# dmd_frame_loader

==> dmd_frame_loader/port_nets.png <==
(3 px per um)
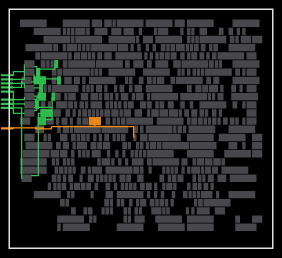

## src/rtl/dmd_frame_loader.sv

```systemverilog
// Parses the UART byte stream into 4-bit pixels for the DMD back buffer
// and hands finished frames to the video generator with a tear-free flip.
module dmd_frame_loader #(
  parameter int         COLS        = 128,
  parameter int         ROWS        = 32,
  parameter int         ADDR_W      = 13,
  parameter int         TIMEOUT_CYC = 4000000,
  parameter logic [7:0] SOF_BYTE    = 8'h46,
  parameter logic [7:0] CLR_BYTE    = 8'h43
) (
  input  logic              clk,
  input  logic              rst_n,
  input  logic [7:0]        rx_data,
  input  logic              rx_valid,
  output logic              wr_en,
  output logic              wr_sel,
  output logic [ADDR_W-1:0] wr_addr,
  output logic [3:0]        wr_data,
  output logic              front_sel,
  output logic              flip_req,
  input  logic              flip_ack,
  output logic              busy,
  output logic              frame_done,
  output logic              err_timeout,
  output logic              err_overrun
);

  localparam int NPIX  = COLS * ROWS;
  localparam int CNT_W = $clog2(TIMEOUT_CYC + 1);

  localparam logic [ADDR_W-1:0] LAST_PIX = ADDR_W'(NPIX - 1);
  localparam logic [CNT_W-1:0]  TO_LAST  = CNT_W'(TIMEOUT_CYC - 1);

  typedef enum logic [2:0] {
    IDLE,
    RECV,
    WR_HI,
    WR_LO,
    CLEAR,
    WAIT_FLIP
  } state_t;

  state_t            state_q, state_d;
  logic [ADDR_W-1:0] idx_q, idx_d;
  logic [7:0]        byte_q, byte_d;
  logic [CNT_W-1:0]  cnt_q, cnt_d;
  logic              wr_en_q, wr_en_d;
  logic [ADDR_W-1:0] wr_addr_q, wr_addr_d;
  logic [3:0]        wr_data_q, wr_data_d;
  logic              front_q, front_d;
  logic              done_q, done_d;
  logic              err_to_q, err_to_d;
  logic              err_ov_q, err_ov_d;
  logic              no_rx_st;

  // States that cannot take a byte; anything arriving there is an overrun.
  assign no_rx_st = (state_q == WR_HI) || (state_q == WR_LO) ||
                    (state_q == CLEAR) || (state_q == WAIT_FLIP);

  always_comb begin
    state_d   = state_q;
    idx_d     = idx_q;
    byte_d    = byte_q;
    cnt_d     = '0;
    wr_en_d   = 1'b0;
    wr_addr_d = wr_addr_q;
    wr_data_d = wr_data_q;
    front_d   = front_q;
    done_d    = 1'b0;
    err_to_d  = err_to_q;
    err_ov_d  = err_ov_q;

    unique case (state_q)
      IDLE: begin
        if (rx_valid && rx_data == SOF_BYTE) begin
          state_d  = RECV;
          idx_d    = '0;
          err_to_d = 1'b0;
          err_ov_d = 1'b0;
        end else if (rx_valid && rx_data == CLR_BYTE) begin
          state_d  = CLEAR;
          idx_d    = '0;
          err_to_d = 1'b0;
          err_ov_d = 1'b0;
        end
      end
      RECV: begin
        if (rx_valid) begin
          byte_d  = rx_data;
          state_d = WR_HI;
        end else if (cnt_q == TO_LAST) begin
          err_to_d = 1'b1;
          state_d  = IDLE;
        end else begin
          cnt_d = cnt_q + 1'b1;
        end
      end
      WR_HI: begin
        wr_en_d   = 1'b1;
        wr_addr_d = idx_q;
        wr_data_d = byte_q[7:4];
        idx_d     = idx_q + 1'b1;
        state_d   = WR_LO;
      end
      WR_LO: begin
        wr_en_d   = 1'b1;
        wr_addr_d = idx_q;
        wr_data_d = byte_q[3:0];
        idx_d     = idx_q + 1'b1;
        state_d   = (idx_q == LAST_PIX) ? WAIT_FLIP : RECV;
      end
      CLEAR: begin
        wr_en_d   = 1'b1;
        wr_addr_d = idx_q;
        wr_data_d = 4'h0;
        idx_d     = idx_q + 1'b1;
        if (idx_q == LAST_PIX) state_d = WAIT_FLIP;
      end
      WAIT_FLIP: begin
        if (flip_ack) begin
          front_d = ~front_q;
          done_d  = 1'b1;
          state_d = IDLE;
        end
      end
      default: state_d = IDLE;
    endcase

    if (rx_valid && no_rx_st) err_ov_d = 1'b1;
  end

  always_ff @(posedge clk or negedge rst_n) begin
    if (!rst_n) begin
      state_q   <= IDLE;
      idx_q     <= '0;
      byte_q    <= '0;
      cnt_q     <= '0;
      wr_en_q   <= 1'b0;
      wr_addr_q <= '0;
      wr_data_q <= '0;
      front_q   <= 1'b0;
      done_q    <= 1'b0;
      err_to_q  <= 1'b0;
      err_ov_q  <= 1'b0;
    end else begin
      state_q   <= state_d;
      idx_q     <= idx_d;
      byte_q    <= byte_d;
      cnt_q     <= cnt_d;
      wr_en_q   <= wr_en_d;
      wr_addr_q <= wr_addr_d;
      wr_data_q <= wr_data_d;
      front_q   <= front_d;
      done_q    <= done_d;
      err_to_q  <= err_to_d;
      err_ov_q  <= err_ov_d;
    end
  end

  assign wr_en       = wr_en_q;
  assign wr_sel      = ~front_q;
  assign wr_addr     = wr_addr_q;
  assign wr_data     = wr_data_q;
  assign front_sel   = front_q;
  assign flip_req    = (state_q == WAIT_FLIP);
  assign busy        = (state_q != IDLE);
  assign frame_done  = done_q;
  assign err_timeout = err_to_q;
  assign err_overrun = err_ov_q;

endmodule

```

## config.mk

```make
export PLATFORM = sky130hd
export DESIGN_NAME = dmd_frame_loader
export DESIGN_NICKNAME = d
export VERILOG_FILES = /design/src/rtl/dmd_frame_loader.sv
export SDC_FILE = /design/constraint.sdc
export NUM_CORES = 1
export LEC_CHECK = 0
export ABC_AREA = 1
export CAP_MARGIN = 30
export CORE_ASPECT_RATIO = 0.9
export CORE_MARGIN = 3
export CORE_UTILIZATION = 59
export CTS_BUF_LIST = sky130_fd_sc_hd__clkbuf_4
export CTS_CLUSTER_SIZE = 40
export DETAILED_ROUTE_END_ITERATION = 10
export GPL_TIMING_DRIVEN = 1
export PLACE_DENSITY = 0.84
export SYNTH_ARGS = -nofsm -noshare
export SYNTH_HDL_FRONTEND = slang
export SYNTH_SLANG_ARGS = --single-unit
```

## constraint.sdc

```tcl
create_clock -name clk -period 2.06 [get_ports clk]
set_input_delay 0.412 -clock clk [delete_from_list [all_inputs] [get_ports clk]]
set_output_delay 0.412 -clock clk [all_outputs]
set_load 0.005 [all_outputs]
```

# spi_alu_slave

<file path="src/rtl/spi_alu_slave.sv">
// SPI-slave ALU.
// The processor (SPI master) shifts in one request frame {op_2, op_1, op_code},
// LSB first. The slave computes one result and shifts back {flags, result},
// also LSB first. Flags are {E, V, C, N, Z}, with Z just above the result MSB.
//
// Handshake:
//   - The master raises i_mosi while the slave is idle to send a start bit.
//   - Once the result is ready, the slave raises o_miso.
//   - The master acknowledges by pulling i_mosi low, and the response follows.
//   - Raising i_nss at any point abandons the frame.
//
// state      | meaning
// -----------+-----------------------------------------------------------
// IDLE       | waiting for a start bit (i_nss low, i_mosi high)
// RECEIVING  | shifting in REQ_BITS request bits, one per cycle
// OPERATE    | single cycle: ALU result and flags captured
// SEND       | o_miso held high until the master acks with i_mosi low
// SENDING    | shifting out RSP_BITS response bits on o_miso

module spi_alu_slave #(
    parameter int DATA_WIDTH     = 8,
    parameter int OPCODE_WIDTH   = 4,
    parameter int TIMEOUT_CYCLES = 64
) (
    input  logic i_clock,
    input  logic i_reset,
    input  logic i_nss,
    input  logic i_mosi,
    output logic o_miso,
    output logic o_busy,
    output logic o_done,
    output logic o_error
);

    localparam int REQ_BITS = OPCODE_WIDTH + 2 * DATA_WIDTH;
    localparam int RSP_BITS = DATA_WIDTH + 5;

    // The request is always at least as long as the response, so one bit
    // counter sized for the request covers both phases.
    localparam int CNT_W = $clog2(REQ_BITS);
    localparam logic [CNT_W-1:0] REQ_LAST = CNT_W'(REQ_BITS - 1);
    localparam logic [CNT_W-1:0] RSP_LAST = CNT_W'(RSP_BITS - 1);

    localparam int SH_W = $clog2(DATA_WIDTH);
    localparam int MSB  = DATA_WIDTH - 1;

    // The ack timer counts down from TIMEOUT_CYCLES-1 and expires on the
    // SEND cycle where it reads zero. That gives exactly TIMEOUT_CYCLES
    // cycles of waiting.
    localparam bit TO_EN      = (TIMEOUT_CYCLES > 0);
    localparam int TO_W       = (TIMEOUT_CYCLES > 1) ? $clog2(TIMEOUT_CYCLES) : 1;
    localparam int TO_LOAD_I  = (TIMEOUT_CYCLES > 0) ? TIMEOUT_CYCLES - 1 : 0;
    localparam logic [TO_W-1:0] TO_LOAD = TO_W'(TO_LOAD_I);

    localparam logic [2:0] ST_IDLE      = 3'd0;
    localparam logic [2:0] ST_RECEIVING = 3'd1;
    localparam logic [2:0] ST_OPERATE   = 3'd2;
    localparam logic [2:0] ST_SEND      = 3'd3;
    localparam logic [2:0] ST_SENDING   = 3'd4;

    logic [2:0]          state;
    logic [2:0]          state_nxt;
    logic [CNT_W-1:0]    bit_cnt;
    logic [TO_W-1:0]     to_cnt;
    logic [REQ_BITS-1:0] req;
    logic [RSP_BITS-1:0] rsp;
    logic [RSP_BITS-1:0] rsp_nxt;
    logic                err_q;

    logic                    abort;
    logic                    timeout;
    logic [OPCODE_WIDTH-1:0] op_code;
    logic [DATA_WIDTH-1:0]   op_1;
    logic [DATA_WIDTH-1:0]   op_2;

    assign op_code = req[OPCODE_WIDTH-1:0];
    assign op_1    = req[OPCODE_WIDTH +: DATA_WIDTH];
    assign op_2    = req[OPCODE_WIDTH + DATA_WIDTH +: DATA_WIDTH];

    // Deselect wins over everything once a frame is in progress.
    assign abort = i_nss && (state != ST_IDLE);

    assign timeout = TO_EN && !i_nss && (state == ST_SEND) && i_mosi
                     && (to_cnt == '0);

    // Next-state selection; abort overrides the per-state transitions.
    always_comb begin
        state_nxt = state;
        case (state)
            ST_IDLE: begin
                if (!i_nss && i_mosi && !o_miso) begin
                    state_nxt = ST_RECEIVING;
                end
            end
            ST_RECEIVING: begin
                if (bit_cnt == REQ_LAST) begin
                    state_nxt = ST_OPERATE;
                end
            end
            ST_OPERATE: begin
                state_nxt = ST_SEND;
            end
            ST_SEND: begin
                if (!i_mosi) begin
                    state_nxt = ST_SENDING;
                end else if (timeout) begin
                    state_nxt = ST_IDLE;
                end
            end
            ST_SENDING: begin
                if (bit_cnt == RSP_LAST) begin
                    state_nxt = ST_IDLE;
                end
            end
            default: begin
                state_nxt = ST_IDLE;
            end
        endcase
        if (abort) begin
            state_nxt = ST_IDLE;
        end
    end

    // State register.
    always_ff @(posedge i_clock or posedge i_reset) begin
        if (i_reset) begin
            state <= ST_IDLE;
        end else begin
            state <= state_nxt;
        end
    end

    // Bit index within the current request or response frame.
    always_ff @(posedge i_clock or posedge i_reset) begin
        if (i_reset) begin
            bit_cnt <= '0;
        end else if (abort) begin
            bit_cnt <= '0;
        end else if (state == ST_RECEIVING) begin
            bit_cnt <= (bit_cnt == REQ_LAST) ? '0 : bit_cnt + 1'b1;
        end else if (state == ST_SENDING) begin
            bit_cnt <= (bit_cnt == RSP_LAST) ? '0 : bit_cnt + 1'b1;
        end else begin
            bit_cnt <= '0;
        end
    end

    // Ack-timeout down-counter: loaded while operating, counts during SEND.
    always_ff @(posedge i_clock or posedge i_reset) begin
        if (i_reset) begin
            to_cnt <= '0;
        end else if (abort) begin
            to_cnt <= '0;
        end else if (state == ST_OPERATE) begin
            to_cnt <= TO_LOAD;
        end else if (state == ST_SEND) begin
            if (to_cnt != '0) begin
                to_cnt <= to_cnt - 1'b1;
            end
        end else begin
            to_cnt <= '0;
        end
    end

    // Request shift register: bits arrive LSB first and enter at the top,
    // so after REQ_BITS shifts the first bit sits at position 0.
    always_ff @(posedge i_clock or posedge i_reset) begin
        if (i_reset) begin
            req <= '0;
        end else if (abort) begin
            req <= '0;
        end else if (state == ST_RECEIVING) begin
            req <= {i_mosi, req[REQ_BITS-1:1]};
        end
    end

    // ALU: computes the result and the {E, V, C, N, Z} flags from the request.
    always_comb begin
        logic [DATA_WIDTH:0]   wide;
        logic [DATA_WIDTH-1:0] res;
        logic                  f_c;
        logic                  f_v;
        logic                  f_e;

        wide = '0;
        res  = '0;
        f_c  = 1'b0;
        f_v  = 1'b0;
        f_e  = 1'b0;

        case (op_code[2:0])
            3'd0: begin
                wide = {1'b0, op_1} + {1'b0, op_2};
                res  = wide[DATA_WIDTH-1:0];
                f_c  = wide[DATA_WIDTH];
                f_v  = (op_1[MSB] == op_2[MSB]) && (res[MSB] != op_1[MSB]);
            end
            3'd1: begin
                // The extra top bit is the borrow; C reports its inverse.
                wide = {1'b0, op_1} - {1'b0, op_2};
                res  = wide[DATA_WIDTH-1:0];
                f_c  = ~wide[DATA_WIDTH];
                f_v  = (op_1[MSB] != op_2[MSB]) && (res[MSB] != op_1[MSB]);
            end
            3'd2: res = op_1 & op_2;
            3'd3: res = op_1 | op_2;
            3'd4: res = op_1 ^ op_2;
            3'd5: res[0] = ($signed(op_1) < $signed(op_2));
            3'd6: res = op_1 << op_2[SH_W-1:0];
            3'd7: res = op_1 >> op_2[SH_W-1:0];
            default: res = '0;
        endcase

        // Opcodes above 7 are illegal: the result is forced to 0 and only
        // E and Z are reported.
        if (op_code > OPCODE_WIDTH'(7)) begin
            res = '0;
            f_c = 1'b0;
            f_v = 1'b0;
            f_e = 1'b1;
        end

        rsp_nxt = {f_e, f_v, f_c, res[MSB], (res == '0), res};
    end

    // Response register: captured in OPERATE, then shifted out LSB first.
    always_ff @(posedge i_clock or posedge i_reset) begin
        if (i_reset) begin
            rsp <= '0;
        end else if (abort) begin
            rsp <= '0;
        end else if (state == ST_OPERATE) begin
            rsp <= rsp_nxt;
        end else if (state == ST_SENDING) begin
            rsp <= {1'b0, rsp[RSP_BITS-1:1]};
        end
    end

    // Error pulse, issued in the first IDLE cycle after an abort or timeout.
    always_ff @(posedge i_clock or posedge i_reset) begin
        if (i_reset) begin
            err_q <= 1'b0;
        end else begin
            err_q <= abort || timeout;
        end
    end

    // o_miso follows i_nss directly, so a deselected slave releases the
    // line within the same cycle.
    assign o_miso  = !i_nss && ((state == ST_SEND) || ((state == ST_SENDING) && rsp[0]));
    assign o_busy  = (state != ST_IDLE);
    assign o_done  = !i_nss && (state == ST_SENDING) && (bit_cnt == RSP_LAST);
    assign o_error = err_q;

endmodule
</file>
<file path="config.mk">
export PLATFORM = sky130hd
export DESIGN_NAME = spi_alu_slave
export DESIGN_NICKNAME = d
export VERILOG_FILES = /design/src/rtl/spi_alu_slave.sv
export SDC_FILE = /design/constraint.sdc
export NUM_CORES = 1
export LEC_CHECK = 0
export CAP_MARGIN = 20
export CORE_ASPECT_RATIO = 0.6
export CORE_MARGIN = 10
export CORE_UTILIZATION = 40
export DETAILED_ROUTE_END_ITERATION = 7
export PLACE_DENSITY = 0.69
export SYNTH_ARGS = -nofsm -noshare
export SYNTH_HDL_FRONTEND = slang
export SYNTH_SLANG_ARGS = --single-unit
</file>
<file path="constraint.sdc">
create_clock -name i_clock -period 2.5 [get_ports i_clock]
set_input_delay 0.5 -clock i_clock [delete_from_list [all_inputs] [get_ports i_clock]]
set_output_delay 0.5 -clock i_clock [all_outputs]
set_load 0.1 [all_outputs]
</file>
==> dmd_frame_loader/final_placement.png <==
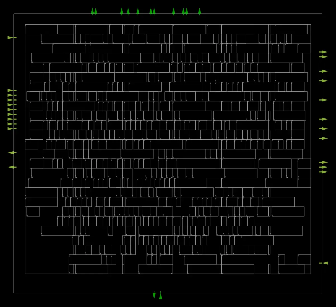
Cell Count, Final, Fillers Out: 588
FFs & Latches: 68

Notes on dmd_frame_loader/port_nets.png above:
[orange] `flip_req` | direction: output | end cells: 1 | buffers: 1 | wire: 51.1 um
[green] `rx_data` | direction: input | end cells: 16 | buffers: 8 | wire: 169 um

==> run notes, dmd_frame_loader <==
impl run done, here's what came out: port bufs 36, period utilization between 90% and 100%, routed length on met3 471 um, Cells after Synth around 460, GRT Residual Overflow 0, FA/HA/MAJ Cells, Area Fraction 0.712%, library cells used by synthesis 29, setup bufs post-CTS 3, htree depth 3, vias in the first global route 2,964, clk latency late pin between 0.4 and 0.5 ns, peak supply drop roughly 0.00069 V, Final Net Count 527, FP Rows 26, run status finished, final reports clean, seq pwr 1.85 mW, Avg Synthesized Cell Area about 7.6 um2, Hold WS 0.494 ns, Max-cap violations 0, Synth top cell by count nand2_1, Synth Warn # 0, synthesis area per yosys 3510 um2, Worst path slowest cell dfrtp_1, Tool Warnings 26, PostCTS Resize Cnt 5, Data arrival, critical path 1.52 ns, CP Launch Type flip-flop, hold endpoint wr_addr[10]$_DFFE_PN0N_, Main logic family simple AND/OR/NAND/NOR gates, pwr dens 1010 nW/um2, Post-synth seq share approximately 48%, async set-reset flop share out of synthesis 100%, layout cells sized above 1 11.0%, Fin. Hold Viols 0, EDFF count, synth 0, initial antenna violation count 0, Worst-Margin Slew 0.473 ns, setup TNS 0 ns, Placed Instances 566, Post-Place Setup Slack 0.173 ns
dmd_frame_loader: flip-flops by register name, indices dropped and copies added, names as in the netlist:
name,cells
idx_q,13
wr_en,1
state_q,3
wr_data,4
front_sel,1
wr_addr,13
err_timeout,1
byte_q,8
cnt_q,22
err_overrun,1
frame_done,1
dmd_frame_loader: critical path: cells and delay by family, from the launching register on:
kind / cells / cell delay [ns]
AND/OR/NAND/NOR: 2 / 0.22
buffers and inverters: 3 / 0.48
flip-flops: 1 / 0.41
dmd_frame_loader: metrics by stage:
step	power [mW]	util (%)
final	4.22	72.7
after global routing	4.55	72.7
after CTS	4.23	72.4
after detailed placement	3.31	69.2
after global placement	3.24	69.2
after floorplan	2.72	-
dmd_frame_loader: final cells by class:
| class | count | area [um2] | area share (%) |
|---|---|---|---|
| clock inverter | 6 | 63.8 | 1.53 |
| timing repair buffer | 49 | 469 | 11.3 |
| clock buffer | 10 | 75.1 | 1.80 |
| sequential | 68 | 1700 | 40.9 |
| tap | 70 | 87.6 | 2.10 |
| multi-input combinational | 318 | 1510 | 36.3 |
| inverter | 67 | 254 | 6.10 |
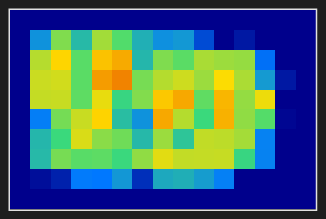
(spi_alu_slave/density.png)
(2 px per um) 15 x 10 tiles, from dark blue (low) to red (high), 0 to 100% covered.
nearly empty tiles: 38%
mean over tiles: 33%
fullest tile: 85%
densest ninth of the die: center
tiles over 75% full: 7.3%

==> run notes, spi_alu_slave <==
impl run done, here's what came out: vias in the first global route 3,859, failing checks negative setup slack, Top delay family on crit path simple AND/OR/NAND/NOR gates, Non-clock inverters 32, CP endpoint kind flip-flop, pwr dens 746 nW/um2, Seq pwr share 28.4%, number of diodes 0, final setup vio count 1, Critical Path RT 2.73 ns, FFs & Latches between 40 and 50, Synth Warn # 0, setup slack after layout -0.0635 ns, Hold WS between 0.4 and 0.5 ns, Max Transition Viols Final 0, M1 GR Usage 27.4%, crit path max fanout 3, Cells after Synth between 500 and 600, MI comb cells 397, async set-reset flop share out of synthesis 100%, run status finished with violations, clk slew on worst S/H paths 0.07 ns
[spi_alu_slave: cell usage after synthesis, types with 10 or more instances]
cell	number	area, um2
nand2_1	70	263
buf_2	11	55.1
a21oi_1	40	200
clkbuf_1	23	86.3
nor2_1	45	169
dfrtp_1	48	1200
a211oi_1	10	75.1
ha_1	31	388
o21ai_0	26	130
mux2i_1	11	110
nand3_1	12	60.1
nand2b_1	13	81.3
inv_1	32	120
[spi_alu_slave: worst paths after layout]
| kind | end | slack [ns] | from |
|---|---|---|---|
| max | rsp[8]$_DFFE_PP0P_ | -0.06 | req[12]$_DFFE_PP0P_ |
| min in group asynchronous | to_cnt[1]$_DFFE_PP0P_ | 0.56 | i_reset |
| max reg2reg | rsp[8]$_DFFE_PP0P_ | -0.06 | req[12]$_DFFE_PP0P_ |
| min reg2reg | rsp[2]$_DFFE_PP0P_ | 0.49 | rsp[2]$_DFFE_PP0P_ |
| min | rsp[2]$_DFFE_PP0P_ | 0.49 | rsp[2]$_DFFE_PP0P_ |
| max in group asynchronous | rsp[9]$_DFFE_PP0P_ | 1.41 | i_reset |
[spi_alu_slave: tightest hold or removal path: stages, from the launching register on]
cell and delay (ns):
dfrtp_1 0.35, nand2_1 0.05, o21ai_0 0.06

# keypad_scanner

==> keypad_scanner/cell_classes.png <==
(4 px per um)
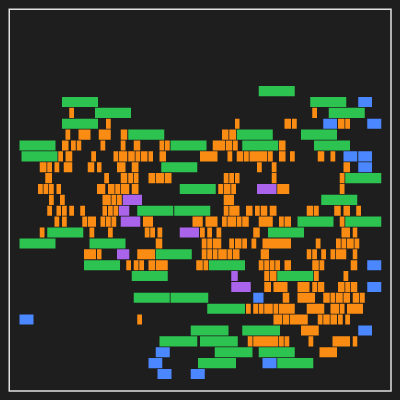

$ cat src/rtl/keypad_scanner.sv
// keypad_scanner
//   Scans a 4x4 active-low matrix keypad one column at a time, debounces the
//   key seen in the active column and publishes its hex code.
//
//   Ports
//     clk        system clock
//     rst        asynchronous reset, active-high
//     row[3:0]   keypad rows, active-low, asynchronous to clk
//     col[3:0]   column drive, active-low, exactly one column low
//     keypadBuf  last accepted key code, held until the next accepted press
//     key_valid  one-cycle strobe in the cycle keypadBuf takes a new press
//     key_down   high from an accepted press until its release is debounced
module keypad_scanner #(
  parameter int SCAN_DIV     = 50000,
  parameter int DEBOUNCE_CNT = 10
) (
  input  logic       clk,
  input  logic       rst,
  input  logic [3:0] row,
  output logic [3:0] col,
  output logic [3:0] keypadBuf,
  output logic       key_valid,
  output logic       key_down
);

  localparam int TICK_W = (SCAN_DIV > 1) ? $clog2(SCAN_DIV) : 1;
  localparam int CNT_W  = (DEBOUNCE_CNT > 1) ? $clog2(DEBOUNCE_CNT) : 1;
  localparam logic [TICK_W-1:0] TICK_LAST = TICK_W'(SCAN_DIV - 1);
  // The counter never stores the threshold itself: the sample that would
  // reach it causes the transition instead, so DEBOUNCE_CNT-1 is the top.
  localparam logic [CNT_W-1:0] CNT_LAST = CNT_W'(DEBOUNCE_CNT - 1);
  // With a threshold of one, the very first sample already decides.
  localparam bit ACCEPT_FIRST = (DEBOUNCE_CNT <= 1);

  typedef enum logic [1:0] {SCAN, DEBOUNCE, HELD, RELEASE} state_t;

  state_t            state, state_next;
  logic [3:0]        row_meta, row_sync;
  logic [3:0]        rs;
  logic [TICK_W-1:0] tick;
  logic [1:0]        col_idx;
  logic [3:0]        cand;
  logic [CNT_W-1:0]  cnt;
  logic              slot_end, any_key, same_key;
  logic [1:0]        hit_row;
  logic [3:0]        code;
  logic              advance, load_cand, cnt_one, cnt_inc, accept, release_done;

  function automatic logic [3:0] key_code(input logic [1:0] r, input logic [1:0] c);
    case ({r, c})
      4'h0: return 4'h1;
      4'h1: return 4'h2;
      4'h2: return 4'h3;
      4'h3: return 4'hA;
      4'h4: return 4'h4;
      4'h5: return 4'h5;
      4'h6: return 4'h6;
      4'h7: return 4'hB;
      4'h8: return 4'h7;
      4'h9: return 4'h8;
      4'hA: return 4'h9;
      4'hB: return 4'hC;
      4'hC: return 4'hE;
      4'hD: return 4'h0;
      4'hE: return 4'hF;
      default: return 4'hD;
    endcase
  endfunction

  // Rows idle high, so the synchronizer resets to "nothing pressed".
  always_ff @(posedge clk or posedge rst) begin
    if (rst) begin
      row_meta <= 4'hF;
      row_sync <= 4'hF;
    end else begin
      row_meta <= row;
      row_sync <= row_meta;
    end
  end

  assign rs       = ~row_sync;
  assign slot_end = (tick == TICK_LAST);
  assign any_key  = |rs;
  assign col      = ~(4'b0001 << col_idx);

  // Lowest pressed row index wins when several rows are active.
  always_comb begin
    hit_row = 2'd0;
    for (int r = 3; r >= 0; r--) begin
      if (rs[r]) hit_row = 2'(r);
    end
    code     = key_code(hit_row, col_idx);
    same_key = (code == cand);
  end

  // State register
  always_ff @(posedge clk or posedge rst) begin
    if (rst) state <= SCAN;
    else     state <= state_next;
  end

  // Next-state logic; nothing moves except at slot end.
  always_comb begin
    state_next = state;
    if (slot_end) begin
      case (state)
        SCAN:
          if (any_key) state_next = ACCEPT_FIRST ? HELD : DEBOUNCE;
        DEBOUNCE:
          if (!any_key)                         state_next = SCAN;
          else if (same_key && cnt == CNT_LAST) state_next = HELD;
        HELD:
          if (!any_key) state_next = ACCEPT_FIRST ? SCAN : RELEASE;
        RELEASE:
          if (any_key)              state_next = HELD;
          else if (cnt == CNT_LAST) state_next = SCAN;
        default: state_next = SCAN;
      endcase
    end
  end

  // Datapath controls derived from the state and the slot-end sample.
  always_comb begin
    advance      = 1'b0;
    load_cand    = 1'b0;
    cnt_one      = 1'b0;
    cnt_inc      = 1'b0;
    accept       = 1'b0;
    release_done = 1'b0;
    if (slot_end) begin
      case (state)
        SCAN:
          if (!any_key) advance = 1'b1;
          else begin
            load_cand = 1'b1;
            cnt_one   = 1'b1;
            accept    = ACCEPT_FIRST;
          end
        DEBOUNCE:
          if (!any_key) advance = 1'b1;
          else if (!same_key) begin
            load_cand = 1'b1;
            cnt_one   = 1'b1;
          end else if (cnt == CNT_LAST) accept  = 1'b1;
          else                          cnt_inc = 1'b1;
        HELD:
          if (!any_key) begin
            cnt_one      = 1'b1;
            release_done = ACCEPT_FIRST;
            advance      = ACCEPT_FIRST;
          end
        RELEASE:
          if (!any_key) begin
            if (cnt == CNT_LAST) begin
              release_done = 1'b1;
              advance      = 1'b1;
            end else begin
              cnt_inc = 1'b1;
            end
          end
        default: ;
      endcase
    end
  end

  always_ff @(posedge clk or posedge rst) begin
    if (rst) begin
      tick      <= '0;
      col_idx   <= 2'd0;
      cand      <= 4'h0;
      cnt       <= '0;
      keypadBuf <= 4'h0;
      key_valid <= 1'b0;
      key_down  <= 1'b0;
    end else begin
      tick      <= slot_end ? '0 : tick + TICK_W'(1);
      key_valid <= accept;
      if (advance)   col_idx <= col_idx + 2'd1;
      if (load_cand) cand    <= code;
      if (cnt_one)      cnt <= CNT_W'(1);
      else if (cnt_inc) cnt <= cnt + CNT_W'(1);
      // An accepted code always equals the current sample.
      if (accept) begin
        keypadBuf <= code;
        key_down  <= 1'b1;
      end else if (release_done) begin
        key_down  <= 1'b0;
      end
    end
  end

endmodule

$ cat config.mk
export PLATFORM = sky130hd
export DESIGN_NAME = keypad_scanner
export DESIGN_NICKNAME = d
export VERILOG_FILES = /design/src/rtl/keypad_scanner.sv
export SDC_FILE = /design/constraint.sdc
export NUM_CORES = 1
export LEC_CHECK = 0
export ABC_AREA = 1
export CAP_MARGIN = 20
export CORE_MARGIN = 2
export CORE_UTILIZATION = 27
export DETAILED_ROUTE_END_ITERATION = 6
export PLACE_DENSITY_LB_ADDON = 0.3
export SLEW_MARGIN = 10
export SYNTH_ARGS = -nofsm -noshare
export SYNTH_HDL_FRONTEND = slang
export SYNTH_SLANG_ARGS = --single-unit
$ cat constraint.sdc
create_clock -name clk -period 3.64 [get_ports clk]
set_input_delay 0.364 -clock clk [delete_from_list [all_inputs] [get_ports clk]]
set_output_delay 0.364 -clock clk [all_outputs]
set_load 0.005 [all_outputs]
# rtr_channel_input

### src/rtl/rtr_pkg.sv
// Router channel definitions shared by the channel input and output sides:
// packet-format and reset-type constants plus channel/flit field-width helpers.
package rtr_pkg;

  localparam int PACKET_FORMAT_HEAD_TAIL       = 0;
  localparam int PACKET_FORMAT_TAIL_ONLY       = 1;
  localparam int PACKET_FORMAT_EXPLICIT_LENGTH = 2;

  localparam int RESET_TYPE_ASYNC = 0;
  localparam int RESET_TYPE_SYNC  = 1;

  function automatic int rtr_vc_idx_width(input int num_vcs);
    return (num_vcs > 1) ? $clog2(num_vcs) : 0;
  endfunction

  function automatic int rtr_flit_ctrl_width(input int packet_format);
    return (packet_format == PACKET_FORMAT_HEAD_TAIL) ? 2 : 1;
  endfunction

  function automatic int rtr_length_width(input int max_payload_length);
    return (max_payload_length > 0) ? $clog2(max_payload_length + 1) : 1;
  endfunction

  // Layout, MSB first: [link][valid][vc idx][flit ctrl][data]
  function automatic int rtr_channel_width(input int num_vcs, input int packet_format,
                                           input int enable_link_pm, input int flit_data_width);
    return ((enable_link_pm != 0) ? 1 : 0) + 1 + rtr_vc_idx_width(num_vcs)
           + rtr_flit_ctrl_width(packet_format) + flit_data_width;
  endfunction

endpackage

### src/rtl/rtr_ivc_pkt_tracker.sv
// Per-VC packet tracker: IDLE/BODY state plus remaining-length counter.
// Protocol-violation detection is built only with RTR_CHANNEL_INPUT_ERR_CHECK_EN.
module rtr_ivc_pkt_tracker
  import rtr_pkg::*;
#(
  parameter int packet_format      = PACKET_FORMAT_EXPLICIT_LENGTH,
  parameter int max_payload_length = 4
) (
  input  logic                                        clk,
  input  logic                                        reset,
  input  logic                                        flit_active,
  input  logic                                        head_in,
  input  logic                                        tail_in,
  input  logic [rtr_length_width(max_payload_length)-1:0] length_in,
  output logic                                        head_out,
  output logic                                        tail_out,
  output logic                                        error_out
);

  localparam int len_w = rtr_length_width(max_payload_length);
  localparam logic [0:0] STATE_IDLE = 1'b0;
  localparam logic [0:0] STATE_BODY = 1'b1;
  localparam logic [len_w-1:0] max_len_c = len_w'(max_payload_length);
  localparam logic [len_w-1:0] one_c     = len_w'(1);
  localparam logic [len_w-1:0] zero_c    = len_w'(0);

  logic [0:0]       state_r, state_nxt_s;
  logic [len_w-1:0] cnt_r, cnt_nxt_s, len_clamped_s;
  logic             head_s, tail_s, err_s;

  // Oversized lengths are clamped so the counter never exceeds the legal maximum.
  assign len_clamped_s = (length_in > max_len_c) ? max_len_c : length_in;

  // Flit classification and next-state/counter computation for this VC.
  always_comb begin
    head_s      = 1'b0;
    tail_s      = 1'b0;
    err_s       = 1'b0;
    state_nxt_s = state_r;
    cnt_nxt_s   = cnt_r;
    if (flit_active) begin
      case (packet_format)
        PACKET_FORMAT_HEAD_TAIL: begin
          head_s = head_in;
          tail_s = tail_in;
        end
        PACKET_FORMAT_TAIL_ONLY: begin
          head_s = (state_r == STATE_IDLE);
          tail_s = tail_in;
        end
        PACKET_FORMAT_EXPLICIT_LENGTH: begin
          head_s = head_in;
          if (head_in) begin
            tail_s = (length_in == zero_c);
          end else begin
            tail_s = (cnt_r == one_c);
          end
        end
        default: begin
          head_s = head_in;
          tail_s = tail_in;
        end
      endcase
      if (packet_format == PACKET_FORMAT_EXPLICIT_LENGTH) begin
        if (head_s) begin
          cnt_nxt_s = len_clamped_s;
        end else if (cnt_r != zero_c) begin
          cnt_nxt_s = cnt_r - one_c;
        end else begin
          cnt_nxt_s = cnt_r;
        end
      end else begin
        cnt_nxt_s = cnt_r;
      end
      state_nxt_s = tail_s ? STATE_IDLE : STATE_BODY;
`ifdef RTR_CHANNEL_INPUT_ERR_CHECK_EN
      err_s = (head_s && (state_r == STATE_BODY))
           || (!head_s && (state_r == STATE_IDLE) && (packet_format != PACKET_FORMAT_TAIL_ONLY))
           || ((packet_format == PACKET_FORMAT_EXPLICIT_LENGTH) && head_s && (length_in > max_len_c));
      // A stray body flit does not open a packet.
      if (!head_s && (state_r == STATE_IDLE)) begin
        state_nxt_s = STATE_IDLE;
      end else begin
        state_nxt_s = tail_s ? STATE_IDLE : STATE_BODY;
      end
`endif
    end else begin
      head_s = 1'b0;
      tail_s = 1'b0;
    end
  end

  // VC state and length counter.
  always_ff @(posedge clk or negedge reset) begin
    if (!reset) begin
      state_r <= STATE_IDLE;
      cnt_r   <= zero_c;
    end else begin
      state_r <= state_nxt_s;
      cnt_r   <= cnt_nxt_s;
    end
  end

  assign head_out  = head_s;
  assign tail_out  = tail_s;
  assign error_out = err_s;

endmodule

### src/rtl/rtr_channel_input.sv
// Router channel input stage: registers the channel and recovers per-VC head/tail framing.
// RTR_CHANNEL_INPUT_ERR_CHECK_EN enables protocol-violation reporting on flit_error_out.
module rtr_channel_input
  import rtr_pkg::*;
#(
  parameter int num_vcs            = 4,
  parameter int packet_format      = PACKET_FORMAT_EXPLICIT_LENGTH,
  parameter int enable_link_pm     = 1,
  parameter int flit_data_width    = 64,
  parameter int max_payload_length = 4
) (
  input  logic                       clk,
  input  logic                       reset,
  input  logic [rtr_channel_width(num_vcs, packet_format, enable_link_pm, flit_data_width)-1:0] channel_in,
  output logic                       link_active_out,
  output logic                       flit_valid_out,
  output logic                       flit_head_out,
  output logic                       flit_tail_out,
  output logic [flit_data_width-1:0] flit_data_out,
  output logic [num_vcs-1:0]         flit_sel_out_ivc,
  output logic                       flit_error_out
);

  localparam int vc_idx_w  = rtr_vc_idx_width(num_vcs);
  localparam int vc_reg_w  = (vc_idx_w > 0) ? vc_idx_w : 1;
  localparam int ctrl_w    = rtr_flit_ctrl_width(packet_format);
  localparam int len_w     = rtr_length_width(max_payload_length);
  localparam int ctrl_lsb  = flit_data_width;
  localparam int vc_lsb    = ctrl_lsb + ctrl_w;
  localparam int valid_pos = vc_lsb + vc_idx_w;
  localparam int link_pos  = valid_pos + 1;

  logic                       link_in_s, valid_in_s, head_in_s, tail_in_s, load_s;
  logic [vc_reg_w-1:0]        vc_in_s, vc_r;
  logic                       link_r, valid_r, head_r, tail_r;
  logic [flit_data_width-1:0] data_r;
  logic [num_vcs-1:0]         sel_s, head_v_s, tail_v_s, err_v_s;

  assign valid_in_s = channel_in[valid_pos];

  if (enable_link_pm != 0) begin : g_link
    assign link_in_s = channel_in[link_pos];
    assign load_s    = link_in_s | valid_in_s;
  end else begin : g_no_link
    assign link_in_s = 1'b0;
    assign load_s    = 1'b1;
  end

  if (vc_idx_w > 0) begin : g_vc
    assign vc_in_s = channel_in[vc_lsb +: vc_reg_w];
  end else begin : g_no_vc
    assign vc_in_s = {vc_reg_w{1'b0}};
  end

  // Split the per-format control field into raw head/tail bits.
  always_comb begin
    head_in_s = 1'b0;
    tail_in_s = 1'b0;
    case (packet_format)
      PACKET_FORMAT_HEAD_TAIL: begin
        head_in_s = channel_in[ctrl_lsb + 1];
        tail_in_s = channel_in[ctrl_lsb];
      end
      PACKET_FORMAT_TAIL_ONLY: tail_in_s = channel_in[ctrl_lsb];
      default:                 head_in_s = channel_in[ctrl_lsb];
    endcase
  end

  // Valid and link bits sample every cycle.
  always_ff @(posedge clk or negedge reset) begin
    if (!reset) begin
      valid_r <= 1'b0;
      link_r  <= 1'b0;
    end else begin
      valid_r <= valid_in_s;
      link_r  <= link_in_s;
    end
  end

  // Control fields only load while the link is up or a flit arrives.
  always_ff @(posedge clk or negedge reset) begin
    if (!reset) begin
      vc_r   <= {vc_reg_w{1'b0}};
      head_r <= 1'b0;
      tail_r <= 1'b0;
    end else if (load_s) begin
      vc_r   <= vc_in_s;
      head_r <= head_in_s;
      tail_r <= tail_in_s;
    end
  end

  // Payload register, deliberately left out of reset.
  always_ff @(posedge clk) begin
    if (load_s) begin
      data_r <= channel_in[flit_data_width-1:0];
    end
  end

  // One-hot VC select, qualified by the registered valid.
  always_comb begin
    sel_s = {num_vcs{1'b0}};
    for (int i = 0; i < num_vcs; i++) begin
      sel_s[i] = valid_r && (vc_r == vc_reg_w'(i));
    end
  end

  for (genvar gi = 0; gi < num_vcs; gi++) begin : g_ivc
    rtr_ivc_pkt_tracker #(
      .packet_format      (packet_format),
      .max_payload_length (max_payload_length)
    ) u_tracker (
      .clk         (clk),
      .reset       (reset),
      .flit_active (sel_s[gi]),
      .head_in     (head_r),
      .tail_in     (tail_r),
      .length_in   (data_r[len_w-1:0]),
      .head_out    (head_v_s[gi]),
      .tail_out    (tail_v_s[gi]),
      .error_out   (err_v_s[gi])
    );
  end

  assign flit_valid_out   = valid_r;
  assign flit_sel_out_ivc = sel_s;
  assign flit_head_out    = |head_v_s;
  assign flit_tail_out    = |tail_v_s;
  assign flit_error_out   = |err_v_s;
  assign flit_data_out    = data_r;
  assign link_active_out  = (enable_link_pm != 0) ? (link_r | valid_r) : 1'b1;

endmodule
### config.mk
export PLATFORM = sky130hd
export DESIGN_NAME = rtr_channel_input
export DESIGN_NICKNAME = d
export VERILOG_FILES = /design/src/rtl/rtr_pkg.sv /design/src/rtl/rtr_ivc_pkt_tracker.sv /design/src/rtl/rtr_channel_input.sv
export SDC_FILE = /design/constraint.sdc
export NUM_CORES = 1
export LEC_CHECK = 0
export ABC_CLOCK_PERIOD_IN_PS = 2100
export CAP_MARGIN = 15
export CORE_ASPECT_RATIO = 0.5
export CORE_MARGIN = 2
export CORE_UTILIZATION = 41
export DETAILED_ROUTE_END_ITERATION = 8
export PLACE_DENSITY = 0.81
export RECOVER_POWER = 25
export SETUP_SLACK_MARGIN = 0.1
export SLEW_MARGIN = 20
export SYNTH_ARGS = -nofsm -noshare
export SYNTH_HDL_FRONTEND = slang
export SYNTH_SLANG_ARGS = --single-unit
### constraint.sdc
create_clock -name clk -period 2.1 [get_ports clk]
set_input_delay 0.525 -clock clk [delete_from_list [all_inputs] [get_ports clk]]
set_output_delay 0.525 -clock clk [all_outputs]
set_load 0.01 [all_outputs]
# mux2_bus_arbiter_flat

===== config.mk =====
export PLATFORM = sky130hd
export DESIGN_NAME = mux2_bus_arbiter_flat
export DESIGN_NICKNAME = d
export VERILOG_FILES = /design/src/rtl/mux2_bus_arbiter_if.sv /design/src/rtl/mux2_bus_arbiter.sv /design/src/flat_wrapper.sv
export SDC_FILE = /design/constraint.sdc
export NUM_CORES = 1
export LEC_CHECK = 0
export CORE_MARGIN = 2
export CORE_UTILIZATION = 41
export CTS_CLUSTER_DIAMETER = 40
export DETAILED_ROUTE_END_ITERATION = 8
export GPL_TIMING_DRIVEN = 0
export PLACE_DENSITY = 0.87
export SYNTH_ARGS = -nofsm -noshare
export SYNTH_HDL_FRONTEND = slang
export SYNTH_HIERARCHICAL = 1
export SYNTH_SLANG_ARGS = --single-unit

===== constraint.sdc =====
create_clock -name clk -period 2 [get_ports clk]
set_clock_uncertainty 0.1 [all_clocks]
set_input_delay 0.2 -clock clk [delete_from_list [all_inputs] [get_ports clk]]
set_output_delay 0.2 -clock clk [all_outputs]
set_load 0.01 [all_outputs]

===== src/rtl/mux2_bus_arbiter_if.sv =====
// rtl/mux2_bus_arbiter_if.sv - two-requester / one-consumer valid-ready bus bundle
interface mux2_bus_arbiter_if;
  logic        req0_valid;
  logic [31:0] req0_data;
  logic        req0_ready;
  logic        req1_valid;
  logic [31:0] req1_data;
  logic        req1_ready;
  logic        out_valid;
  logic [31:0] out_data;
  logic        out_src;
  logic        out_ready;

  modport master (
    output req0_valid, req0_data, req1_valid, req1_data, out_ready,
    input  req0_ready, req1_ready, out_valid, out_data, out_src
  );

  modport slave (
    input  req0_valid, req0_data, req1_valid, req1_data, out_ready,
    output req0_ready, req1_ready, out_valid, out_data, out_src
  );
endinterface


===== src/rtl/mux2_bus_arbiter.sv =====
// rtl/mux2_bus_arbiter.sv - round-robin arbiter sharing one registered 32-bit output channel
module mux_2x1_32 (
  input  logic [31:0] in1,
  input  logic [31:0] in2,
  input  logic        select,
  output logic [31:0] out
);
  assign out = select ? in2 : in1;
endmodule

module mux2_bus_arbiter #(
  parameter int CNT_W = 16
) (
  input  logic             clk,
  input  logic             reset,
  mux2_bus_arbiter_if.slave bus,
  output logic [CNT_W-1:0] xfer_count
);
  localparam logic [0:0] EMPTY = 1'b0;
  localparam logic [0:0] FULL  = 1'b1;

  logic [0:0]       state;
  logic             last_grant;
  logic [31:0]      data_q;
  logic             src_q;
  logic [CNT_W-1:0] count_q;

  logic             grant;
  logic             any_valid;
  logic             cap;
  logic             capture;
  logic             drain;
  logic [31:0]      mux_out;

  always_comb begin
    grant = last_grant;
    if (bus.req0_valid && bus.req1_valid) begin
      grant = ~last_grant;
    end else if (bus.req1_valid) begin
      grant = 1'b1;
    end else if (bus.req0_valid) begin
      grant = 1'b0;
    end
  end

  mux_2x1_32 u_mux (
    .in1    (bus.req0_data),
    .in2    (bus.req1_data),
    .select (grant),
    .out    (mux_out)
  );

  // Readies are masked during reset so nothing is accepted that reset would drop.
  assign any_valid = bus.req0_valid | bus.req1_valid;
  assign cap       = (state == EMPTY) | bus.out_ready;
  assign capture   = cap & any_valid & ~reset;
  assign drain     = (state == FULL) & bus.out_ready;

  assign bus.req0_ready = capture & bus.req0_valid & (grant == 1'b0);
  assign bus.req1_ready = capture & bus.req1_valid & (grant == 1'b1);

  always_ff @(posedge clk) begin
    if (reset) begin
      state      <= EMPTY;
      data_q     <= '0;
      src_q      <= 1'b0;
      last_grant <= 1'b1;
      count_q    <= '0;
    end else begin
      if (drain) begin
        count_q <= count_q + 1'b1;
      end
      if (capture) begin
        data_q     <= mux_out;
        src_q      <= grant;
        last_grant <= grant;
        state      <= FULL;
      end else if (drain) begin
        state <= EMPTY;
      end
    end
  end

  assign bus.out_valid = (state == FULL);
  assign bus.out_data  = data_q;
  assign bus.out_src   = src_q;
  assign xfer_count    = count_q;
endmodule


===== src/flat_wrapper.sv =====
// flat-port wrapper written by rule: the top's interface ports become plain ports
module mux2_bus_arbiter_flat 
#(
  parameter int CNT_W = 16
)
  (clk, reset, xfer_count, bus_req0_valid, bus_req0_data, bus_req1_valid, bus_req1_data, bus_out_ready, bus_req0_ready, bus_req1_ready, bus_out_valid, bus_out_data, bus_out_src);
  mux2_bus_arbiter_if bus_i ();
  input  logic clk;
  input  logic reset;
  output logic [CNT_W-1:0] xfer_count;
  input wire logic [$bits(bus_i.req0_valid)-1:0] bus_req0_valid;
  input wire logic [$bits(bus_i.req0_data)-1:0] bus_req0_data;
  input wire logic [$bits(bus_i.req1_valid)-1:0] bus_req1_valid;
  input wire logic [$bits(bus_i.req1_data)-1:0] bus_req1_data;
  input wire logic [$bits(bus_i.out_ready)-1:0] bus_out_ready;
  output wire logic [$bits(bus_i.req0_ready)-1:0] bus_req0_ready;
  output wire logic [$bits(bus_i.req1_ready)-1:0] bus_req1_ready;
  output wire logic [$bits(bus_i.out_valid)-1:0] bus_out_valid;
  output wire logic [$bits(bus_i.out_data)-1:0] bus_out_data;
  output wire logic [$bits(bus_i.out_src)-1:0] bus_out_src;
  assign bus_i.req0_valid = bus_req0_valid;
  assign bus_i.req0_data = bus_req0_data;
  assign bus_i.req1_valid = bus_req1_valid;
  assign bus_i.req1_data = bus_req1_data;
  assign bus_i.out_ready = bus_out_ready;
  assign bus_req0_ready = bus_i.req0_ready;
  assign bus_req1_ready = bus_i.req1_ready;
  assign bus_out_valid = bus_i.out_valid;
  assign bus_out_data = bus_i.out_data;
  assign bus_out_src = bus_i.out_src;
  mux2_bus_arbiter #(.CNT_W(CNT_W)) u_core (.clk(clk), .reset(reset), .bus(bus_i), .xfer_count(xfer_count));
endmodule

# led_seq_ctrl

===== config.mk =====
export PLATFORM = sky130hd
export DESIGN_NAME = led_seq_ctrl
export DESIGN_NICKNAME = d
export VERILOG_FILES = /design/src/rtl/led_pkg.sv /design/src/rtl/led_tick_gen.sv /design/src/rtl/led_seq_ctrl.sv
export SDC_FILE = /design/constraint.sdc
export NUM_CORES = 1
export LEC_CHECK = 0
export ABC_AREA = 1
export CORE_ASPECT_RATIO = 0.7
export CORE_UTILIZATION = 43
export CTS_BUF_LIST = sky130_fd_sc_hd__clkbuf_8
export CTS_CLUSTER_DIAMETER = 150
export DETAILED_ROUTE_END_ITERATION = 8
export SKIP_LAST_GASP = 1
export SLEW_MARGIN = 10
export SYNTH_ARGS = -nofsm -noshare
export SYNTH_HDL_FRONTEND = slang
export SYNTH_SLANG_ARGS = --single-unit

===== constraint.sdc =====
create_clock -name clk -period 2.3 [get_ports clk]
set_clock_uncertainty 0.1 [all_clocks]
set_input_delay 0.46 -clock clk [delete_from_list [all_inputs] [get_ports clk]]
set_output_delay 0.46 -clock clk [all_outputs]
set_load 0.005 [all_outputs]

===== src/rtl/led_pkg.sv =====
// Shared encodings for the LED pattern sequencer.
package led_pkg;

    typedef enum logic [1:0] {
        MODE_ROT_UP    = 2'd0,
        MODE_ROT_DOWN  = 2'd1,
        MODE_PING_PONG = 2'd2,
        MODE_BLINK     = 2'd3
    } led_mode_e;

    localparam logic DIR_UP    = 1'b0;
    localparam logic DIR_DOWN  = 1'b1;
    localparam logic PHASE_ON  = 1'b1;

endpackage


===== src/rtl/led_tick_gen.sv =====
// Step prescaler: pulses tick once every TICK_DIV enabled cycles; clr restarts the count.
module led_tick_gen #(
    parameter int unsigned TICK_DIV = 50000000
) (
    input  logic clk,
    input  logic rst,
    input  logic en,
    input  logic clr,
    output logic tick
);

    localparam int unsigned CW = (TICK_DIV > 1) ? $clog2(TICK_DIV) : 1;
    localparam logic [CW-1:0] CNT_LAST = CW'(TICK_DIV - 1);

    logic [CW-1:0] cnt_q, cnt_d;

    always_comb begin
        cnt_d = cnt_q;
        if (clr) begin
            cnt_d = '0;
        end else if (en) begin
            cnt_d = (cnt_q == CNT_LAST) ? '0 : cnt_q + 1'b1;
        end
    end

    assign tick = en && !clr && (cnt_q == CNT_LAST);

    always_ff @(posedge clk) begin
        if (rst) begin
            cnt_q <= '0;
        end else begin
            cnt_q <= cnt_d;
        end
    end

endmodule


===== src/rtl/led_seq_ctrl.sv =====
// LED bank sequencer: advances a rotate/ping-pong/blink pattern on each prescaler tick
// and drives the pins through a registered polarity stage.
module led_seq_ctrl
    import led_pkg::*;
#(
    parameter int unsigned LED_NUM    = 3,
    parameter int unsigned TICK_DIV   = 50000000,
    parameter bit          ACTIVE_LOW = 1'b1
) (
    input  logic               clk,
    input  logic               rst,
    input  logic               en,
    input  logic [1:0]         mode,
    output logic [LED_NUM-1:0] led,
    output logic               step_tick
);

    localparam int unsigned PW = (LED_NUM > 1) ? $clog2(LED_NUM) : 1;
    localparam logic [PW-1:0] POS_LAST = PW'(LED_NUM - 1);
    localparam logic [LED_NUM-1:0] ONE_HOT = LED_NUM'(1);
    localparam logic [LED_NUM-1:0] LED_RESET = ACTIVE_LOW ? ~ONE_HOT : ONE_HOT;

    logic [1:0]         mode_q;
    logic [PW-1:0]      pos_q, pos_d;
    logic               dir_q, dir_d;
    logic               phase_q, phase_d;
    logic               step_tick_q, step_tick_d;
    logic [LED_NUM-1:0] led_q, led_d;
    logic [LED_NUM-1:0] on_d;
    logic               restart;
    logic               tick;

    assign restart = (mode != mode_q);

    led_tick_gen #(
        .TICK_DIV(TICK_DIV)
    ) u_tick_gen (
        .clk  (clk),
        .rst  (rst),
        .en   (en),
        .clr  (restart),
        .tick (tick)
    );

    always_comb begin
        pos_d       = pos_q;
        dir_d       = dir_q;
        phase_d     = phase_q;
        step_tick_d = 1'b0;
        // A mode change drops any coincident step and restarts from the new mode's origin.
        if (restart) begin
            pos_d   = (mode == MODE_ROT_DOWN) ? POS_LAST : '0;
            dir_d   = DIR_UP;
            phase_d = PHASE_ON;
        end else if (tick) begin
            step_tick_d = 1'b1;
            unique case (mode_q)
                MODE_ROT_UP:   pos_d = (pos_q == POS_LAST) ? '0 : pos_q + 1'b1;
                MODE_ROT_DOWN: pos_d = (pos_q == '0) ? POS_LAST : pos_q - 1'b1;
                MODE_PING_PONG: begin
                    if (LED_NUM == 1) begin
                        pos_d = '0;
                    end else if (dir_q == DIR_UP) begin
                        if (pos_q == POS_LAST) begin
                            dir_d = DIR_DOWN;
                            pos_d = POS_LAST - 1'b1;
                        end else begin
                            pos_d = pos_q + 1'b1;
                        end
                    end else begin
                        if (pos_q == '0) begin
                            dir_d = DIR_UP;
                            pos_d = PW'(1);
                        end else begin
                            pos_d = pos_q - 1'b1;
                        end
                    end
                end
                MODE_BLINK:    phase_d = ~phase_q;
            endcase
            if (pos_q > POS_LAST) begin
                pos_d = '0;
            end
        end

        if (mode == MODE_BLINK) begin
            on_d = {LED_NUM{phase_d}};
        end else begin
            on_d = ONE_HOT << pos_d;
        end
        led_d = ACTIVE_LOW ? ~on_d : on_d;
    end

    always_ff @(posedge clk) begin
        if (rst) begin
            mode_q      <= mode;
            pos_q       <= '0;
            dir_q       <= DIR_UP;
            phase_q     <= PHASE_ON;
            step_tick_q <= 1'b0;
            led_q       <= LED_RESET;
        end else begin
            mode_q      <= mode;
            pos_q       <= pos_d;
            dir_q       <= dir_d;
            phase_q     <= phase_d;
            step_tick_q <= step_tick_d;
            led_q       <= led_d;
        end
    end

    assign led       = led_q;
    assign step_tick = step_tick_q;

endmodule

==> mux2_bus_arbiter_flat/density.png <==
(4 px per um) 8 x 8 tiles, from dark blue (low) to red (high), 0 to 100% covered.
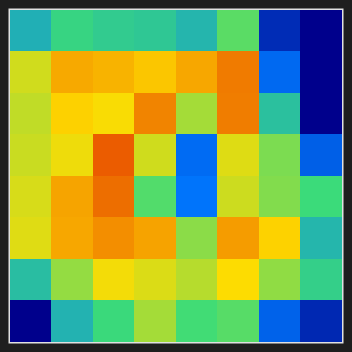
nearly empty tiles: 6.2%
mean over tiles: 56%
emptiest ninth of the die: north-east
tiles over 75% full: 25%

==> run notes, mux2_bus_arbiter_flat <==
impl run done, here's what came out: Max-cap violations 0, period utilization 94.4%, P_int about 1.8 mW, worst-path cell chain nor2b_4 -> nor3_2 -> clkbuf_4 -> nand2_1 -> inv_1 -> dlygate4sd2_1, met3 GRT Util about 6%, Detailed Place HPWL between 5 and 6 mm, reg-to-reg slack, setup approximately 0.13 ns, run status finished, final reports clean, RSZ-0062 raised after global routing false, clk slew on worst S/H paths approximately 0.09 ns, R2R Path Start u_core/xfer_count[6]$_SDFFE_PP0P_, Placer Congestion 0.748, Cell Count, Final, Fillers Out 480, CTS Hold Buffers Added 0, Switching Power 0.607 mW, DR top layer met4, First-pass DRT Iterations 4, CP Class flip-flop to output port, residual DRC count 0, Top power group sequential cells, dpl cell area 3840 um2, number of diodes 0, wire per inst 13.7 um
-- mux2_bus_arbiter_flat: critical path: cells and delay by family, from the launching register on --
kind                   cells  cell delay (ns)
buffers and inverters      3             0.51
and+or+nand+nor            3             0.43
DFF                        1             0.36
-- mux2_bus_arbiter_flat: sequential cells by signal, indices dropped and copies added, names as in the netlist --
name,flops
u_core/bus.out_data,32
u_core/xfer_count,16
u_core/bus.out_src,1
u_core/bus.out_valid,1
u_core/last_grant,1
-- mux2_bus_arbiter_flat: layout make-up --
cell class | instances | area share, %
Sequential cell | 51 | 25.8
Tap cell | 75 | 2.37
Multi-Input combinational cell | 204 | 35.7
Timing Repair Buffer | 120 | 30.4
Inverter | 5 | 0.474
Clock buffer | 7 | 1.93
Buffer | 17 | 3.26
Clock inverter | 1 | 0.126
-- mux2_bus_arbiter_flat: cells by family (layout without fill, tap and decap cells) --
group | Yosys count | in the layout | share of synthesized area (%)
compound gates | 45 | 45 | 9.05
flops | 51 | 51 | 39.9
buf+inv | 22 | 150 | 5.43
fa+ha+maj | 1 | 1 | 0.489
mux | 32 | 32 | 18.5
xor+xnor | 11 | 11 | 3.77
simple gates | 115 | 115 | 22.9
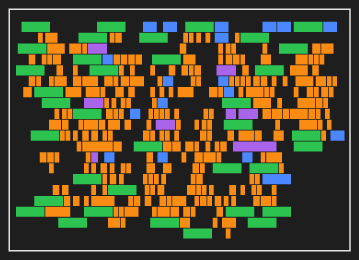
(led_seq_ctrl/cell_classes.png)
(4 px per um)
[purple] clock drivers and dummy loads | cells: 8
[orange] all other logic | cells: 255
[green] flip-flops | cells: 36
[blue] other buffers and delay cells | cells: 18

==> run notes, led_seq_ctrl <==
impl run done, here's what came out: run status finished, final reports clean, CP max stage delay 0.58 ns, RSZ-0062 raised after global routing false, vias in the first global route 1,640, most frequent cells in the layout nand2_1, nor2_1, inv_1, dfxtp_1, a21oi_1, CTS tree built, Commonest cells post-synth nand2_1, nor2_1, inv_1, Hold WS 0.373 ns, total combinational power between 0.09 and 0.1 mW, Cells after Synth just under 300, most common logic cell in the routed design nand2_1, number of diodes 0, Comb power frac 7.7%, First-pass DRT Iterations 4, PostCTS Resize Cnt 0, vias per cell between 5 and 6, core area 4480 um2, Post-synth seq share approximately a third, HP Class flip-flop to flip-flop, Layout area overhead 16.6%, peak supply drop ~0.00032 V, hold endpoint u_tick_gen.cnt_q[23]$_SDFFE_PP0P_, M2 GR Usage 28.5%, Slew headroom between 70 and 80%, Max Transition Viols Final 0, CP Launch Type primary input, CTS Hold Buffers Added 0, largest net degree at the start of global routing 13, Post-Syn Area 2060 um2, Final Net Count 329, Detailed Place HPWL around 3.6 mm, reg-to-reg slack, setup 0.37 ns, P_int 0.996 mW, die height 60.0 um, initial antenna violation count 0, Seq pwr share 49.1%, Most Crowded Layer GR met1, residual DRC count 0, Final Instance Area 2410 um2
==> led_seq_ctrl: layout make-up <==
cell class | count | area, um2
Sequential cell | 36 | 721
Multi-Input combinational cell | 212 | 1180
Clock buffer | 5 | 68.8
Inverter | 43 | 163
Timing Repair Buffer | 18 | 168
Tap cell | 55 | 68.8
Fill cell | 441 | 2070
Clock inverter | 3 | 42.5
==> led_seq_ctrl: logic make-up (layout without fill, tap and decap cells) <==
| family | count (synthesis) | in the layout | synth area share (%) |
|---|---|---|---|
| simple gates | 162 | 162 | 39.5 |
| buf+inv | 44 | 69 | 8.12 |
| flops | 36 | 36 | 34.9 |
| compound gates | 32 | 32 | 8.42 |
| xor+xnor | 10 | 10 | 4.24 |
| fa+ha+maj | 8 | 8 | 4.85 |
==> led_seq_ctrl: metrics by stage <==
stage	power, mW	std cells	setup WS [ns]	util, %
finish	1.29	372	0.295	53.7
global route	1.36	372	0.138	53.7
CTS	1.31	372	0.303	53.7
detailed placement	0.750	364	0.00161	51.3
global placement	0.750	364	0.0356	51.3
floorplan	0.701	292	0.588	-
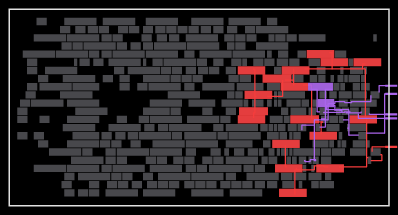
(rtr_channel_input/port_nets.png)
(3 px per um)
[purple] `flit_sel_out_ivc` | direction: output | end cells: 4 | buffers: 7 | wire: 166 um
[red] `reset` | direction: input | end cells: 17 | buffers: 2 | wire: 174 um

==> run notes, rtr_channel_input <==
impl run done, here's what came out: run status finished, final reports clean, number of diodes 0, Comb power frac about a quarter, Simple-Gate Fraction of Synth Area 5.37%, clk slew on worst S/H paths 0.06 ns, clock sinks a little over 80, FA/HA/MAJ Cells, Area Fraction 4.92%, library cells used by synthesis 32, total power 4.66 mW, period utilization 98.3%, peak supply drop 0.000464 V, Final Net Count between 400 and 500, switch share a little over a quarter, DR iter-0 viols about 160, Top area cell types edfxtp_1, dfrtp_1, ha_1, mux2_2, inv_1, Main logic family simple AND/OR/NAND/NOR gates, Post-Place Setup Slack -0.0253 ns, most common logic cell in the routed design clkdlybuf4s50_1, Top power group sequential cells, reg-to-reg slack, setup 0.35 ns, CP endpoint kind output port, Routed Antenna Nets 0, Total GRT Usage 17.9%, final setup vio count 0, die width 126 um, Die Size approximately 8200 um2
## rtr_channel_input: cells in the mapped netlist, drive strengths merged (2+ instances only)
cell,n
edfxtp,64
nor2b,8
dfrtp,17
a21oi,4
ha,12
mux2i,2
inv,16
o41ai,2
o21ai,10
nand3b,3
nor2,6
buf,6
mux2,10
o31ai,2
## rtr_channel_input: cell type report
type                            instances  area, um2  share of cell area (%)
Clock buffer                           10        229                    4.57
Inverter                               16       63.8                    1.27
Timing Repair Buffer                  159       1550                    30.9
Sequential cell                        81       2350                    47.0
Multi-Input combinational cell         72        664                    13.3
Clock inverter                          5       32.5                   0.650
Tap cell                               96        120                    2.40
## rtr_channel_input: flip-flops by register name, indices dropped and copies added, names as in the netlist
name                   cells
link_r                     1
head_r                     1
flit_valid_out             1
vc_r                       2
flit_data_out             64
g_ivc.u_tracker.cnt_r     12
## rtr_channel_input: per-layer routing
layer  share of wire (%)  global-route usage, %  vias to the layer above
met5                   0                      0                        -
met4                 1.5                   7.42                        0
met3                 3.8                   5.53                       10
met2                  56                   32.6                       51
met1                  39                   19.7                     1005
li1                    -                      -                      966
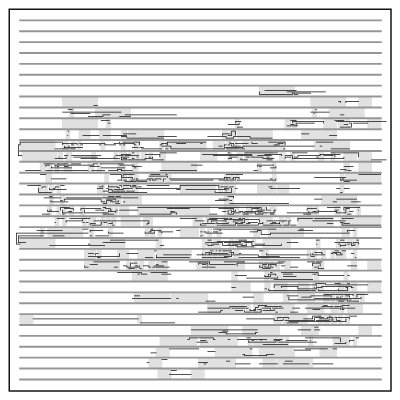
(keypad_scanner/met1.png)
(4 px per um) Supply wires on this layer in gray.
wire length on this layer: 2,190 um
share of all routed wire: 50%
longest straight run: 30.8 um
main direction: horizontal
nets with wire on the layer: 283

## Picture notes: keypad_scanner/cell_classes.png
[orange] all other logic | cells: 232
[blue] other buffers and delay cells | cells: 16
[purple] clock drivers and dummy loads | cells: 8
[green] flip-flops | cells: 42

==> run notes, keypad_scanner <==
impl run done, here's what came out: Cell Count, Final, Fillers Out 403, total power 0.823 mW, run status finished, final reports clean, most frequent cells in the layout nand2_1, inv_1, dfrtp_1, nand3_1, nor2_1, root buf cell clkbuf_8, period utilization 56.7%, Final Routed Wirelength between 4 and 5 mm, Seq pwr share between 50% and 60%, peak supply drop 0.000136 V, final setup vio count 0, total combinational power 0.0426 mW, async set-reset flop share out of synthesis 100%, layout cells sized above 1 10.4%, FA/HA/MAJ Cells, Area Fraction 5.03%, setup TNS 0 ns, CP Class flip-flop to output port, pwr dens 314 nW/um2, clock network share of area 3.44%, Commonest cells post-synth nand2_1, inv_1, dfrtp_1, Post-Syn Area 2240 um2, Max Transition Viols Final 0, Max-cap violations 0, CTS tree built, Post-Place Setup Slack 1.62 ns, CTS Buffer Depth 2, die height 95.1 um, CP endpoint kind output port, dpl cell area 2530 um2, CP Launch Type flip-flop, Hold WS around 0.35 ns, clock network power share 36.9%, XOR Share, Synth 2.74%, vias in the first global route 1,704, number of diodes 0, Filler Cells Inserted 856, leakage power approximately 1.3 nW, clock buffers 5, Tap Count 105, Buf+Inv Stages, Crit Path 3, Top delay family on crit path buffers and inverters
[keypad_scanner: layer usage]
metal | up-vias | GRT usage, % | share of wire [%]
met1 | 819 | 14.8 | 50
met3 | 5 | 2.37 | 3.1
met2 | 28 | 17.2 | 45
met5 | - | 0 | 0
li1 | 919 | - | -
met4 | 0 | 3.62 | 1.4
[keypad_scanner: path summary, 6_finish.rpt]
path	cells after the start	to	slack, ns	from
worst max register to register	12	keypadBuf[2]$_DFFE_PP0P_	1.65	col_idx[0]$_DFFE_PP0P_
worst min-delay path	0	row_sync[0]$_DFF_PP1_	0.35	row_meta[0]$_DFF_PP1_
worst max-delay path	4	col[0]	1.58	col_idx[0]$_DFFE_PP0P_
max in group asynchronous	3	tick[6]$_DFF_PP0_	2.49	rst
min in group asynchronous	2	col_idx[1]$_DFFE_PP0P_	0.37	rst
worst min register to register	0	row_sync[0]$_DFF_PP1_	0.35	row_meta[0]$_DFF_PP1_
[keypad_scanner: state kept, by name, summed over array words and instances (netlist names), named ones only]
register / flops
tick: 16
cand: 4
cnt: 4
keypadBuf: 4
row_meta: 4
row_sync: 4
col_idx: 2
key_down: 1
key_valid: 1
state: 1

# musa_fetch_unit

==> musa_fetch_unit/port_nets.png <==
(1.5 px per um)
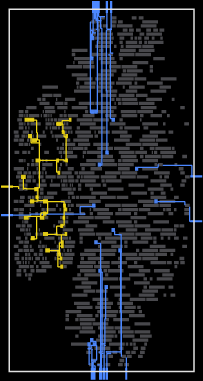

## config.mk

```make
export PLATFORM = sky130hd
export DESIGN_NAME = musa_fetch_unit
export DESIGN_NICKNAME = d
export VERILOG_FILES = /design/src/rtl/musa_fetch_unit.sv
export SDC_FILE = /design/constraint.sdc
export NUM_CORES = 1
export LEC_CHECK = 0
export CAP_MARGIN = 30
export CORE_ASPECT_RATIO = 2
export CORE_MARGIN = 2
export CORE_UTILIZATION = 35
export CTS_BUF_LIST = sky130_fd_sc_hd__clkbuf_4
export DETAILED_ROUTE_END_ITERATION = 8
export HOLD_SLACK_MARGIN = 0.05
export SYNTH_ARGS = -nofsm -noshare
export SYNTH_HDL_FRONTEND = slang
export SYNTH_SLANG_ARGS = --single-unit
```

## constraint.sdc

```tcl
create_clock -name clk -period 8.23 [get_ports clk]
set_input_delay 2.0575 -clock clk [delete_from_list [all_inputs] [get_ports clk]]
set_output_delay 2.0575 -clock clk [all_outputs]
set_load 0.02 [all_outputs]
```

## src/rtl/musa_fetch_unit.sv

```systemverilog
// Instruction fetch stage: PC, 1-cycle imem reads, prefetch FIFO, valid/ready to decode.
// Optional MUSA_FETCH_PERF_EN adds saturating perf_fetched / perf_flushes counters.
module musa_fetch_unit #(
  parameter int              ADDR_W     = 18,
  parameter int              DATA_W     = 32,
  parameter int              FIFO_DEPTH = 4,
  parameter logic [ADDR_W-1:0] RESET_PC = '0
) (
  input  logic              clk,
  input  logic              rst,
  output logic              imem_req,
  output logic [ADDR_W-1:0] imem_addr,
  input  logic [DATA_W-1:0] imem_data,
  input  logic              redirect_valid,
  input  logic [ADDR_W-1:0] redirect_pc,
  output logic              instr_valid,
  output logic [DATA_W-1:0] instr_data,
  output logic [ADDR_W-1:0] instr_pc,
  input  logic              instr_ready
`ifdef MUSA_FETCH_PERF_EN
  ,
  output logic [31:0]       perf_fetched,
  output logic [15:0]       perf_flushes
`endif
);

  localparam int PTR_W = $clog2(FIFO_DEPTH);
  localparam int CNT_W = PTR_W + 1;
  localparam logic [CNT_W-1:0] DEPTH_C = CNT_W'(FIFO_DEPTH);

  typedef struct packed {
    logic [DATA_W-1:0] data;
    logic [ADDR_W-1:0] pc;
  } entry_t;

  entry_t            fifo_mem [FIFO_DEPTH];
  logic [PTR_W-1:0]  rd_ptr, wr_ptr;
  logic [CNT_W-1:0]  count;
  logic              inflight;
  logic [ADDR_W-1:0] fetch_pc, tag;
  logic              push, pop;

  always_comb begin
    // Space is reserved against registered count+inflight, so a same-cycle pop
    // cannot free a slot early and the FIFO can never overflow.
    imem_req    = !rst && !redirect_valid && ((count + CNT_W'(inflight)) < DEPTH_C);
    imem_addr   = fetch_pc;
    instr_valid = (count != '0);
    pop         = instr_valid && instr_ready;
    push        = inflight && !redirect_valid;
    instr_data  = instr_valid ? fifo_mem[rd_ptr].data : '0;
    instr_pc    = instr_valid ? fifo_mem[rd_ptr].pc   : '0;
  end

  // NOTE: sequential state uses non-blocking assignments so every register
  // samples pre-edge values regardless of statement order.
  always_ff @(posedge clk) begin
    if (rst) begin
      fetch_pc <= RESET_PC;
      tag      <= '0;
      inflight <= 1'b0;
      count    <= '0;
      rd_ptr   <= '0;
      wr_ptr   <= '0;
    end else if (redirect_valid) begin
      fetch_pc <= redirect_pc;
      inflight <= 1'b0;
      count    <= '0;
      rd_ptr   <= '0;
      wr_ptr   <= '0;
    end else begin
      inflight <= imem_req;
      if (imem_req) begin
        fetch_pc <= fetch_pc + ADDR_W'(1);
        tag      <= fetch_pc;
      end
      if (push) wr_ptr <= wr_ptr + PTR_W'(1);
      if (pop)  rd_ptr <= rd_ptr + PTR_W'(1);
      case ({push, pop})
        2'b10:   count <= count + CNT_W'(1);
        2'b01:   count <= count - CNT_W'(1);
        default: count <= count;
      endcase
    end
  end

  // NOTE: FIFO storage is deliberately not reset; outputs are gated by count,
  // so stale entries are never visible.
  always_ff @(posedge clk) begin
    if (push && !rst) fifo_mem[wr_ptr] <= '{data: imem_data, pc: tag};
  end

`ifdef MUSA_FETCH_PERF_EN
  logic flush_loses_work;
  assign flush_loses_work = inflight || (count > CNT_W'(pop));

  always_ff @(posedge clk) begin
    if (rst) begin
      perf_fetched <= '0;
      perf_flushes <= '0;
    end else begin
      if (pop && (perf_fetched != '1)) perf_fetched <= perf_fetched + 32'd1;
      if (redirect_valid && flush_loses_work && (perf_flushes != '1))
        perf_flushes <= perf_flushes + 16'd1;
    end
  end
`endif

endmodule

```

# tick_stretcher

==> src/rtl/tick_stretcher.sv <==
// Tick-to-level stretcher: each accepted single-cycle tick becomes one lvl pulse of
// HOLD_CYCLES high followed by at least GAP_CYCLES low; ticks arriving mid-pulse are queued.
module tick_stretcher #(
   parameter int HOLD_CYCLES = 4,
   parameter int GAP_CYCLES  = 2,
   parameter int PEND_W      = 2
) (
   input  logic              clk,
   input  logic              rst,
   input  logic              tck,
   output logic              lvl,
   output logic              busy,
   output logic [PEND_W-1:0] pending,
   output logic              overflow
);

   localparam int MAX_CYC = (HOLD_CYCLES > GAP_CYCLES) ? HOLD_CYCLES : GAP_CYCLES;
   localparam int CW      = (MAX_CYC > 1) ? $clog2(MAX_CYC) : 1;

   localparam logic [CW-1:0]     HOLD_LOAD = CW'(HOLD_CYCLES - 1);
   localparam logic [CW-1:0]     GAP_LOAD  = CW'(GAP_CYCLES - 1);
   localparam logic [PEND_W-1:0] PEND_MAX  = {PEND_W{1'b1}};

   typedef enum logic [1:0] {
      IDLE = 2'd0,
      HOLD = 2'd1,
      GAP  = 2'd2
   } state_t;

   state_t            state_reg, state_next;
   logic [CW-1:0]     cnt_reg, cnt_next;
   logic [PEND_W-1:0] pend_reg, pend_next;
   logic              ovf_reg, ovf_next;
   logic              lvl_reg;
   logic              push, pop;

   always_comb begin
      state_next = state_reg;
      cnt_next   = cnt_reg;
      push       = 1'b0;
      pop        = 1'b0;
      case (state_reg)
         IDLE: begin
            if (tck) begin
               state_next = HOLD;
               cnt_next   = HOLD_LOAD;
            end
         end
         HOLD: begin
            push = tck;
            if (cnt_reg != '0) begin
               cnt_next = cnt_reg - 1'b1;
            end else begin
               state_next = GAP;
               cnt_next   = GAP_LOAD;
            end
         end
         GAP: begin
            if (cnt_reg != '0) begin
               cnt_next = cnt_reg - 1'b1;
               push     = tck;
            end else if (pend_reg != '0) begin
               // Queued tick restarts; a simultaneous new tick takes its place in the queue.
               state_next = HOLD;
               cnt_next   = HOLD_LOAD;
               pop        = 1'b1;
               push       = tck;
            end else if (tck) begin
               state_next = HOLD;
               cnt_next   = HOLD_LOAD;
            end else begin
               state_next = IDLE;
            end
         end
         default: begin
            state_next = IDLE;
            cnt_next   = '0;
         end
      endcase
   end

   always_comb begin
      pend_next = pend_reg;
      ovf_next  = ovf_reg;
      if (push && !pop) begin
         if (pend_reg == PEND_MAX) begin
            ovf_next = 1'b1;
         end else begin
            pend_next = pend_reg + 1'b1;
         end
      end else if (pop && !push) begin
         pend_next = pend_reg - 1'b1;
      end
   end

   always_ff @(posedge clk) begin
      if (rst) begin
         state_reg <= IDLE;
         cnt_reg   <= '0;
         pend_reg  <= '0;
         ovf_reg   <= 1'b0;
         lvl_reg   <= 1'b0;
      end else begin
         state_reg <= state_next;
         cnt_reg   <= cnt_next;
         pend_reg  <= pend_next;
         ovf_reg   <= ovf_next;
         lvl_reg   <= (state_next == HOLD);
      end
   end

   assign lvl      = lvl_reg;
   assign busy     = (state_reg != IDLE) || (pend_reg != '0);
   assign pending  = pend_reg;
   assign overflow = ovf_reg;

endmodule
==> config.mk <==
export PLATFORM = sky130hd
export DESIGN_NAME = tick_stretcher
export DESIGN_NICKNAME = d
export VERILOG_FILES = /design/src/rtl/tick_stretcher.sv
export SDC_FILE = /design/constraint.sdc
export NUM_CORES = 1
export LEC_CHECK = 0
export CORE_AREA = 2 2 39 41
export CTS_CLUSTER_SIZE = 16
export DETAILED_ROUTE_END_ITERATION = 16
export DIE_AREA = 0 0 41 43
export PLACE_DENSITY = 0.64
export SYNTH_ARGS = -nofsm -noshare
export SYNTH_HDL_FRONTEND = slang
export SYNTH_SLANG_ARGS = --single-unit
==> constraint.sdc <==
create_clock -name clk -period 2.6 [get_ports clk]
set_input_delay 0.39 -clock clk [delete_from_list [all_inputs] [get_ports clk]]
set_output_delay 0.39 -clock clk [all_outputs]
set_load 0.005 [all_outputs]
# mul_arb_ctrl

<file path="config.mk">
export PLATFORM = sky130hd
export DESIGN_NAME = mul_arb_ctrl
export DESIGN_NICKNAME = d
export VERILOG_FILES = /design/src/rtl/mul_arb_ctrl_pkg.sv /design/src/rtl/rr_arbiter.sv /design/src/rtl/mul_arb_ctrl.sv
export SDC_FILE = /design/constraint.sdc
export NUM_CORES = 1
export LEC_CHECK = 0
export ABC_AREA = 0
export CAP_MARGIN = 30
export CORE_MARGIN = 2
export CORE_UTILIZATION = 47
export CTS_CLUSTER_DIAMETER = 60
export DETAILED_ROUTE_END_ITERATION = 6
export PLACE_DENSITY = 0.77
export SYNTH_ARGS = -nofsm -noshare
export SYNTH_HDL_FRONTEND = slang
export SYNTH_SLANG_ARGS = --single-unit
</file>
<file path="constraint.sdc">
create_clock -name clk -period 1.7 [get_ports clk]
set_input_delay 0.17 -clock clk [delete_from_list [all_inputs] [get_ports clk]]
set_output_delay 0.17 -clock clk [all_outputs]
set_load 0.1 [all_outputs]
</file>
<file path="src/rtl/mul_arb_ctrl_pkg.sv">
// Shared definitions for the multiplier-bank arbitration controller:
// matrix memory geometry, the controller state encoding and the default
// completion timeout derived from the multiplier latency.
`ifndef MATRIX_MEM_DEPTH_BIT
`define MATRIX_MEM_DEPTH_BIT 4
`endif
`ifndef MATRIX_MEM_DATA_HALF_LENGTH
`define MATRIX_MEM_DATA_HALF_LENGTH 8
`endif

package mul_arb_ctrl_pkg;

    localparam int MATRIX_MEM_DEPTH_BIT        = `MATRIX_MEM_DEPTH_BIT;
    localparam int MATRIX_MEM_DATA_HALF_LENGTH = `MATRIX_MEM_DATA_HALF_LENGTH;

    // Twice the nominal multiply latency plus slack before a job is abandoned.
    localparam int TIMEOUT_DEF = 2 * MATRIX_MEM_DATA_HALF_LENGTH + 8;

    typedef enum logic [1:0] {
        ST_IDLE  = 2'd0,
        ST_ISSUE = 2'd1,
        ST_BUSY  = 2'd2,
        ST_RESP  = 2'd3
    } state_t;

endpackage

</file>
<file path="src/rtl/rr_arbiter.sv">
// Round-robin arbiter: one-hot grant to the first active requester after the
// last granted one; the pointer only moves when a grant is actually taken.
module rr_arbiter #(
    parameter int  NUM_REQ = 2,
    localparam int IDX_W   = (NUM_REQ > 1) ? $clog2(NUM_REQ) : 1
) (
    input  logic               clk,
    input  logic               rst,
    input  logic               en,
    input  logic [NUM_REQ-1:0] req,
    output logic [NUM_REQ-1:0] gnt,
    output logic [IDX_W-1:0]   gnt_idx,
    output logic               gnt_any
);

    logic [IDX_W-1:0] ptr;
    logic [IDX_W:0]   cand;

    // Search from ptr+1 upward with wrap, first active requester wins.
    always_comb begin
        gnt     = '0;
        gnt_idx = '0;
        gnt_any = 1'b0;
        cand    = '0;
        for (int k = 1; k <= NUM_REQ; k++) begin
            cand = (IDX_W+1)'(ptr) + (IDX_W+1)'(k);
            if (cand >= (IDX_W+1)'(NUM_REQ))
                cand = cand - (IDX_W+1)'(NUM_REQ);
            if (!gnt_any && en && req[cand[IDX_W-1:0]]) begin
                gnt_any = 1'b1;
                gnt_idx = cand[IDX_W-1:0];
            end
        end
        if (gnt_any)
            gnt[gnt_idx] = 1'b1;
    end

    // Remember the last granted requester; reset value gives requester 0 priority.
    always_ff @(posedge clk or posedge rst) begin
        if (rst)
            ptr <= IDX_W'(NUM_REQ - 1);
        else if (gnt_any)
            ptr <= gnt_idx;
    end

endmodule

</file>
<file path="src/rtl/mul_arb_ctrl.sv">
// Shares one multiplier among NUM_REQ requesters, one job in flight at a time.
//
//   state    | meaning
//   ---------+------------------------------------------------------------
//   ST_IDLE  | no job; round-robin grant offered to active requesters
//   ST_ISSUE | start pulse and tag presented to the multiplier
//   ST_BUSY  | waiting for completion, counting towards TIMEOUT
//   ST_RESP  | completion pulse presented to the requesters
module mul_arb_ctrl
    import mul_arb_ctrl_pkg::*;
#(
    parameter int  NUM_REQ = 2,
    parameter int  RD_W    = `MATRIX_MEM_DEPTH_BIT,
    parameter int  TIMEOUT = TIMEOUT_DEF,
    localparam int IDX_W   = (NUM_REQ > 1) ? $clog2(NUM_REQ) : 1
) (
    input  logic                    clk,
    input  logic                    rst,
    input  logic [NUM_REQ-1:0]      req_vld,
    input  logic [NUM_REQ*RD_W-1:0] req_rd,
    output logic [NUM_REQ-1:0]      req_rdy,
    output logic [IDX_W-1:0]        op_sel,
    output logic                    mul_vld_in,
    output logic [RD_W-1:0]         mul_rd_in,
    input  logic                    mul_vld_out,
    input  logic [RD_W-1:0]         mul_rd_out,
    output logic                    rsp_vld,
    output logic [IDX_W-1:0]        rsp_id,
    output logic [RD_W-1:0]         rsp_rd,
    output logic                    err_timeout,
    output logic                    err_tag
);

    localparam int CNT_W = $clog2(TIMEOUT + 1);

    state_t           state;
    logic [IDX_W-1:0] idx;
    logic [RD_W-1:0]  tag;
    logic [CNT_W-1:0] wait_cnt;
    logic             accept;
    logic [IDX_W-1:0] win_idx;
    logic [RD_W-1:0]  win_tag;

    // Grants are only offered in IDLE and never while reset is held.
    rr_arbiter #(.NUM_REQ(NUM_REQ)) u_arb (
        .clk     (clk),
        .rst     (rst),
        .en      ((state == ST_IDLE) && !rst),
        .req     (req_vld),
        .gnt     (req_rdy),
        .gnt_idx (win_idx),
        .gnt_any (accept)
    );

    assign win_tag = req_rd[int'(win_idx)*RD_W +: RD_W];
    assign op_sel  = idx;

    // Job sequencing with registered multiplier and response outputs.
    always_ff @(posedge clk or posedge rst) begin
        if (rst) begin
            state       <= ST_IDLE;
            idx         <= '0;
            tag         <= '0;
            wait_cnt    <= '0;
            mul_vld_in  <= 1'b0;
            mul_rd_in   <= '0;
            rsp_vld     <= 1'b0;
            rsp_id      <= '0;
            rsp_rd      <= '0;
            err_timeout <= 1'b0;
            err_tag     <= 1'b0;
        end else begin
            case (state)
                ST_IDLE: begin
                    if (accept) begin
                        idx        <= win_idx;
                        tag        <= win_tag;
                        mul_vld_in <= 1'b1;
                        mul_rd_in  <= win_tag;
                        state      <= ST_ISSUE;
                    end
                end
                ST_ISSUE: begin
                    mul_vld_in <= 1'b0;
                    mul_rd_in  <= '0;
                    wait_cnt   <= '0;
                    state      <= ST_BUSY;
                end
                ST_BUSY: begin
                    // A completion in the last counted cycle still wins over the timeout.
                    if (mul_vld_out) begin
                        rsp_vld <= 1'b1;
                        rsp_id  <= idx;
                        rsp_rd  <= mul_rd_out;
                        if (mul_rd_out != tag)
                            err_tag <= 1'b1;
                        state   <= ST_RESP;
                    end else if (wait_cnt == CNT_W'(TIMEOUT - 1)) begin
                        err_timeout <= 1'b1;
                        state       <= ST_IDLE;
                    end else begin
                        wait_cnt <= wait_cnt + 1'b1;
                    end
                end
                ST_RESP: begin
                    rsp_vld <= 1'b0;
                    state   <= ST_IDLE;
                end
                default: state <= ST_IDLE;
            endcase
        end
    end

endmodule

</file>
# disc_flipper

==> config.mk <==
export PLATFORM = sky130hd
export DESIGN_NAME = disc_flipper
export DESIGN_NICKNAME = d
export VERILOG_FILES = /design/src/rtl/othello_pkg.sv /design/src/rtl/othello_addr_step.sv /design/src/rtl/disc_flipper.sv
export SDC_FILE = /design/constraint.sdc
export NUM_CORES = 1
export LEC_CHECK = 0
export CAP_MARGIN = 20
export CORE_AREA = 2 2 62 64
export CTS_CLUSTER_DIAMETER = 30
export DETAILED_ROUTE_END_ITERATION = 12
export DIE_AREA = 0 0 64 66
export GPL_TIMING_DRIVEN = 0
export PLACE_DENSITY_LB_ADDON = 0.2
export SLEW_MARGIN = 20
export SYNTH_ARGS = -nofsm -noshare
export SYNTH_HDL_FRONTEND = slang
export SYNTH_HIERARCHICAL = 1
export SYNTH_SLANG_ARGS = --single-unit
==> constraint.sdc <==
create_clock -name clock -period 9.31 [get_ports clock]
set_input_delay 1.862 -clock clock [delete_from_list [all_inputs] [get_ports clock]]
set_output_delay 1.862 -clock clock [all_outputs]
set_load 0.01 [all_outputs]
==> src/rtl/othello_pkg.sv <==
// Shared Othello board definitions: cell codes, board geometry, direction
// offsets, colour helpers and the disc flipper state encoding.
package othello_pkg;

    typedef enum logic [1:0] {
        CELL_EMPTY  = 2'b00,
        CELL_BLACK  = 2'b01,
        CELL_WHITE  = 2'b10,
        CELL_BORDER = 2'b11
    } cell_t;

    localparam int BOARD_W = 10;
    localparam int ADDR_W  = 7;
    localparam int STEP_W  = 5;

    // Offsets on the 10-wide board; the border ring stops every walk.
    localparam logic signed [STEP_W-1:0] DIR_N  = -5'sd10;
    localparam logic signed [STEP_W-1:0] DIR_NE = -5'sd9;
    localparam logic signed [STEP_W-1:0] DIR_E  =  5'sd1;
    localparam logic signed [STEP_W-1:0] DIR_SE =  5'sd11;
    localparam logic signed [STEP_W-1:0] DIR_S  =  5'sd10;
    localparam logic signed [STEP_W-1:0] DIR_SW =  5'sd9;
    localparam logic signed [STEP_W-1:0] DIR_W  = -5'sd1;
    localparam logic signed [STEP_W-1:0] DIR_NW = -5'sd11;

    typedef enum logic [2:0] {
        ST_IDLE    = 3'd0,
        ST_PLACE   = 3'd1,
        ST_ADVANCE = 3'd2,
        ST_WAIT    = 3'd3,
        ST_CHECK   = 3'd4,
        ST_FLIP    = 3'd5,
        ST_DONE    = 3'd6
    } flip_state_t;

    function automatic logic [1:0] own_colour(input logic player);
        if (player) return CELL_WHITE;
        else        return CELL_BLACK;
    endfunction

    function automatic logic [1:0] opp_colour(input logic player);
        if (player) return CELL_BLACK;
        else        return CELL_WHITE;
    endfunction

endpackage

==> src/rtl/othello_addr_step.sv <==
// Next board address along a direction: cur + sign-extended step, wrapping
// modulo 2^ADDR_W.
module othello_addr_step #(
    parameter int ADDR_W = 7,
    parameter int STEP_W = 5
) (
    input  logic [ADDR_W-1:0] i_cur,
    input  logic [STEP_W-1:0] i_step,
    output logic [ADDR_W-1:0] o_next
);

    assign o_next = i_cur + {{(ADDR_W-STEP_W){i_step[STEP_W-1]}}, i_step};

endmodule

==> src/rtl/disc_flipper.sv <==
// Walks the board RAM from a placed disc along one direction, rewriting
// opponent discs with the mover's colour until an own disc ends the run.
module disc_flipper #(
    parameter int ADDR_W  = othello_pkg::ADDR_W,
    parameter int STEP_W  = othello_pkg::STEP_W,
    parameter int RD_LAT  = 1,
    parameter int MAX_RUN = 8
) (
    input  logic              clock,
    input  logic              reset,
    input  logic              start,
    input  logic [ADDR_W-1:0] s_addr_in,
    input  logic [STEP_W-1:0] step_in,
    input  logic              player,
    input  logic              place_en,
    input  logic [1:0]        data_in,
    output logic [ADDR_W-1:0] addr_out,
    output logic              wren_o,
    output logic [1:0]        data_out,
    output logic              busy_o,
    output logic              done_o,
    output logic              err_o,
    output logic [3:0]        flip_cnt_o
);
    import othello_pkg::*;

    localparam logic [3:0] RUN_LAST  = 4'(MAX_RUN);
    localparam logic [1:0] WAIT_LAST = 2'(RD_LAT - 1);

    flip_state_t       r_state;
    logic [ADDR_W-1:0] r_cur;
    logic [ADDR_W-1:0] r_addr;
    logic [STEP_W-1:0] r_step;
    logic [1:0]        r_own;
    logic [1:0]        r_opp;
    logic [1:0]        r_data;
    logic [3:0]        r_run;
    logic [3:0]        r_flip_cnt;
    logic [1:0]        r_wait;
    logic              r_wren;
    logic              r_busy;
    logic              r_done;
    logic              r_err;
    logic [ADDR_W-1:0] w_base;
    logic [STEP_W-1:0] w_step;
    logic [ADDR_W-1:0] w_next;

    // In IDLE the first cell is computed directly from the request inputs
    always_comb begin
        w_base = r_cur;
        w_step = r_step;
        if (r_state == ST_IDLE) begin
            w_base = s_addr_in;
            w_step = step_in;
        end else begin
            w_base = r_cur;
            w_step = r_step;
        end
    end

    othello_addr_step #(
        .ADDR_W (ADDR_W),
        .STEP_W (STEP_W)
    ) u_addr_step (
        .i_cur  (w_base),
        .i_step (w_step),
        .o_next (w_next)
    );

    // Walk FSM; every output is registered on the transition into its state
    always_ff @(posedge clock) begin
        if (!reset) begin
            r_state    <= ST_IDLE;
            r_cur      <= '0;
            r_addr     <= '0;
            r_step     <= '0;
            r_own      <= 2'b00;
            r_opp      <= 2'b00;
            r_data     <= 2'b00;
            r_run      <= 4'd0;
            r_flip_cnt <= 4'd0;
            r_wait     <= 2'd0;
            r_wren     <= 1'b0;
            r_busy     <= 1'b0;
            r_done     <= 1'b0;
            r_err      <= 1'b0;
        end else begin
            case (r_state)
                ST_IDLE: begin
                    r_wren <= 1'b0;
                    r_done <= 1'b0;
                    if (start) begin
                        r_step     <= step_in;
                        r_own      <= own_colour(player);
                        r_opp      <= opp_colour(player);
                        r_data     <= own_colour(player);
                        r_flip_cnt <= 4'd0;
                        r_err      <= 1'b0;
                        r_busy     <= 1'b1;
                        if (place_en) begin
                            r_state <= ST_PLACE;
                            r_cur   <= s_addr_in;
                            r_addr  <= s_addr_in;
                            r_wren  <= 1'b1;
                            r_run   <= 4'd0;
                        end else begin
                            r_state <= ST_ADVANCE;
                            r_cur   <= w_next;
                            r_addr  <= w_next;
                            r_run   <= 4'd1;
                        end
                    end else begin
                        r_busy <= 1'b0;
                    end
                end
                ST_PLACE, ST_FLIP: begin
                    r_state <= ST_ADVANCE;
                    r_wren  <= 1'b0;
                    r_cur   <= w_next;
                    r_addr  <= w_next;
                    r_run   <= r_run + 4'd1;
                end
                ST_ADVANCE: begin
                    r_state <= ST_WAIT;
                    r_wait  <= 2'd0;
                end
                ST_WAIT: begin
                    if (r_wait == WAIT_LAST) begin
                        r_state <= ST_CHECK;
                    end else begin
                        r_wait <= r_wait + 2'd1;
                    end
                end
                ST_CHECK: begin
                    // An opponent disc on the last allowed cell cannot be bracketed
                    if ((data_in == r_opp) && (r_run < RUN_LAST)) begin
                        r_state <= ST_FLIP;
                        r_wren  <= 1'b1;
                        if (r_flip_cnt != 4'd15) begin
                            r_flip_cnt <= r_flip_cnt + 4'd1;
                        end else begin
                            r_flip_cnt <= r_flip_cnt;
                        end
                    end else begin
                        r_state <= ST_DONE;
                        r_done  <= 1'b1;
                        r_err   <= (data_in == r_own) ? 1'b0 : 1'b1;
                    end
                end
                ST_DONE: begin
                    r_state <= ST_IDLE;
                    r_done  <= 1'b0;
                    r_busy  <= 1'b0;
                end
                default: begin
                    r_state <= ST_IDLE;
                    r_wren  <= 1'b0;
                    r_done  <= 1'b0;
                    r_busy  <= 1'b0;
                end
            endcase
        end
    end

    assign addr_out   = r_addr;
    assign wren_o     = r_wren;
    assign data_out   = r_data;
    assign busy_o     = r_busy;
    assign done_o     = r_done;
    assign err_o      = r_err;
    assign flip_cnt_o = r_flip_cnt;

endmodule

==> tick_stretcher/density.png <==
(8 px per um) 8 x 9 tiles, from dark blue (low) to red (high), 0 to 100% covered.
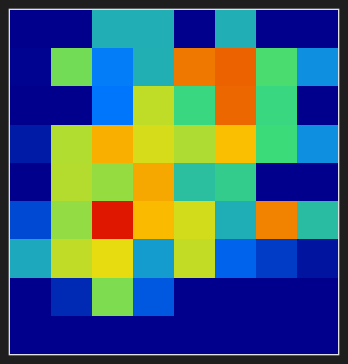
emptiest ninth of the die: south-east
nearly empty tiles: 35%
densest ninth of the die: center

==> run notes, tick_stretcher <==
impl run done, here's what came out: run status finished, final reports clean, core area 1380 um2, PostCTS Resize Cnt 0, CP max stage delay 0.49 ns, Final Util 43.9%, CTS tree built, Nets at Floorplan 71, library cells used by synthesis 26, vias in the first global route 406, residual DRC count 0, hold_sp overflow$_SDFFE_PP0P_, Final Net Count roughly 80, Synth flops 8, HP Class flip-flop to flip-flop, yosys stat cell total about 64, period utilization 75.7%, Post-synth seq share 31.4%, WP depth 4, clock network power share 17.3%, total power 0.551 mW, Post-Syn Area 510 um2, peak supply drop 0.000413 V, cts bufs inserted 3, P_int 0.333 mW, Max-cap violations 0, Seq pwr share 35.8%, Cells after Synth 64, Hold Path Stages 2, Initial Utilization 36.9%, Worst path slowest cell clkdlybuf4s50_1, Fin. Hold Viols 0, Avg Synthesized Cell Area approximately 8.0 um2, Data arrival, critical path 1.58 ns, Placer Congestion 0.798, Layout area overhead 19.1%, Worst Clk Skew 0.00756 ns, setup TNS 0 ns, initial antenna violation count 0, crit path time final 1.97 ns, CP endpoint kind output port, wire per inst 12.5 um, largest net degree at the start of global routing 11
==> tick_stretcher: cells by family (layout without fill, tap and decap cells) <==
family | after synthesis | count (layout) | share of synthesized area [%]
flops | 8 | 8 | 31.4
mux | 1 | 1 | 1.96
buf+inv | 6 | 13 | 5.15
simple gates | 22 | 22 | 22.1
fa+ha+maj | 4 | 4 | 9.80
compound gates | 23 | 23 | 29.7
==> tick_stretcher: cell type report <==
type	instances	area, um2	area share [%]
Clock buffer	3	22.5	3.70
Inverter	3	11.3	1.85
Multi-Input combinational cell	50	324	53.3
Sequential cell	8	160	26.3
Tap cell	16	20.0	3.29
Timing Repair Buffer	7	70.1	11.5
==> tick_stretcher: routing by layer <==
layer	track usage, %	wire, um	vias to the layer above
met5	0	0	-
met3	9.42	83	0
li1	-	-	247
met2	20.0	486	16
met1	24.1	518	212
met4	4.00	0	0
==> tick_stretcher: power by group through the flow <==
stage	sequential, mW	combinational, mW	clock, mW
5_1_grt	0.206	0.289	0.109
6_report	0.197	0.259	0.0953
3_3_place_gp	0.199	0.256	0
2_1_floorplan	0.187	0.181	0
3_5_place_dp	0.199	0.256	0
4_1_cts	0.197	0.258	0.100
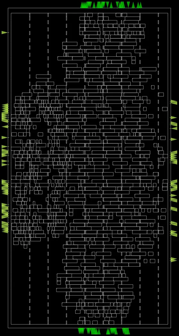
(musa_fetch_unit/final_placement.png)
Tap Count: 352
core area: 27,500 um2
Cell Count, Final, Fillers Out: 1,125
Filler Cells Inserted: 2,577
Final Util: 43.8%

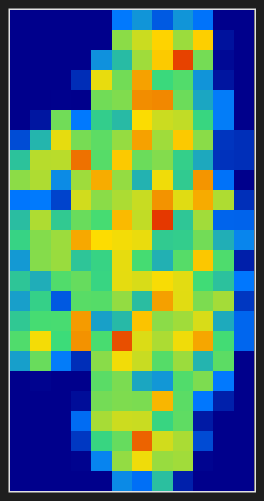
(musa_fetch_unit/density.png)
(2 px per um) 12 x 24 tiles, from dark blue (low) to red (high), 0 to 100% covered.
tiles over 75% full: 9.4%
nearly empty tiles: 23%
mean over tiles: 40%

## Picture notes: musa_fetch_unit/port_nets.png
[blue] `instr_pc` | direction: output | end cells: 18 | buffers: 18 | wire: 1,100 um
[yellow] `rst` | direction: input | end cells: 35 | buffers: 2 | wire: 315 um

==> run notes, musa_fetch_unit <==
impl run done, here's what came out: run status finished, final reports clean, Max Transition Viols Final 0, buffering overhead 11.1%, switch share 21.7%, Nets at Floorplan about 650, Layout area overhead 23.2%, clock buffers a little over 70, Storage cell area 6930 um2, htree depth 2, Reg-to-Reg End count[2]$_SDFFE_PP0P_, initial antenna violation count 1, ys flop type edfxtp_1, CP Class primary input to output port, Final Net Count 794, vias per cell about 5, Worst path slowest cell clkdlybuf4s50_1, Die Size roughly 29,000 um2, end of the critical path imem_req, Comb area 2660 um2, clock network share of area 5.45%, most common logic cell in the routed design edfxtp_1, DR iter-0 viols 275, Final Instance Area 12,100 um2, residual DRC count 0, Total GRT Usage 14.6%, crit path max fanout 29, EDFF count, synth ~200, layout cells sized above 1 19.8%, Synth Warn # 0, final setup vio count 0, via count 5,754, setup bufs post-CTS 0, total combinational power 0.122 mW, Post-Place Setup Slack 1.49 ns
[musa_fetch_unit: per-layer routing]
layer  global-route usage [%]  routed length, um  vias up
met5                        0                  0        -
met4                     6.97                650        0
met3                     2.96               1060       43
met2                     27.1              11700      171
met1                     15.4               7600     2899
li1                         -                  -     2641
[musa_fetch_unit: critical path, delay by kind of cell]
family,cells,cell delay (ns)
buffers and inverters,4,1.91
AND/OR/NAND/NOR,2,0.77
[musa_fetch_unit: sequential cells by signal, summed over array words and instances (netlist names), named ones only]
| register | count |
|---|---|
| fifo_mem | 200 |
| wr_ptr | 2 |
| tag | 18 |
| count | 3 |
| imem_addr | 18 |
| inflight | 1 |
| rd_ptr | 2 |
[musa_fetch_unit: logic make-up (layout without fill, tap and decap cells)]
group / Yosys count / after routing
DFF: 246 / 246
and+or+nand+nor: 145 / 145
AOI/OAI and AO/OA: 77 / 77
muxes: 51 / 51
buffers and inverters: 51 / 237
xor gates and xnor gates: 9 / 9
adders and majority gates: 7 / 7
other: 0 / 1
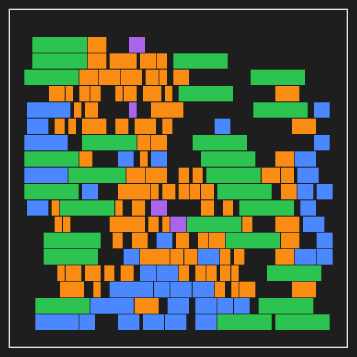
(mul_arb_ctrl/cell_classes.png)
(6 px per um)
[orange] all other logic | cells: 89
[green] flip-flops | cells: 26
[blue] other buffers and delay cells | cells: 40
[purple] clock drivers and dummy loads | cells: 4

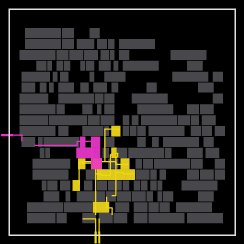
(mul_arb_ctrl/port_nets.png)
(4 px per um)
[yellow] `req_vld` | direction: input | end cells: 10 | buffers: 3 | wire: 92.4 um
[magenta] `rst` | direction: input | end cells: 4 | buffers: 1 | wire: 25.6 um

==> run notes, mul_arb_ctrl <==
impl run done, here's what came out: Routed Antenna Nets 0, dpl cell area between 1500 and 2000 um2, clock network power share 7.4%, EDFF count, synth 0, htree depth 1, met3 GRT Util 3.49%, RSZ-0062 raised after global routing false, HP Class primary input to async pin, Cell Count, Final, Fillers Out 189, maximum clock frequency around 630 MHz, Max Transition Viols Final 0, initial antenna violation count 0, Commonest cells post-synth dfrtp_1, nand3_1, o21ai_1, Hold WS 0.178 ns, Final Util 69.2%, DR iter-0 viols 18, CTS Hold Buffers Added 0, port bufs 32, GRT Residual Overflow 0, Final Routed Wirelength 2.70 mm, Synth top cell by count dfrtp_1, CP Launch Type flip-flop, WP depth 3, largest net degree at the start of global routing 15, Avg Synthesized Cell Area between 10 and 15 um2, number of diodes 0, run status finished, final reports clean, CTS Buffer Depth 2, core area 2520 um2, Total GRT Usage 18.9%, Most Crowded Layer GR met2, Post-Place Setup Slack about 0.13 ns
-- mul_arb_ctrl: state kept, by name, summed over array words and instances (netlist names) --
register,cells
err_tag,1
err_timeout,1
mul_rd_in,4
mul_vld_in,1
op_sel,1
rsp_id,1
rsp_rd,4
rsp_vld,1
state,2
tag,4
u_arb.ptr,1
wait_cnt,5
-- mul_arb_ctrl: per-layer routing --
metal,part of all wire (%),up-vias
met5,0,-
met4,2.0,0
met3,6.2,6
met2,50,32
met1,42,515
li1,-,520
-- mul_arb_ctrl: how the worst max path moves through the flow --
stage / to / startpoint
floorplan: req_rdy[0] / state[0]$_DFFE_PP0P_
global placement: wait_cnt[4]$_DFFE_PP0P_ / mul_vld_out
detailed placement: wait_cnt[4]$_DFFE_PP0P_ / mul_vld_out
CTS: req_rdy[0] / u_arb.ptr$_DFFE_PP1P_
global route: req_rdy[0] / state[1]$_DFFE_PP0P_
finish: req_rdy[1] / state[1]$_DFFE_PP0P_
-- mul_arb_ctrl: cell type report --
class | count | area [um2]
timing repair buffer | 40 | 415
clock buffer | 4 | 26.3
fill | 206 | 777
inverter | 6 | 22.5
sequential | 26 | 653
multi-input combinational | 83 | 591
tap | 30 | 37.5
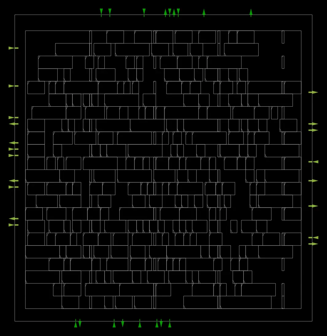
(disc_flipper/final_placement.png)
FP Rows: 22
FFs & Latches: 31
sequential portion of the cell area: 25.6%
Filler Cells Inserted: 305

==> run notes, disc_flipper <==
impl run done, here's what came out: run status finished, final reports clean, Main logic family simple AND/OR/NAND/NOR gates, clock network share of area under 10%, First-pass DRT Iterations 4, final setup vio count 0, P_int 0.284 mW, R2R Path Start r_state[2]$_SDFFE_PN0P_, Avg Synthesized Cell Area 8.08 um2, Post-Place Setup Slack 5.06 ns, Die Size about 4200 um2, most frequent cells in the layout clkdlybuf4s50_1, dfxtp_1, nand2_1, nor2_1, a21oi_1, HP Class flip-flop to flip-flop, Simple-Gate Fraction of Synth Area 21.6%, Storage cell area slightly above 600 um2, MI comb cells approximately 180, RSZ-0062 raised after global routing false
## disc_flipper: per-stage QoR
| step | total power [mW] | instance area [um2] | hold WS, ns |
|---|---|---|---|
| global placement | 0.310 | 2330 | 0.440 |
| finish | 0.425 | 2420 | 0.460 |
| global route | 0.448 | 2420 | 0.494 |
| floorplan | 0.265 | 1920 | 0.434 |
| detailed placement | 0.313 | 2330 | 0.448 |
| CTS | 0.426 | 2420 | 0.463 |
## disc_flipper: critical path, stage by stage
cell	delay, ns
clkdlybuf4s50_1	0.42
mux2_2	0.27
ha_1	0.24
fa_1	0.46
a211oi_2	0.20
o21bai_1	0.11
a21oi_2	0.15
xnor2_1	0.12
nand2_1	0.07
a311oi_1	0.26
## disc_flipper: layer usage
metal  share of wire (%)  global-route usage (%)  routed length [um]  vias up
met3                 4.5                    4.26                 208        4
met2                  50                    41.5                2330       47
li1                    -                       -                   -      942
met4                 1.1                    13.9                  50        0
met1                  45                    27.1                2080      876
met5                   0                       0                   0        -
## disc_flipper: sequential cells by signal, summed over array words and instances, names as in the netlist, 2 cells and up
register and flops:
r_state 3, addr_out 7, r_step 5, r_wait 2, flip_cnt_o 4, r_run 4

# cram_ctrl

==> cram_ctrl/met1.png <==
(6 px per um) Supply wires on this layer in gray.
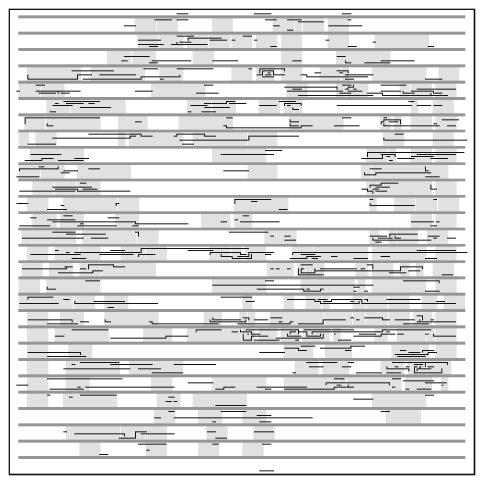

<file path="src/rtl/cram_ctrl_pkg.sv">
// Shared types and sizes for the colour-RAM controller.
// The readback states exist only when CRAM_CTRL_READBACK_EN is defined.
package cram_ctrl_pkg;

   localparam int CRAM_ADDR_W  = 9;
   localparam int CRAM_DATA_W  = 8;
   localparam int STARVE_LIMIT = 2;

`ifdef CRAM_CTRL_READBACK_EN
   typedef enum logic [2:0] {
      IDLE, SETUP, STROBE, HOLD, RB_SETUP, RB_STROBE, RB_HOLD
   } state_t;
`else
   typedef enum logic [1:0] {
      IDLE, SETUP, STROBE, HOLD
   } state_t;
`endif

   typedef struct packed {
      logic                   we;
      logic [CRAM_ADDR_W-1:0] addr;
      logic [CRAM_DATA_W-1:0] wdata;
   } cram_req_t;

endpackage

</file>
<file path="src/rtl/cram_arb.sv">
// Video-priority two-port arbiter; the CPU wins after STARVE_LIMIT consecutive losses.
// Grants are combinational and only meaningful while sample is high (controller IDLE).
module cram_arb
   import cram_ctrl_pkg::*;
(
   input  logic clk,
   input  logic rst_n,
   input  logic sample,
   input  logic vid_req,
   input  logic cpu_req,
   output logic grant_vid,
   output logic grant_cpu
);

   localparam int SW = $clog2(STARVE_LIMIT + 1);

   logic [SW-1:0] starve;
   logic          starved;

   assign starved = (starve >= SW'(STARVE_LIMIT));

   always_comb begin
      grant_vid = 1'b0;
      grant_cpu = 1'b0;
      if (sample) begin
         if (cpu_req && (!vid_req || starved))
            grant_cpu = 1'b1;
         else if (vid_req)
            grant_vid = 1'b1;
      end
   end

   // a loss is a video grant while the CPU was also asking
   always_ff @(posedge clk or negedge rst_n) begin
      if (!rst_n)
         starve <= '0;
      else if (grant_cpu)
         starve <= '0;
      else if (grant_vid && cpu_req && !starved)
         starve <= starve + SW'(1);
   end

endmodule

</file>
<file path="src/rtl/cram_ctrl.sv">
// Synchronous initiator for the 512x8 asynchronous colour SRAM: video/CPU arbitration,
// strobe generation and read capture. Define CRAM_CTRL_READBACK_EN for CPU write verify.
module cram_ctrl
   import cram_ctrl_pkg::*;
#(
   parameter int WAIT_CYC = 2
) (
   input  logic                   CLK,
   input  logic                   RESETn,
   input  logic                   VID_REQ,
   input  logic [CRAM_ADDR_W-1:0] VID_ADDR,
   output logic                   VID_ACK,
   output logic [CRAM_DATA_W-1:0] VID_DATA,
   input  logic                   CPU_REQ,
   input  logic                   CPU_WE,
   input  logic [CRAM_ADDR_W-1:0] CPU_ADDR,
   input  logic [CRAM_DATA_W-1:0] CPU_WDATA,
   output logic                   CPU_ACK,
   output logic [CRAM_DATA_W-1:0] CPU_RDATA,
   output logic [CRAM_ADDR_W-1:0] SRAM_ADDR,
   output logic                   SRAM_CEn,
   output logic                   SRAM_OEn,
   output logic                   SRAM_WEn,
   output logic [CRAM_DATA_W-1:0] SRAM_DOUT,
   output logic                   SRAM_DOE,
   input  logic [CRAM_DATA_W-1:0] SRAM_DIN,
   output logic                   ERR
);

   localparam logic [2:0] CNT_LAST = 3'(WAIT_CYC - 1);

   state_t    state, state_nxt;
   cram_req_t req_q;
   logic      cpu_sel;
   logic [2:0] cnt;
   logic      cnt_last;
   logic      strobe;
   logic      idle;
   logic      grant_vid, grant_cpu;

   assign idle     = (state == IDLE);
   assign cnt_last = (cnt == CNT_LAST);
`ifdef CRAM_CTRL_READBACK_EN
   assign strobe   = (state == STROBE) || (state == RB_STROBE);
`else
   assign strobe   = (state == STROBE);
`endif

   cram_arb u_arb (
      .clk      (CLK),
      .rst_n    (RESETn),
      .sample   (idle),
      .vid_req  (VID_REQ),
      .cpu_req  (CPU_REQ),
      .grant_vid(grant_vid),
      .grant_cpu(grant_cpu)
   );

   // strobes decode straight from the async-reset state so reset kills them at once
   always_ff @(posedge CLK or negedge RESETn) begin
      if (!RESETn)
         state <= IDLE;
      else
         state <= state_nxt;
   end

   always_comb begin
      state_nxt = state;
      SRAM_CEn  = 1'b1;
      SRAM_OEn  = 1'b1;
      SRAM_WEn  = 1'b1;
      SRAM_DOE  = 1'b0;
      VID_ACK   = 1'b0;
      CPU_ACK   = 1'b0;
      case (state)
         IDLE: begin
            if (VID_REQ || CPU_REQ)
               state_nxt = SETUP;
         end
         SETUP: begin
            SRAM_CEn  = 1'b0;
            SRAM_DOE  = req_q.we;
            state_nxt = STROBE;
         end
         STROBE: begin
            SRAM_CEn = 1'b0;
            SRAM_DOE = req_q.we;
            SRAM_OEn = req_q.we;
            SRAM_WEn = !req_q.we;
            if (cnt_last)
               state_nxt = HOLD;
         end
         HOLD: begin
            SRAM_CEn  = 1'b0;
            SRAM_DOE  = req_q.we;
            VID_ACK   = !cpu_sel;
            CPU_ACK   = cpu_sel;
            state_nxt = IDLE;
`ifdef CRAM_CTRL_READBACK_EN
            if (cpu_sel && req_q.we) begin
               CPU_ACK   = 1'b0;
               state_nxt = RB_SETUP;
            end
`endif
         end
`ifdef CRAM_CTRL_READBACK_EN
         RB_SETUP: begin
            SRAM_CEn  = 1'b0;
            state_nxt = RB_STROBE;
         end
         RB_STROBE: begin
            SRAM_CEn = 1'b0;
            SRAM_OEn = 1'b0;
            if (cnt_last)
               state_nxt = RB_HOLD;
         end
         RB_HOLD: begin
            SRAM_CEn  = 1'b0;
            CPU_ACK   = 1'b1;
            state_nxt = IDLE;
         end
`endif
         default: state_nxt = IDLE;
      endcase
   end

   always_ff @(posedge CLK or negedge RESETn) begin
      if (!RESETn) begin
         req_q     <= '0;
         cpu_sel   <= 1'b0;
         cnt       <= 3'd0;
         VID_DATA  <= '0;
         CPU_RDATA <= '0;
      end else begin
         if (grant_cpu) begin
            req_q   <= '{we: CPU_WE, addr: CPU_ADDR, wdata: CPU_WDATA};
            cpu_sel <= 1'b1;
         end else if (grant_vid) begin
            req_q.we   <= 1'b0;
            req_q.addr <= VID_ADDR;
            cpu_sel    <= 1'b0;
         end
         if (strobe)
            cnt <= cnt_last ? 3'd0 : cnt + 3'd1;
         // read data lands in the port register so it is valid alongside ACK in HOLD
         if (state == STROBE && cnt_last && !req_q.we) begin
            if (cpu_sel)
               CPU_RDATA <= SRAM_DIN;
            else
               VID_DATA  <= SRAM_DIN;
         end
      end
   end

`ifdef CRAM_CTRL_READBACK_EN
   logic err_q;

   always_ff @(posedge CLK or negedge RESETn) begin
      if (!RESETn)
         err_q <= 1'b0;
      else if (state == RB_STROBE && cnt_last && SRAM_DIN != req_q.wdata)
         err_q <= 1'b1;
   end

   assign ERR = err_q;
`else
   assign ERR = 1'b0;
`endif

   assign SRAM_ADDR = req_q.addr;
   assign SRAM_DOUT = req_q.wdata;

endmodule

</file>
<file path="config.mk">
export PLATFORM = sky130hd
export DESIGN_NAME = cram_ctrl
export DESIGN_NICKNAME = d
export VERILOG_FILES = /design/src/rtl/cram_ctrl_pkg.sv /design/src/rtl/cram_arb.sv /design/src/rtl/cram_ctrl.sv
export SDC_FILE = /design/constraint.sdc
export NUM_CORES = 1
export LEC_CHECK = 0
export CORE_MARGIN = 1
export CORE_UTILIZATION = 35
export DETAILED_ROUTE_END_ITERATION = 12
export PLACE_DENSITY = 0.78
export SETUP_SLACK_MARGIN = 0.05
export SLEW_MARGIN = 20
export SYNTH_ARGS = -nofsm -noshare
export SYNTH_HDL_FRONTEND = slang
export SYNTH_HIERARCHICAL = 1
export SYNTH_SLANG_ARGS = --single-unit
</file>
<file path="constraint.sdc">
create_clock -name CLK -period 5.1 [get_ports CLK]
set_input_delay 1.275 -clock CLK [delete_from_list [all_inputs] [get_ports CLK]]
set_output_delay 1.275 -clock CLK [all_outputs]
set_load 0.05 [all_outputs]
</file>
# dmem_debug_writer

<file path="src/rtl/dmem_debug_writer.sv">
// rtl/dmem_debug_writer.sv - switch/button driven single-word data-memory writer
//
// Entry sequence: next loads the address, next captures the low data half-word,
// next captures the high half-word and issues the write, which then waits for
// dm_ready. The abort button cancels entry before the write is issued.
//
// Build option: define DMEM_DEBUG_DEBOUNCE_EN to debounce both buttons
// (a level must be stable for 2^DB_W clocks). Otherwise the buttons are only
// synchronised and edge-detected.
//
// Ports (dmem_debug_writer):
//   clk        in   system clock
//   reset      in   synchronous active-high reset
//   sw_i       in   16  switch value: address (bit 15 = auto-increment) or data half-word
//   btn_next   in   raw button, advances the entry sequence
//   btn_abort  in   raw button, cancels entry in LO/HI
//   dm_ready   in   memory accepts the write this cycle
//   dm_we      out  registered write request
//   dm_addr    out  ADDR_W  write address
//   dm_wdata   out  32  write data
//   state_o    out  3   FSM state (IDLE=0, LO=1, HI=2, WRITE=3)
//   wr_count   out  8   completed writes, wraps
//
// Ports (dmem_debug_btn_cond):
//   clk, reset  as above
//   btn_i       in   raw button
//   pulse_o     out  one-clock pulse per accepted press

module dmem_debug_btn_cond #(
  parameter int DB_W = 20
) (
  input  logic clk,
  input  logic reset,
  input  logic btn_i,
  output logic pulse_o
);

  logic sync1_q;
  logic sync2_q;
  logic lvl_q;

`ifdef DMEM_DEBUG_DEBOUNCE_EN
  logic            lvl_prev_q;
  logic [DB_W-1:0] cnt_q;

  // cnt_q counts consecutive samples that disagree with the accepted level;
  // the 2^DB_W-th such sample replaces the accepted level.
  always_ff @(posedge clk) begin
    if (reset) begin
      sync1_q    <= 1'b0;
      sync2_q    <= 1'b0;
      lvl_q      <= 1'b0;
      lvl_prev_q <= 1'b0;
      cnt_q      <= '0;
    end else begin
      sync1_q    <= btn_i;
      sync2_q    <= sync1_q;
      lvl_prev_q <= lvl_q;
      if (sync2_q == lvl_q) begin
        cnt_q <= '0;
      end else if (cnt_q == {DB_W{1'b1}}) begin
        lvl_q <= sync2_q;
        cnt_q <= '0;
      end else begin
        cnt_q <= cnt_q + {{(DB_W-1){1'b0}}, 1'b1};
      end
    end
  end

  assign pulse_o = lvl_q & ~lvl_prev_q;
`else
  // lvl_q is simply the previous synchronised sample here.
  always_ff @(posedge clk) begin
    if (reset) begin
      sync1_q <= 1'b0;
      sync2_q <= 1'b0;
      lvl_q   <= 1'b0;
    end else begin
      sync1_q <= btn_i;
      sync2_q <= sync1_q;
      lvl_q   <= sync2_q;
    end
  end

  assign pulse_o = sync2_q & ~lvl_q;

  // DB_W only sizes the debounce counter, absent in this build.
  logic unused_db_w;
  assign unused_db_w = ^DB_W;
`endif

endmodule

module dmem_debug_writer #(
  parameter int DB_W   = 20,
  parameter int ADDR_W = 6
) (
  input  logic              clk,
  input  logic              reset,
  input  logic [15:0]       sw_i,
  input  logic              btn_next,
  input  logic              btn_abort,
  input  logic              dm_ready,
  output logic              dm_we,
  output logic [ADDR_W-1:0] dm_addr,
  output logic [31:0]       dm_wdata,
  output logic [2:0]        state_o,
  output logic [7:0]        wr_count
);

  typedef enum logic [2:0] {
    IDLE  = 3'd0,
    LO    = 3'd1,
    HI    = 3'd2,
    WRITE = 3'd3
  } state_e;

  state_e            state_q, state_d;
  logic [ADDR_W-1:0] addr_q, addr_d;
  logic [ADDR_W-1:0] last_addr_q, last_addr_d;
  logic [31:0]       wdata_q, wdata_d;
  logic              we_q, we_d;
  logic [7:0]        cnt_q, cnt_d;
  logic              next_pulse;
  logic              abort_pulse;

  dmem_debug_btn_cond #(.DB_W(DB_W)) u_next_cond (
    .clk     (clk),
    .reset   (reset),
    .btn_i   (btn_next),
    .pulse_o (next_pulse)
  );

  dmem_debug_btn_cond #(.DB_W(DB_W)) u_abort_cond (
    .clk     (clk),
    .reset   (reset),
    .btn_i   (btn_abort),
    .pulse_o (abort_pulse)
  );

  always_ff @(posedge clk) begin
    if (reset) begin
      state_q     <= IDLE;
      addr_q      <= '0;
      last_addr_q <= '1;   // all-ones so the first auto-increment lands on 0
      wdata_q     <= '0;
      we_q        <= 1'b0;
      cnt_q       <= '0;
    end else begin
      state_q     <= state_d;
      addr_q      <= addr_d;
      last_addr_q <= last_addr_d;
      wdata_q     <= wdata_d;
      we_q        <= we_d;
      cnt_q       <= cnt_d;
    end
  end

  always_comb begin
    state_d     = state_q;
    addr_d      = addr_q;
    last_addr_d = last_addr_q;
    wdata_d     = wdata_q;
    we_d        = we_q;
    cnt_d       = cnt_q;
    case (state_q)
      IDLE: begin
        if (next_pulse) begin
          addr_d  = sw_i[15] ? last_addr_q + {{(ADDR_W-1){1'b0}}, 1'b1}
                             : sw_i[ADDR_W-1:0];
          state_d = LO;
        end
      end
      LO: begin
        // Abort has priority over a simultaneous next.
        if (abort_pulse) begin
          state_d = IDLE;
        end else if (next_pulse) begin
          wdata_d[15:0] = sw_i;
          state_d       = HI;
        end
      end
      HI: begin
        if (abort_pulse) begin
          state_d = IDLE;
        end else if (next_pulse) begin
          wdata_d[31:16] = sw_i;
          we_d           = 1'b1;
          state_d        = WRITE;
        end
      end
      WRITE: begin
        // Buttons are ignored; only the memory handshake leaves this state.
        if (we_q && dm_ready) begin
          we_d        = 1'b0;
          cnt_d       = cnt_q + 8'd1;
          last_addr_d = addr_q;
          state_d     = IDLE;
        end
      end
      default: begin
        we_d    = 1'b0;
        state_d = IDLE;
      end
    endcase
  end

  assign dm_we    = we_q;
  assign dm_addr  = addr_q;
  assign dm_wdata = wdata_q;
  assign state_o  = state_q;
  assign wr_count = cnt_q;

endmodule

</file>
<file path="config.mk">
export PLATFORM = sky130hd
export DESIGN_NAME = dmem_debug_writer
export DESIGN_NICKNAME = d
export VERILOG_FILES = /design/src/rtl/dmem_debug_writer.sv
export SDC_FILE = /design/constraint.sdc
export NUM_CORES = 1
export LEC_CHECK = 0
export CAP_MARGIN = 10
export CORE_MARGIN = 2
export CORE_UTILIZATION = 25
export DETAILED_ROUTE_END_ITERATION = 8
export HOLD_SLACK_MARGIN = 0.03
export SLEW_MARGIN = 10
export SYNTH_ARGS = -nofsm -noshare
export SYNTH_HDL_FRONTEND = slang
export SYNTH_SLANG_ARGS = --single-unit
</file>
<file path="constraint.sdc">
create_clock -name clk -period 3.2 [get_ports clk]
set_clock_uncertainty 0.15 [all_clocks]
set_input_delay 0.8 -clock clk [delete_from_list [all_inputs] [get_ports clk]]
set_output_delay 0.8 -clock clk [all_outputs]
set_load 0.05 [all_outputs]
</file>
==> dmem_debug_writer/cell_classes.png <==
(4 px per um)
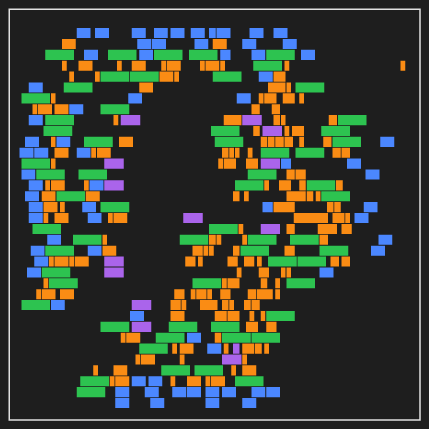
[purple] clock drivers and dummy loads | cells: 14
[green] flip-flops | cells: 61
[blue] other buffers and delay cells | cells: 72
[orange] all other logic | cells: 171

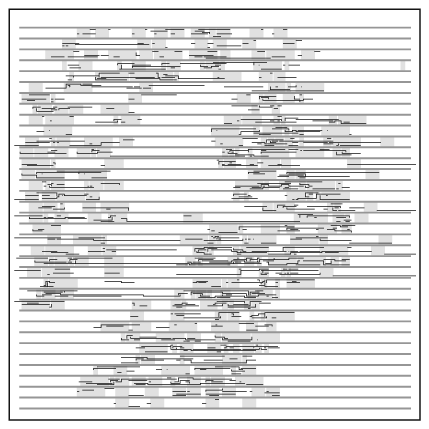
(dmem_debug_writer/met1.png)
(4 px per um) Supply wires on this layer in gray.
main direction: horizontal
longest straight run: 43.2 um
nets with wire on the layer: 310
wire length on this layer: 2,770 um

==> run notes, dmem_debug_writer <==
impl run done, here's what came out: run status finished, final reports clean, peak supply drop 0.000173 V, Filler Cells Inserted 946, HP Class flip-flop to flip-flop, most common logic cell in the routed design clkdlybuf4s50_1, crit path max fanout 12, Hold Path Stages 1, via count 1,942, hold_sp u_next_cond.sync1_q$_SDFF_PP0_, port bufs 69, vias per cell 4.34, PostCTS Resize Cnt 0, first-pass GRT wire length 9.18 mm, met3 GRT Util 4.99%, clock sinks a little over 60, Final Net Count 338, metal2 WL 2.63 mm, library cells used by synthesis 37, worst-path cell chain clkdlybuf4s50_1, Power Clock 0.639 mW, R2R depth 3, async set-reset flop share out of synthesis 0%, cts bufs inserted 9, Most Crowded Layer GR met2
==> dmem_debug_writer: logic make-up after synthesis <==
family                     Yosys count  synth area share, %
buffers and inverters               18                 4.09
muxes                               34                 14.1
other                                1                0.155
adders and majority gates            2                 1.04
and+or+nand+nor                    105                 22.0
DFF                                 61                 50.5
AOI/OAI and AO/OA                   19                 4.81
xor gates and xnor gates             9                 3.26
==> dmem_debug_writer: metrics by stage <==
stage	instances	power, mW	hold WS (ns)
finish	447	1.52	0.296
global route	447	1.59	0.313
CTS	447	1.54	0.297
detailed placement	433	0.900	0.277
global placement	433	0.898	0.274
floorplan	249	0.852	0.264
==> dmem_debug_writer: worst paths after layout <==
path,slack (ns),to
max,0.45,state_o[0]
min,0.30,u_next_cond.sync2_q$_SDFF_PP0_
max reg2reg,1.34,dm_wdata[5]$_SDFFE_PP0P_
min reg2reg,0.30,u_next_cond.sync2_q$_SDFF_PP0_
==> dmem_debug_writer: final cells by class <==
type	count	share of cell area (%)
repair buffers	72	20.9
inverters	1	0.111
clock inverters	1	0.148
clock buffers	13	5.29
well taps	129	4.77
flip-flops and latches	61	36.1
multi-input cells	170	32.6
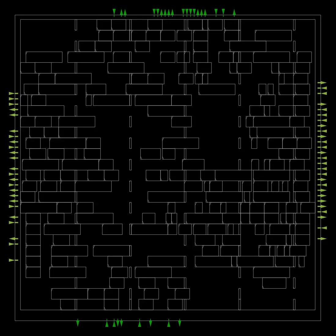
(cram_ctrl/final_placement.png)
sequential portion of the cell area: 37.8%
FFs & Latches: 42
Filler Cells Inserted: 517
Final Util: 50.9%

About cram_ctrl/met1.png:
share of all routed wire: 44%
longest straight run: 29.0 um
wire length on this layer: 1,630 um
main direction: horizontal
nets with wire on the layer: 211

==> run notes, cram_ctrl <==
impl run done, here's what came out: run status finished, final reports clean, hold endpoint VID_DATA[0]$_DFFE_PN0P_, Comb area 763 um2, Slew headroom 37.6%, Power Clock 0.214 mW, CP endpoint kind output port, DR iter-0 viols 44, Top power group combinational logic, die width 77.3 um, FP Rows 27, Post-Syn Area between 1500 and 2000 um2, Tap Count 72, maximum clock frequency around 300 MHz, DR top layer met4, met3 GRT Util under 10%, period utilization between 60% and 70%, clock buffers 7, CTS tree built, Tool Warnings 28, Final Net Count 265
cram_ctrl: critical path, delay by kind of cell, from the launching register on:
family	cells	cell delay, ns
buf+inv	2	0.88
flops	1	0.37
fa+ha+maj	1	0.34
simple gates	1	0.12
cram_ctrl: synth_stat cells, types with 2 or more instances:
cell,number
ha_1,4
nand2b_1,2
inv_1,4
mux2_2,24
mux2i_1,9
a21o_1,2
a21oi_1,2
nor2b_1,3
o21ai_0,10
nor2_1,2
dfrtp_1,42
buf_4,19
clkbuf_1,4
nand3_2,2
nand2_1,16
cram_ctrl: worst max-delay path by stage:
stage                                     from                       end  depth (start not counted)
after floorplan           state[0]$_DFFE_PN0P_                  SRAM_DOE                          3
after global placement                 CPU_REQ  SRAM_DOUT[6]$_DFFE_PN0P_                          4
after detailed placement               CPU_REQ  SRAM_DOUT[0]$_DFFE_PN0P_                          4
after CTS                 state[0]$_DFFE_PN0P_                  SRAM_OEn                          4
after global routing      state[0]$_DFFE_PN0P_                  SRAM_OEn                          4
final                     state[0]$_DFFE_PN0P_                  SRAM_OEn                          4

==> gallery <==
Cell density map.
Plate I
(4 px per um) 8 x 8 tiles, from dark blue (low) to red (high), 0 to 100% covered.
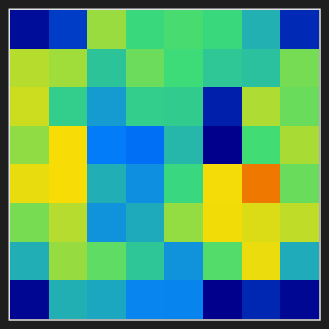
Plate II
(4 px per um) 10 x 10 tiles, from dark blue (low) to red (high), 0 to 100% covered.
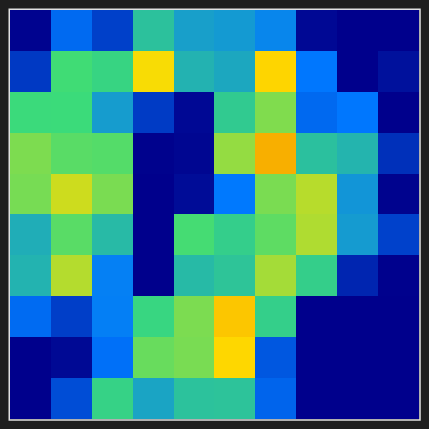
- highest utilization: Plate I
cram_ctrl is Plate I.
dmem_debug_writer is Plate II.

Key to Plate II:
nearly empty tiles: 26%
fullest tile: 80%
emptiest ninth of the die: south-east
mean over tiles: 31%
tiles over 75% full: 4.0%



==> notes/layouts.md <==
Pictures saved along the way, in no particular order.

Metal 1.
shot_01.png
(8 px per um) Supply wires on this layer in gray.
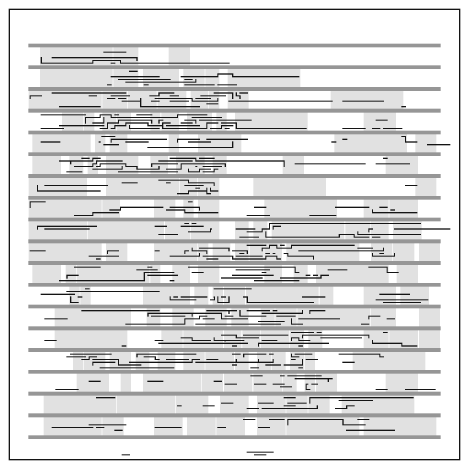
shot_02.png
(4 px per um) Supply wires on this layer in gray.
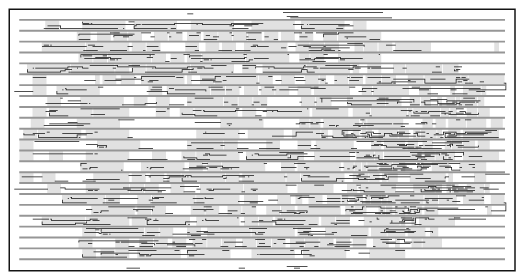
shot_03.png
(8 px per um) Supply wires on this layer in gray.
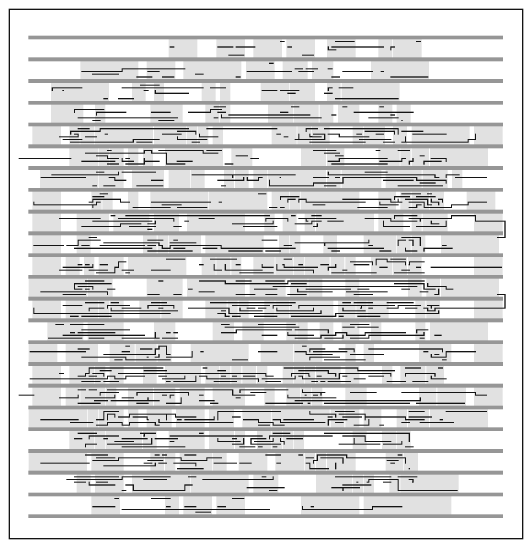
shot_04.png
(6 px per um) Supply wires on this layer in gray.
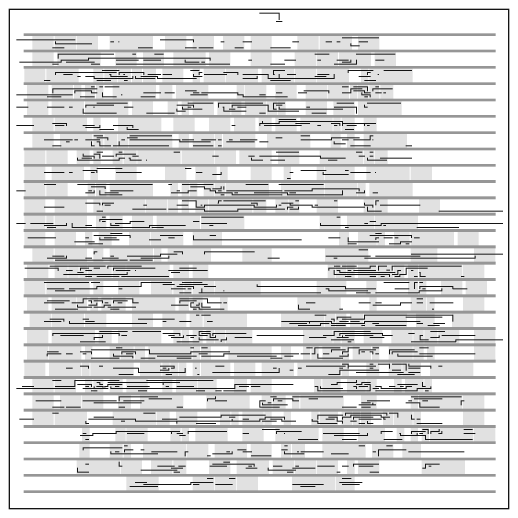
shot_05.png
(2 px per um) Supply wires on this layer in gray.
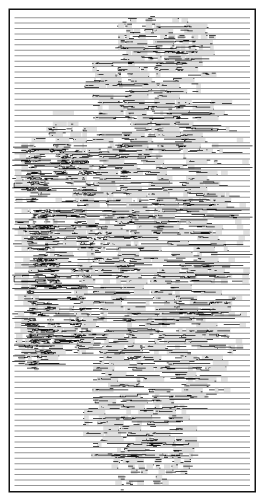
shot_06.png
(3 px per um) Supply wires on this layer in gray.
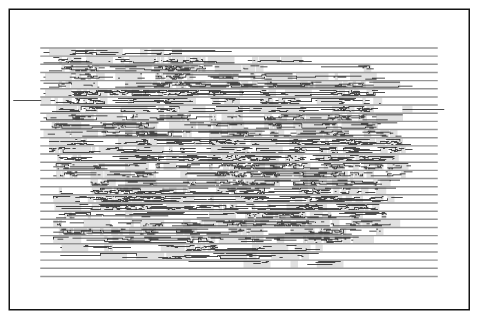
The one with the smallest die is shot_01.png.
The one with the largest die is shot_05.png.
shot_02.png -> rtr_channel_input
shot_01.png -> mul_arb_ctrl
shot_03.png -> disc_flipper
shot_05.png -> musa_fetch_unit
shot_06.png -> spi_alu_slave
shot_04.png -> mux2_bus_arbiter_flat

Key to shot_04.png:
nets with wire on the layer: 402
main direction: horizontal


==> notes/layouts.md <==
Pictures saved along the way, in no particular order.

Placed standard cells.
(a)
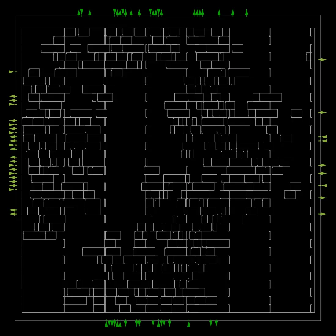
(b)
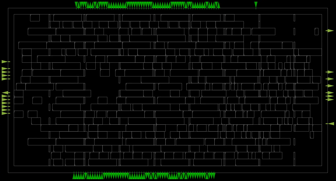
(c)
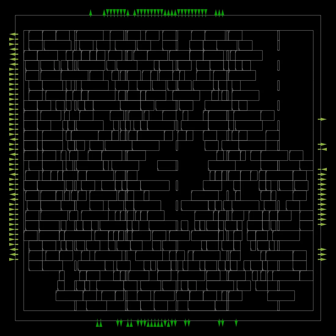
(d)
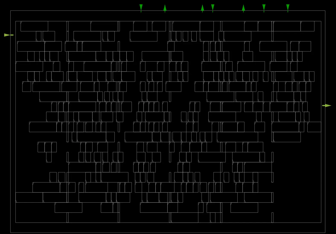
(e)
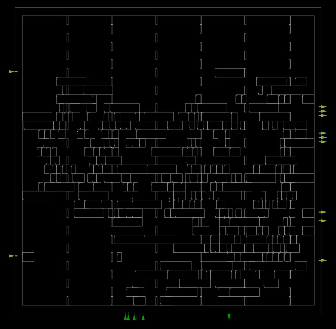
(a) is dmem_debug_writer.
(b) is rtr_channel_input.
(e) is keypad_scanner.
(c) is mux2_bus_arbiter_flat.
(d) is led_seq_ctrl.
- most sequential cells: (b)

Power figures rest on the tool's default switching activity, not on a simulated workload.
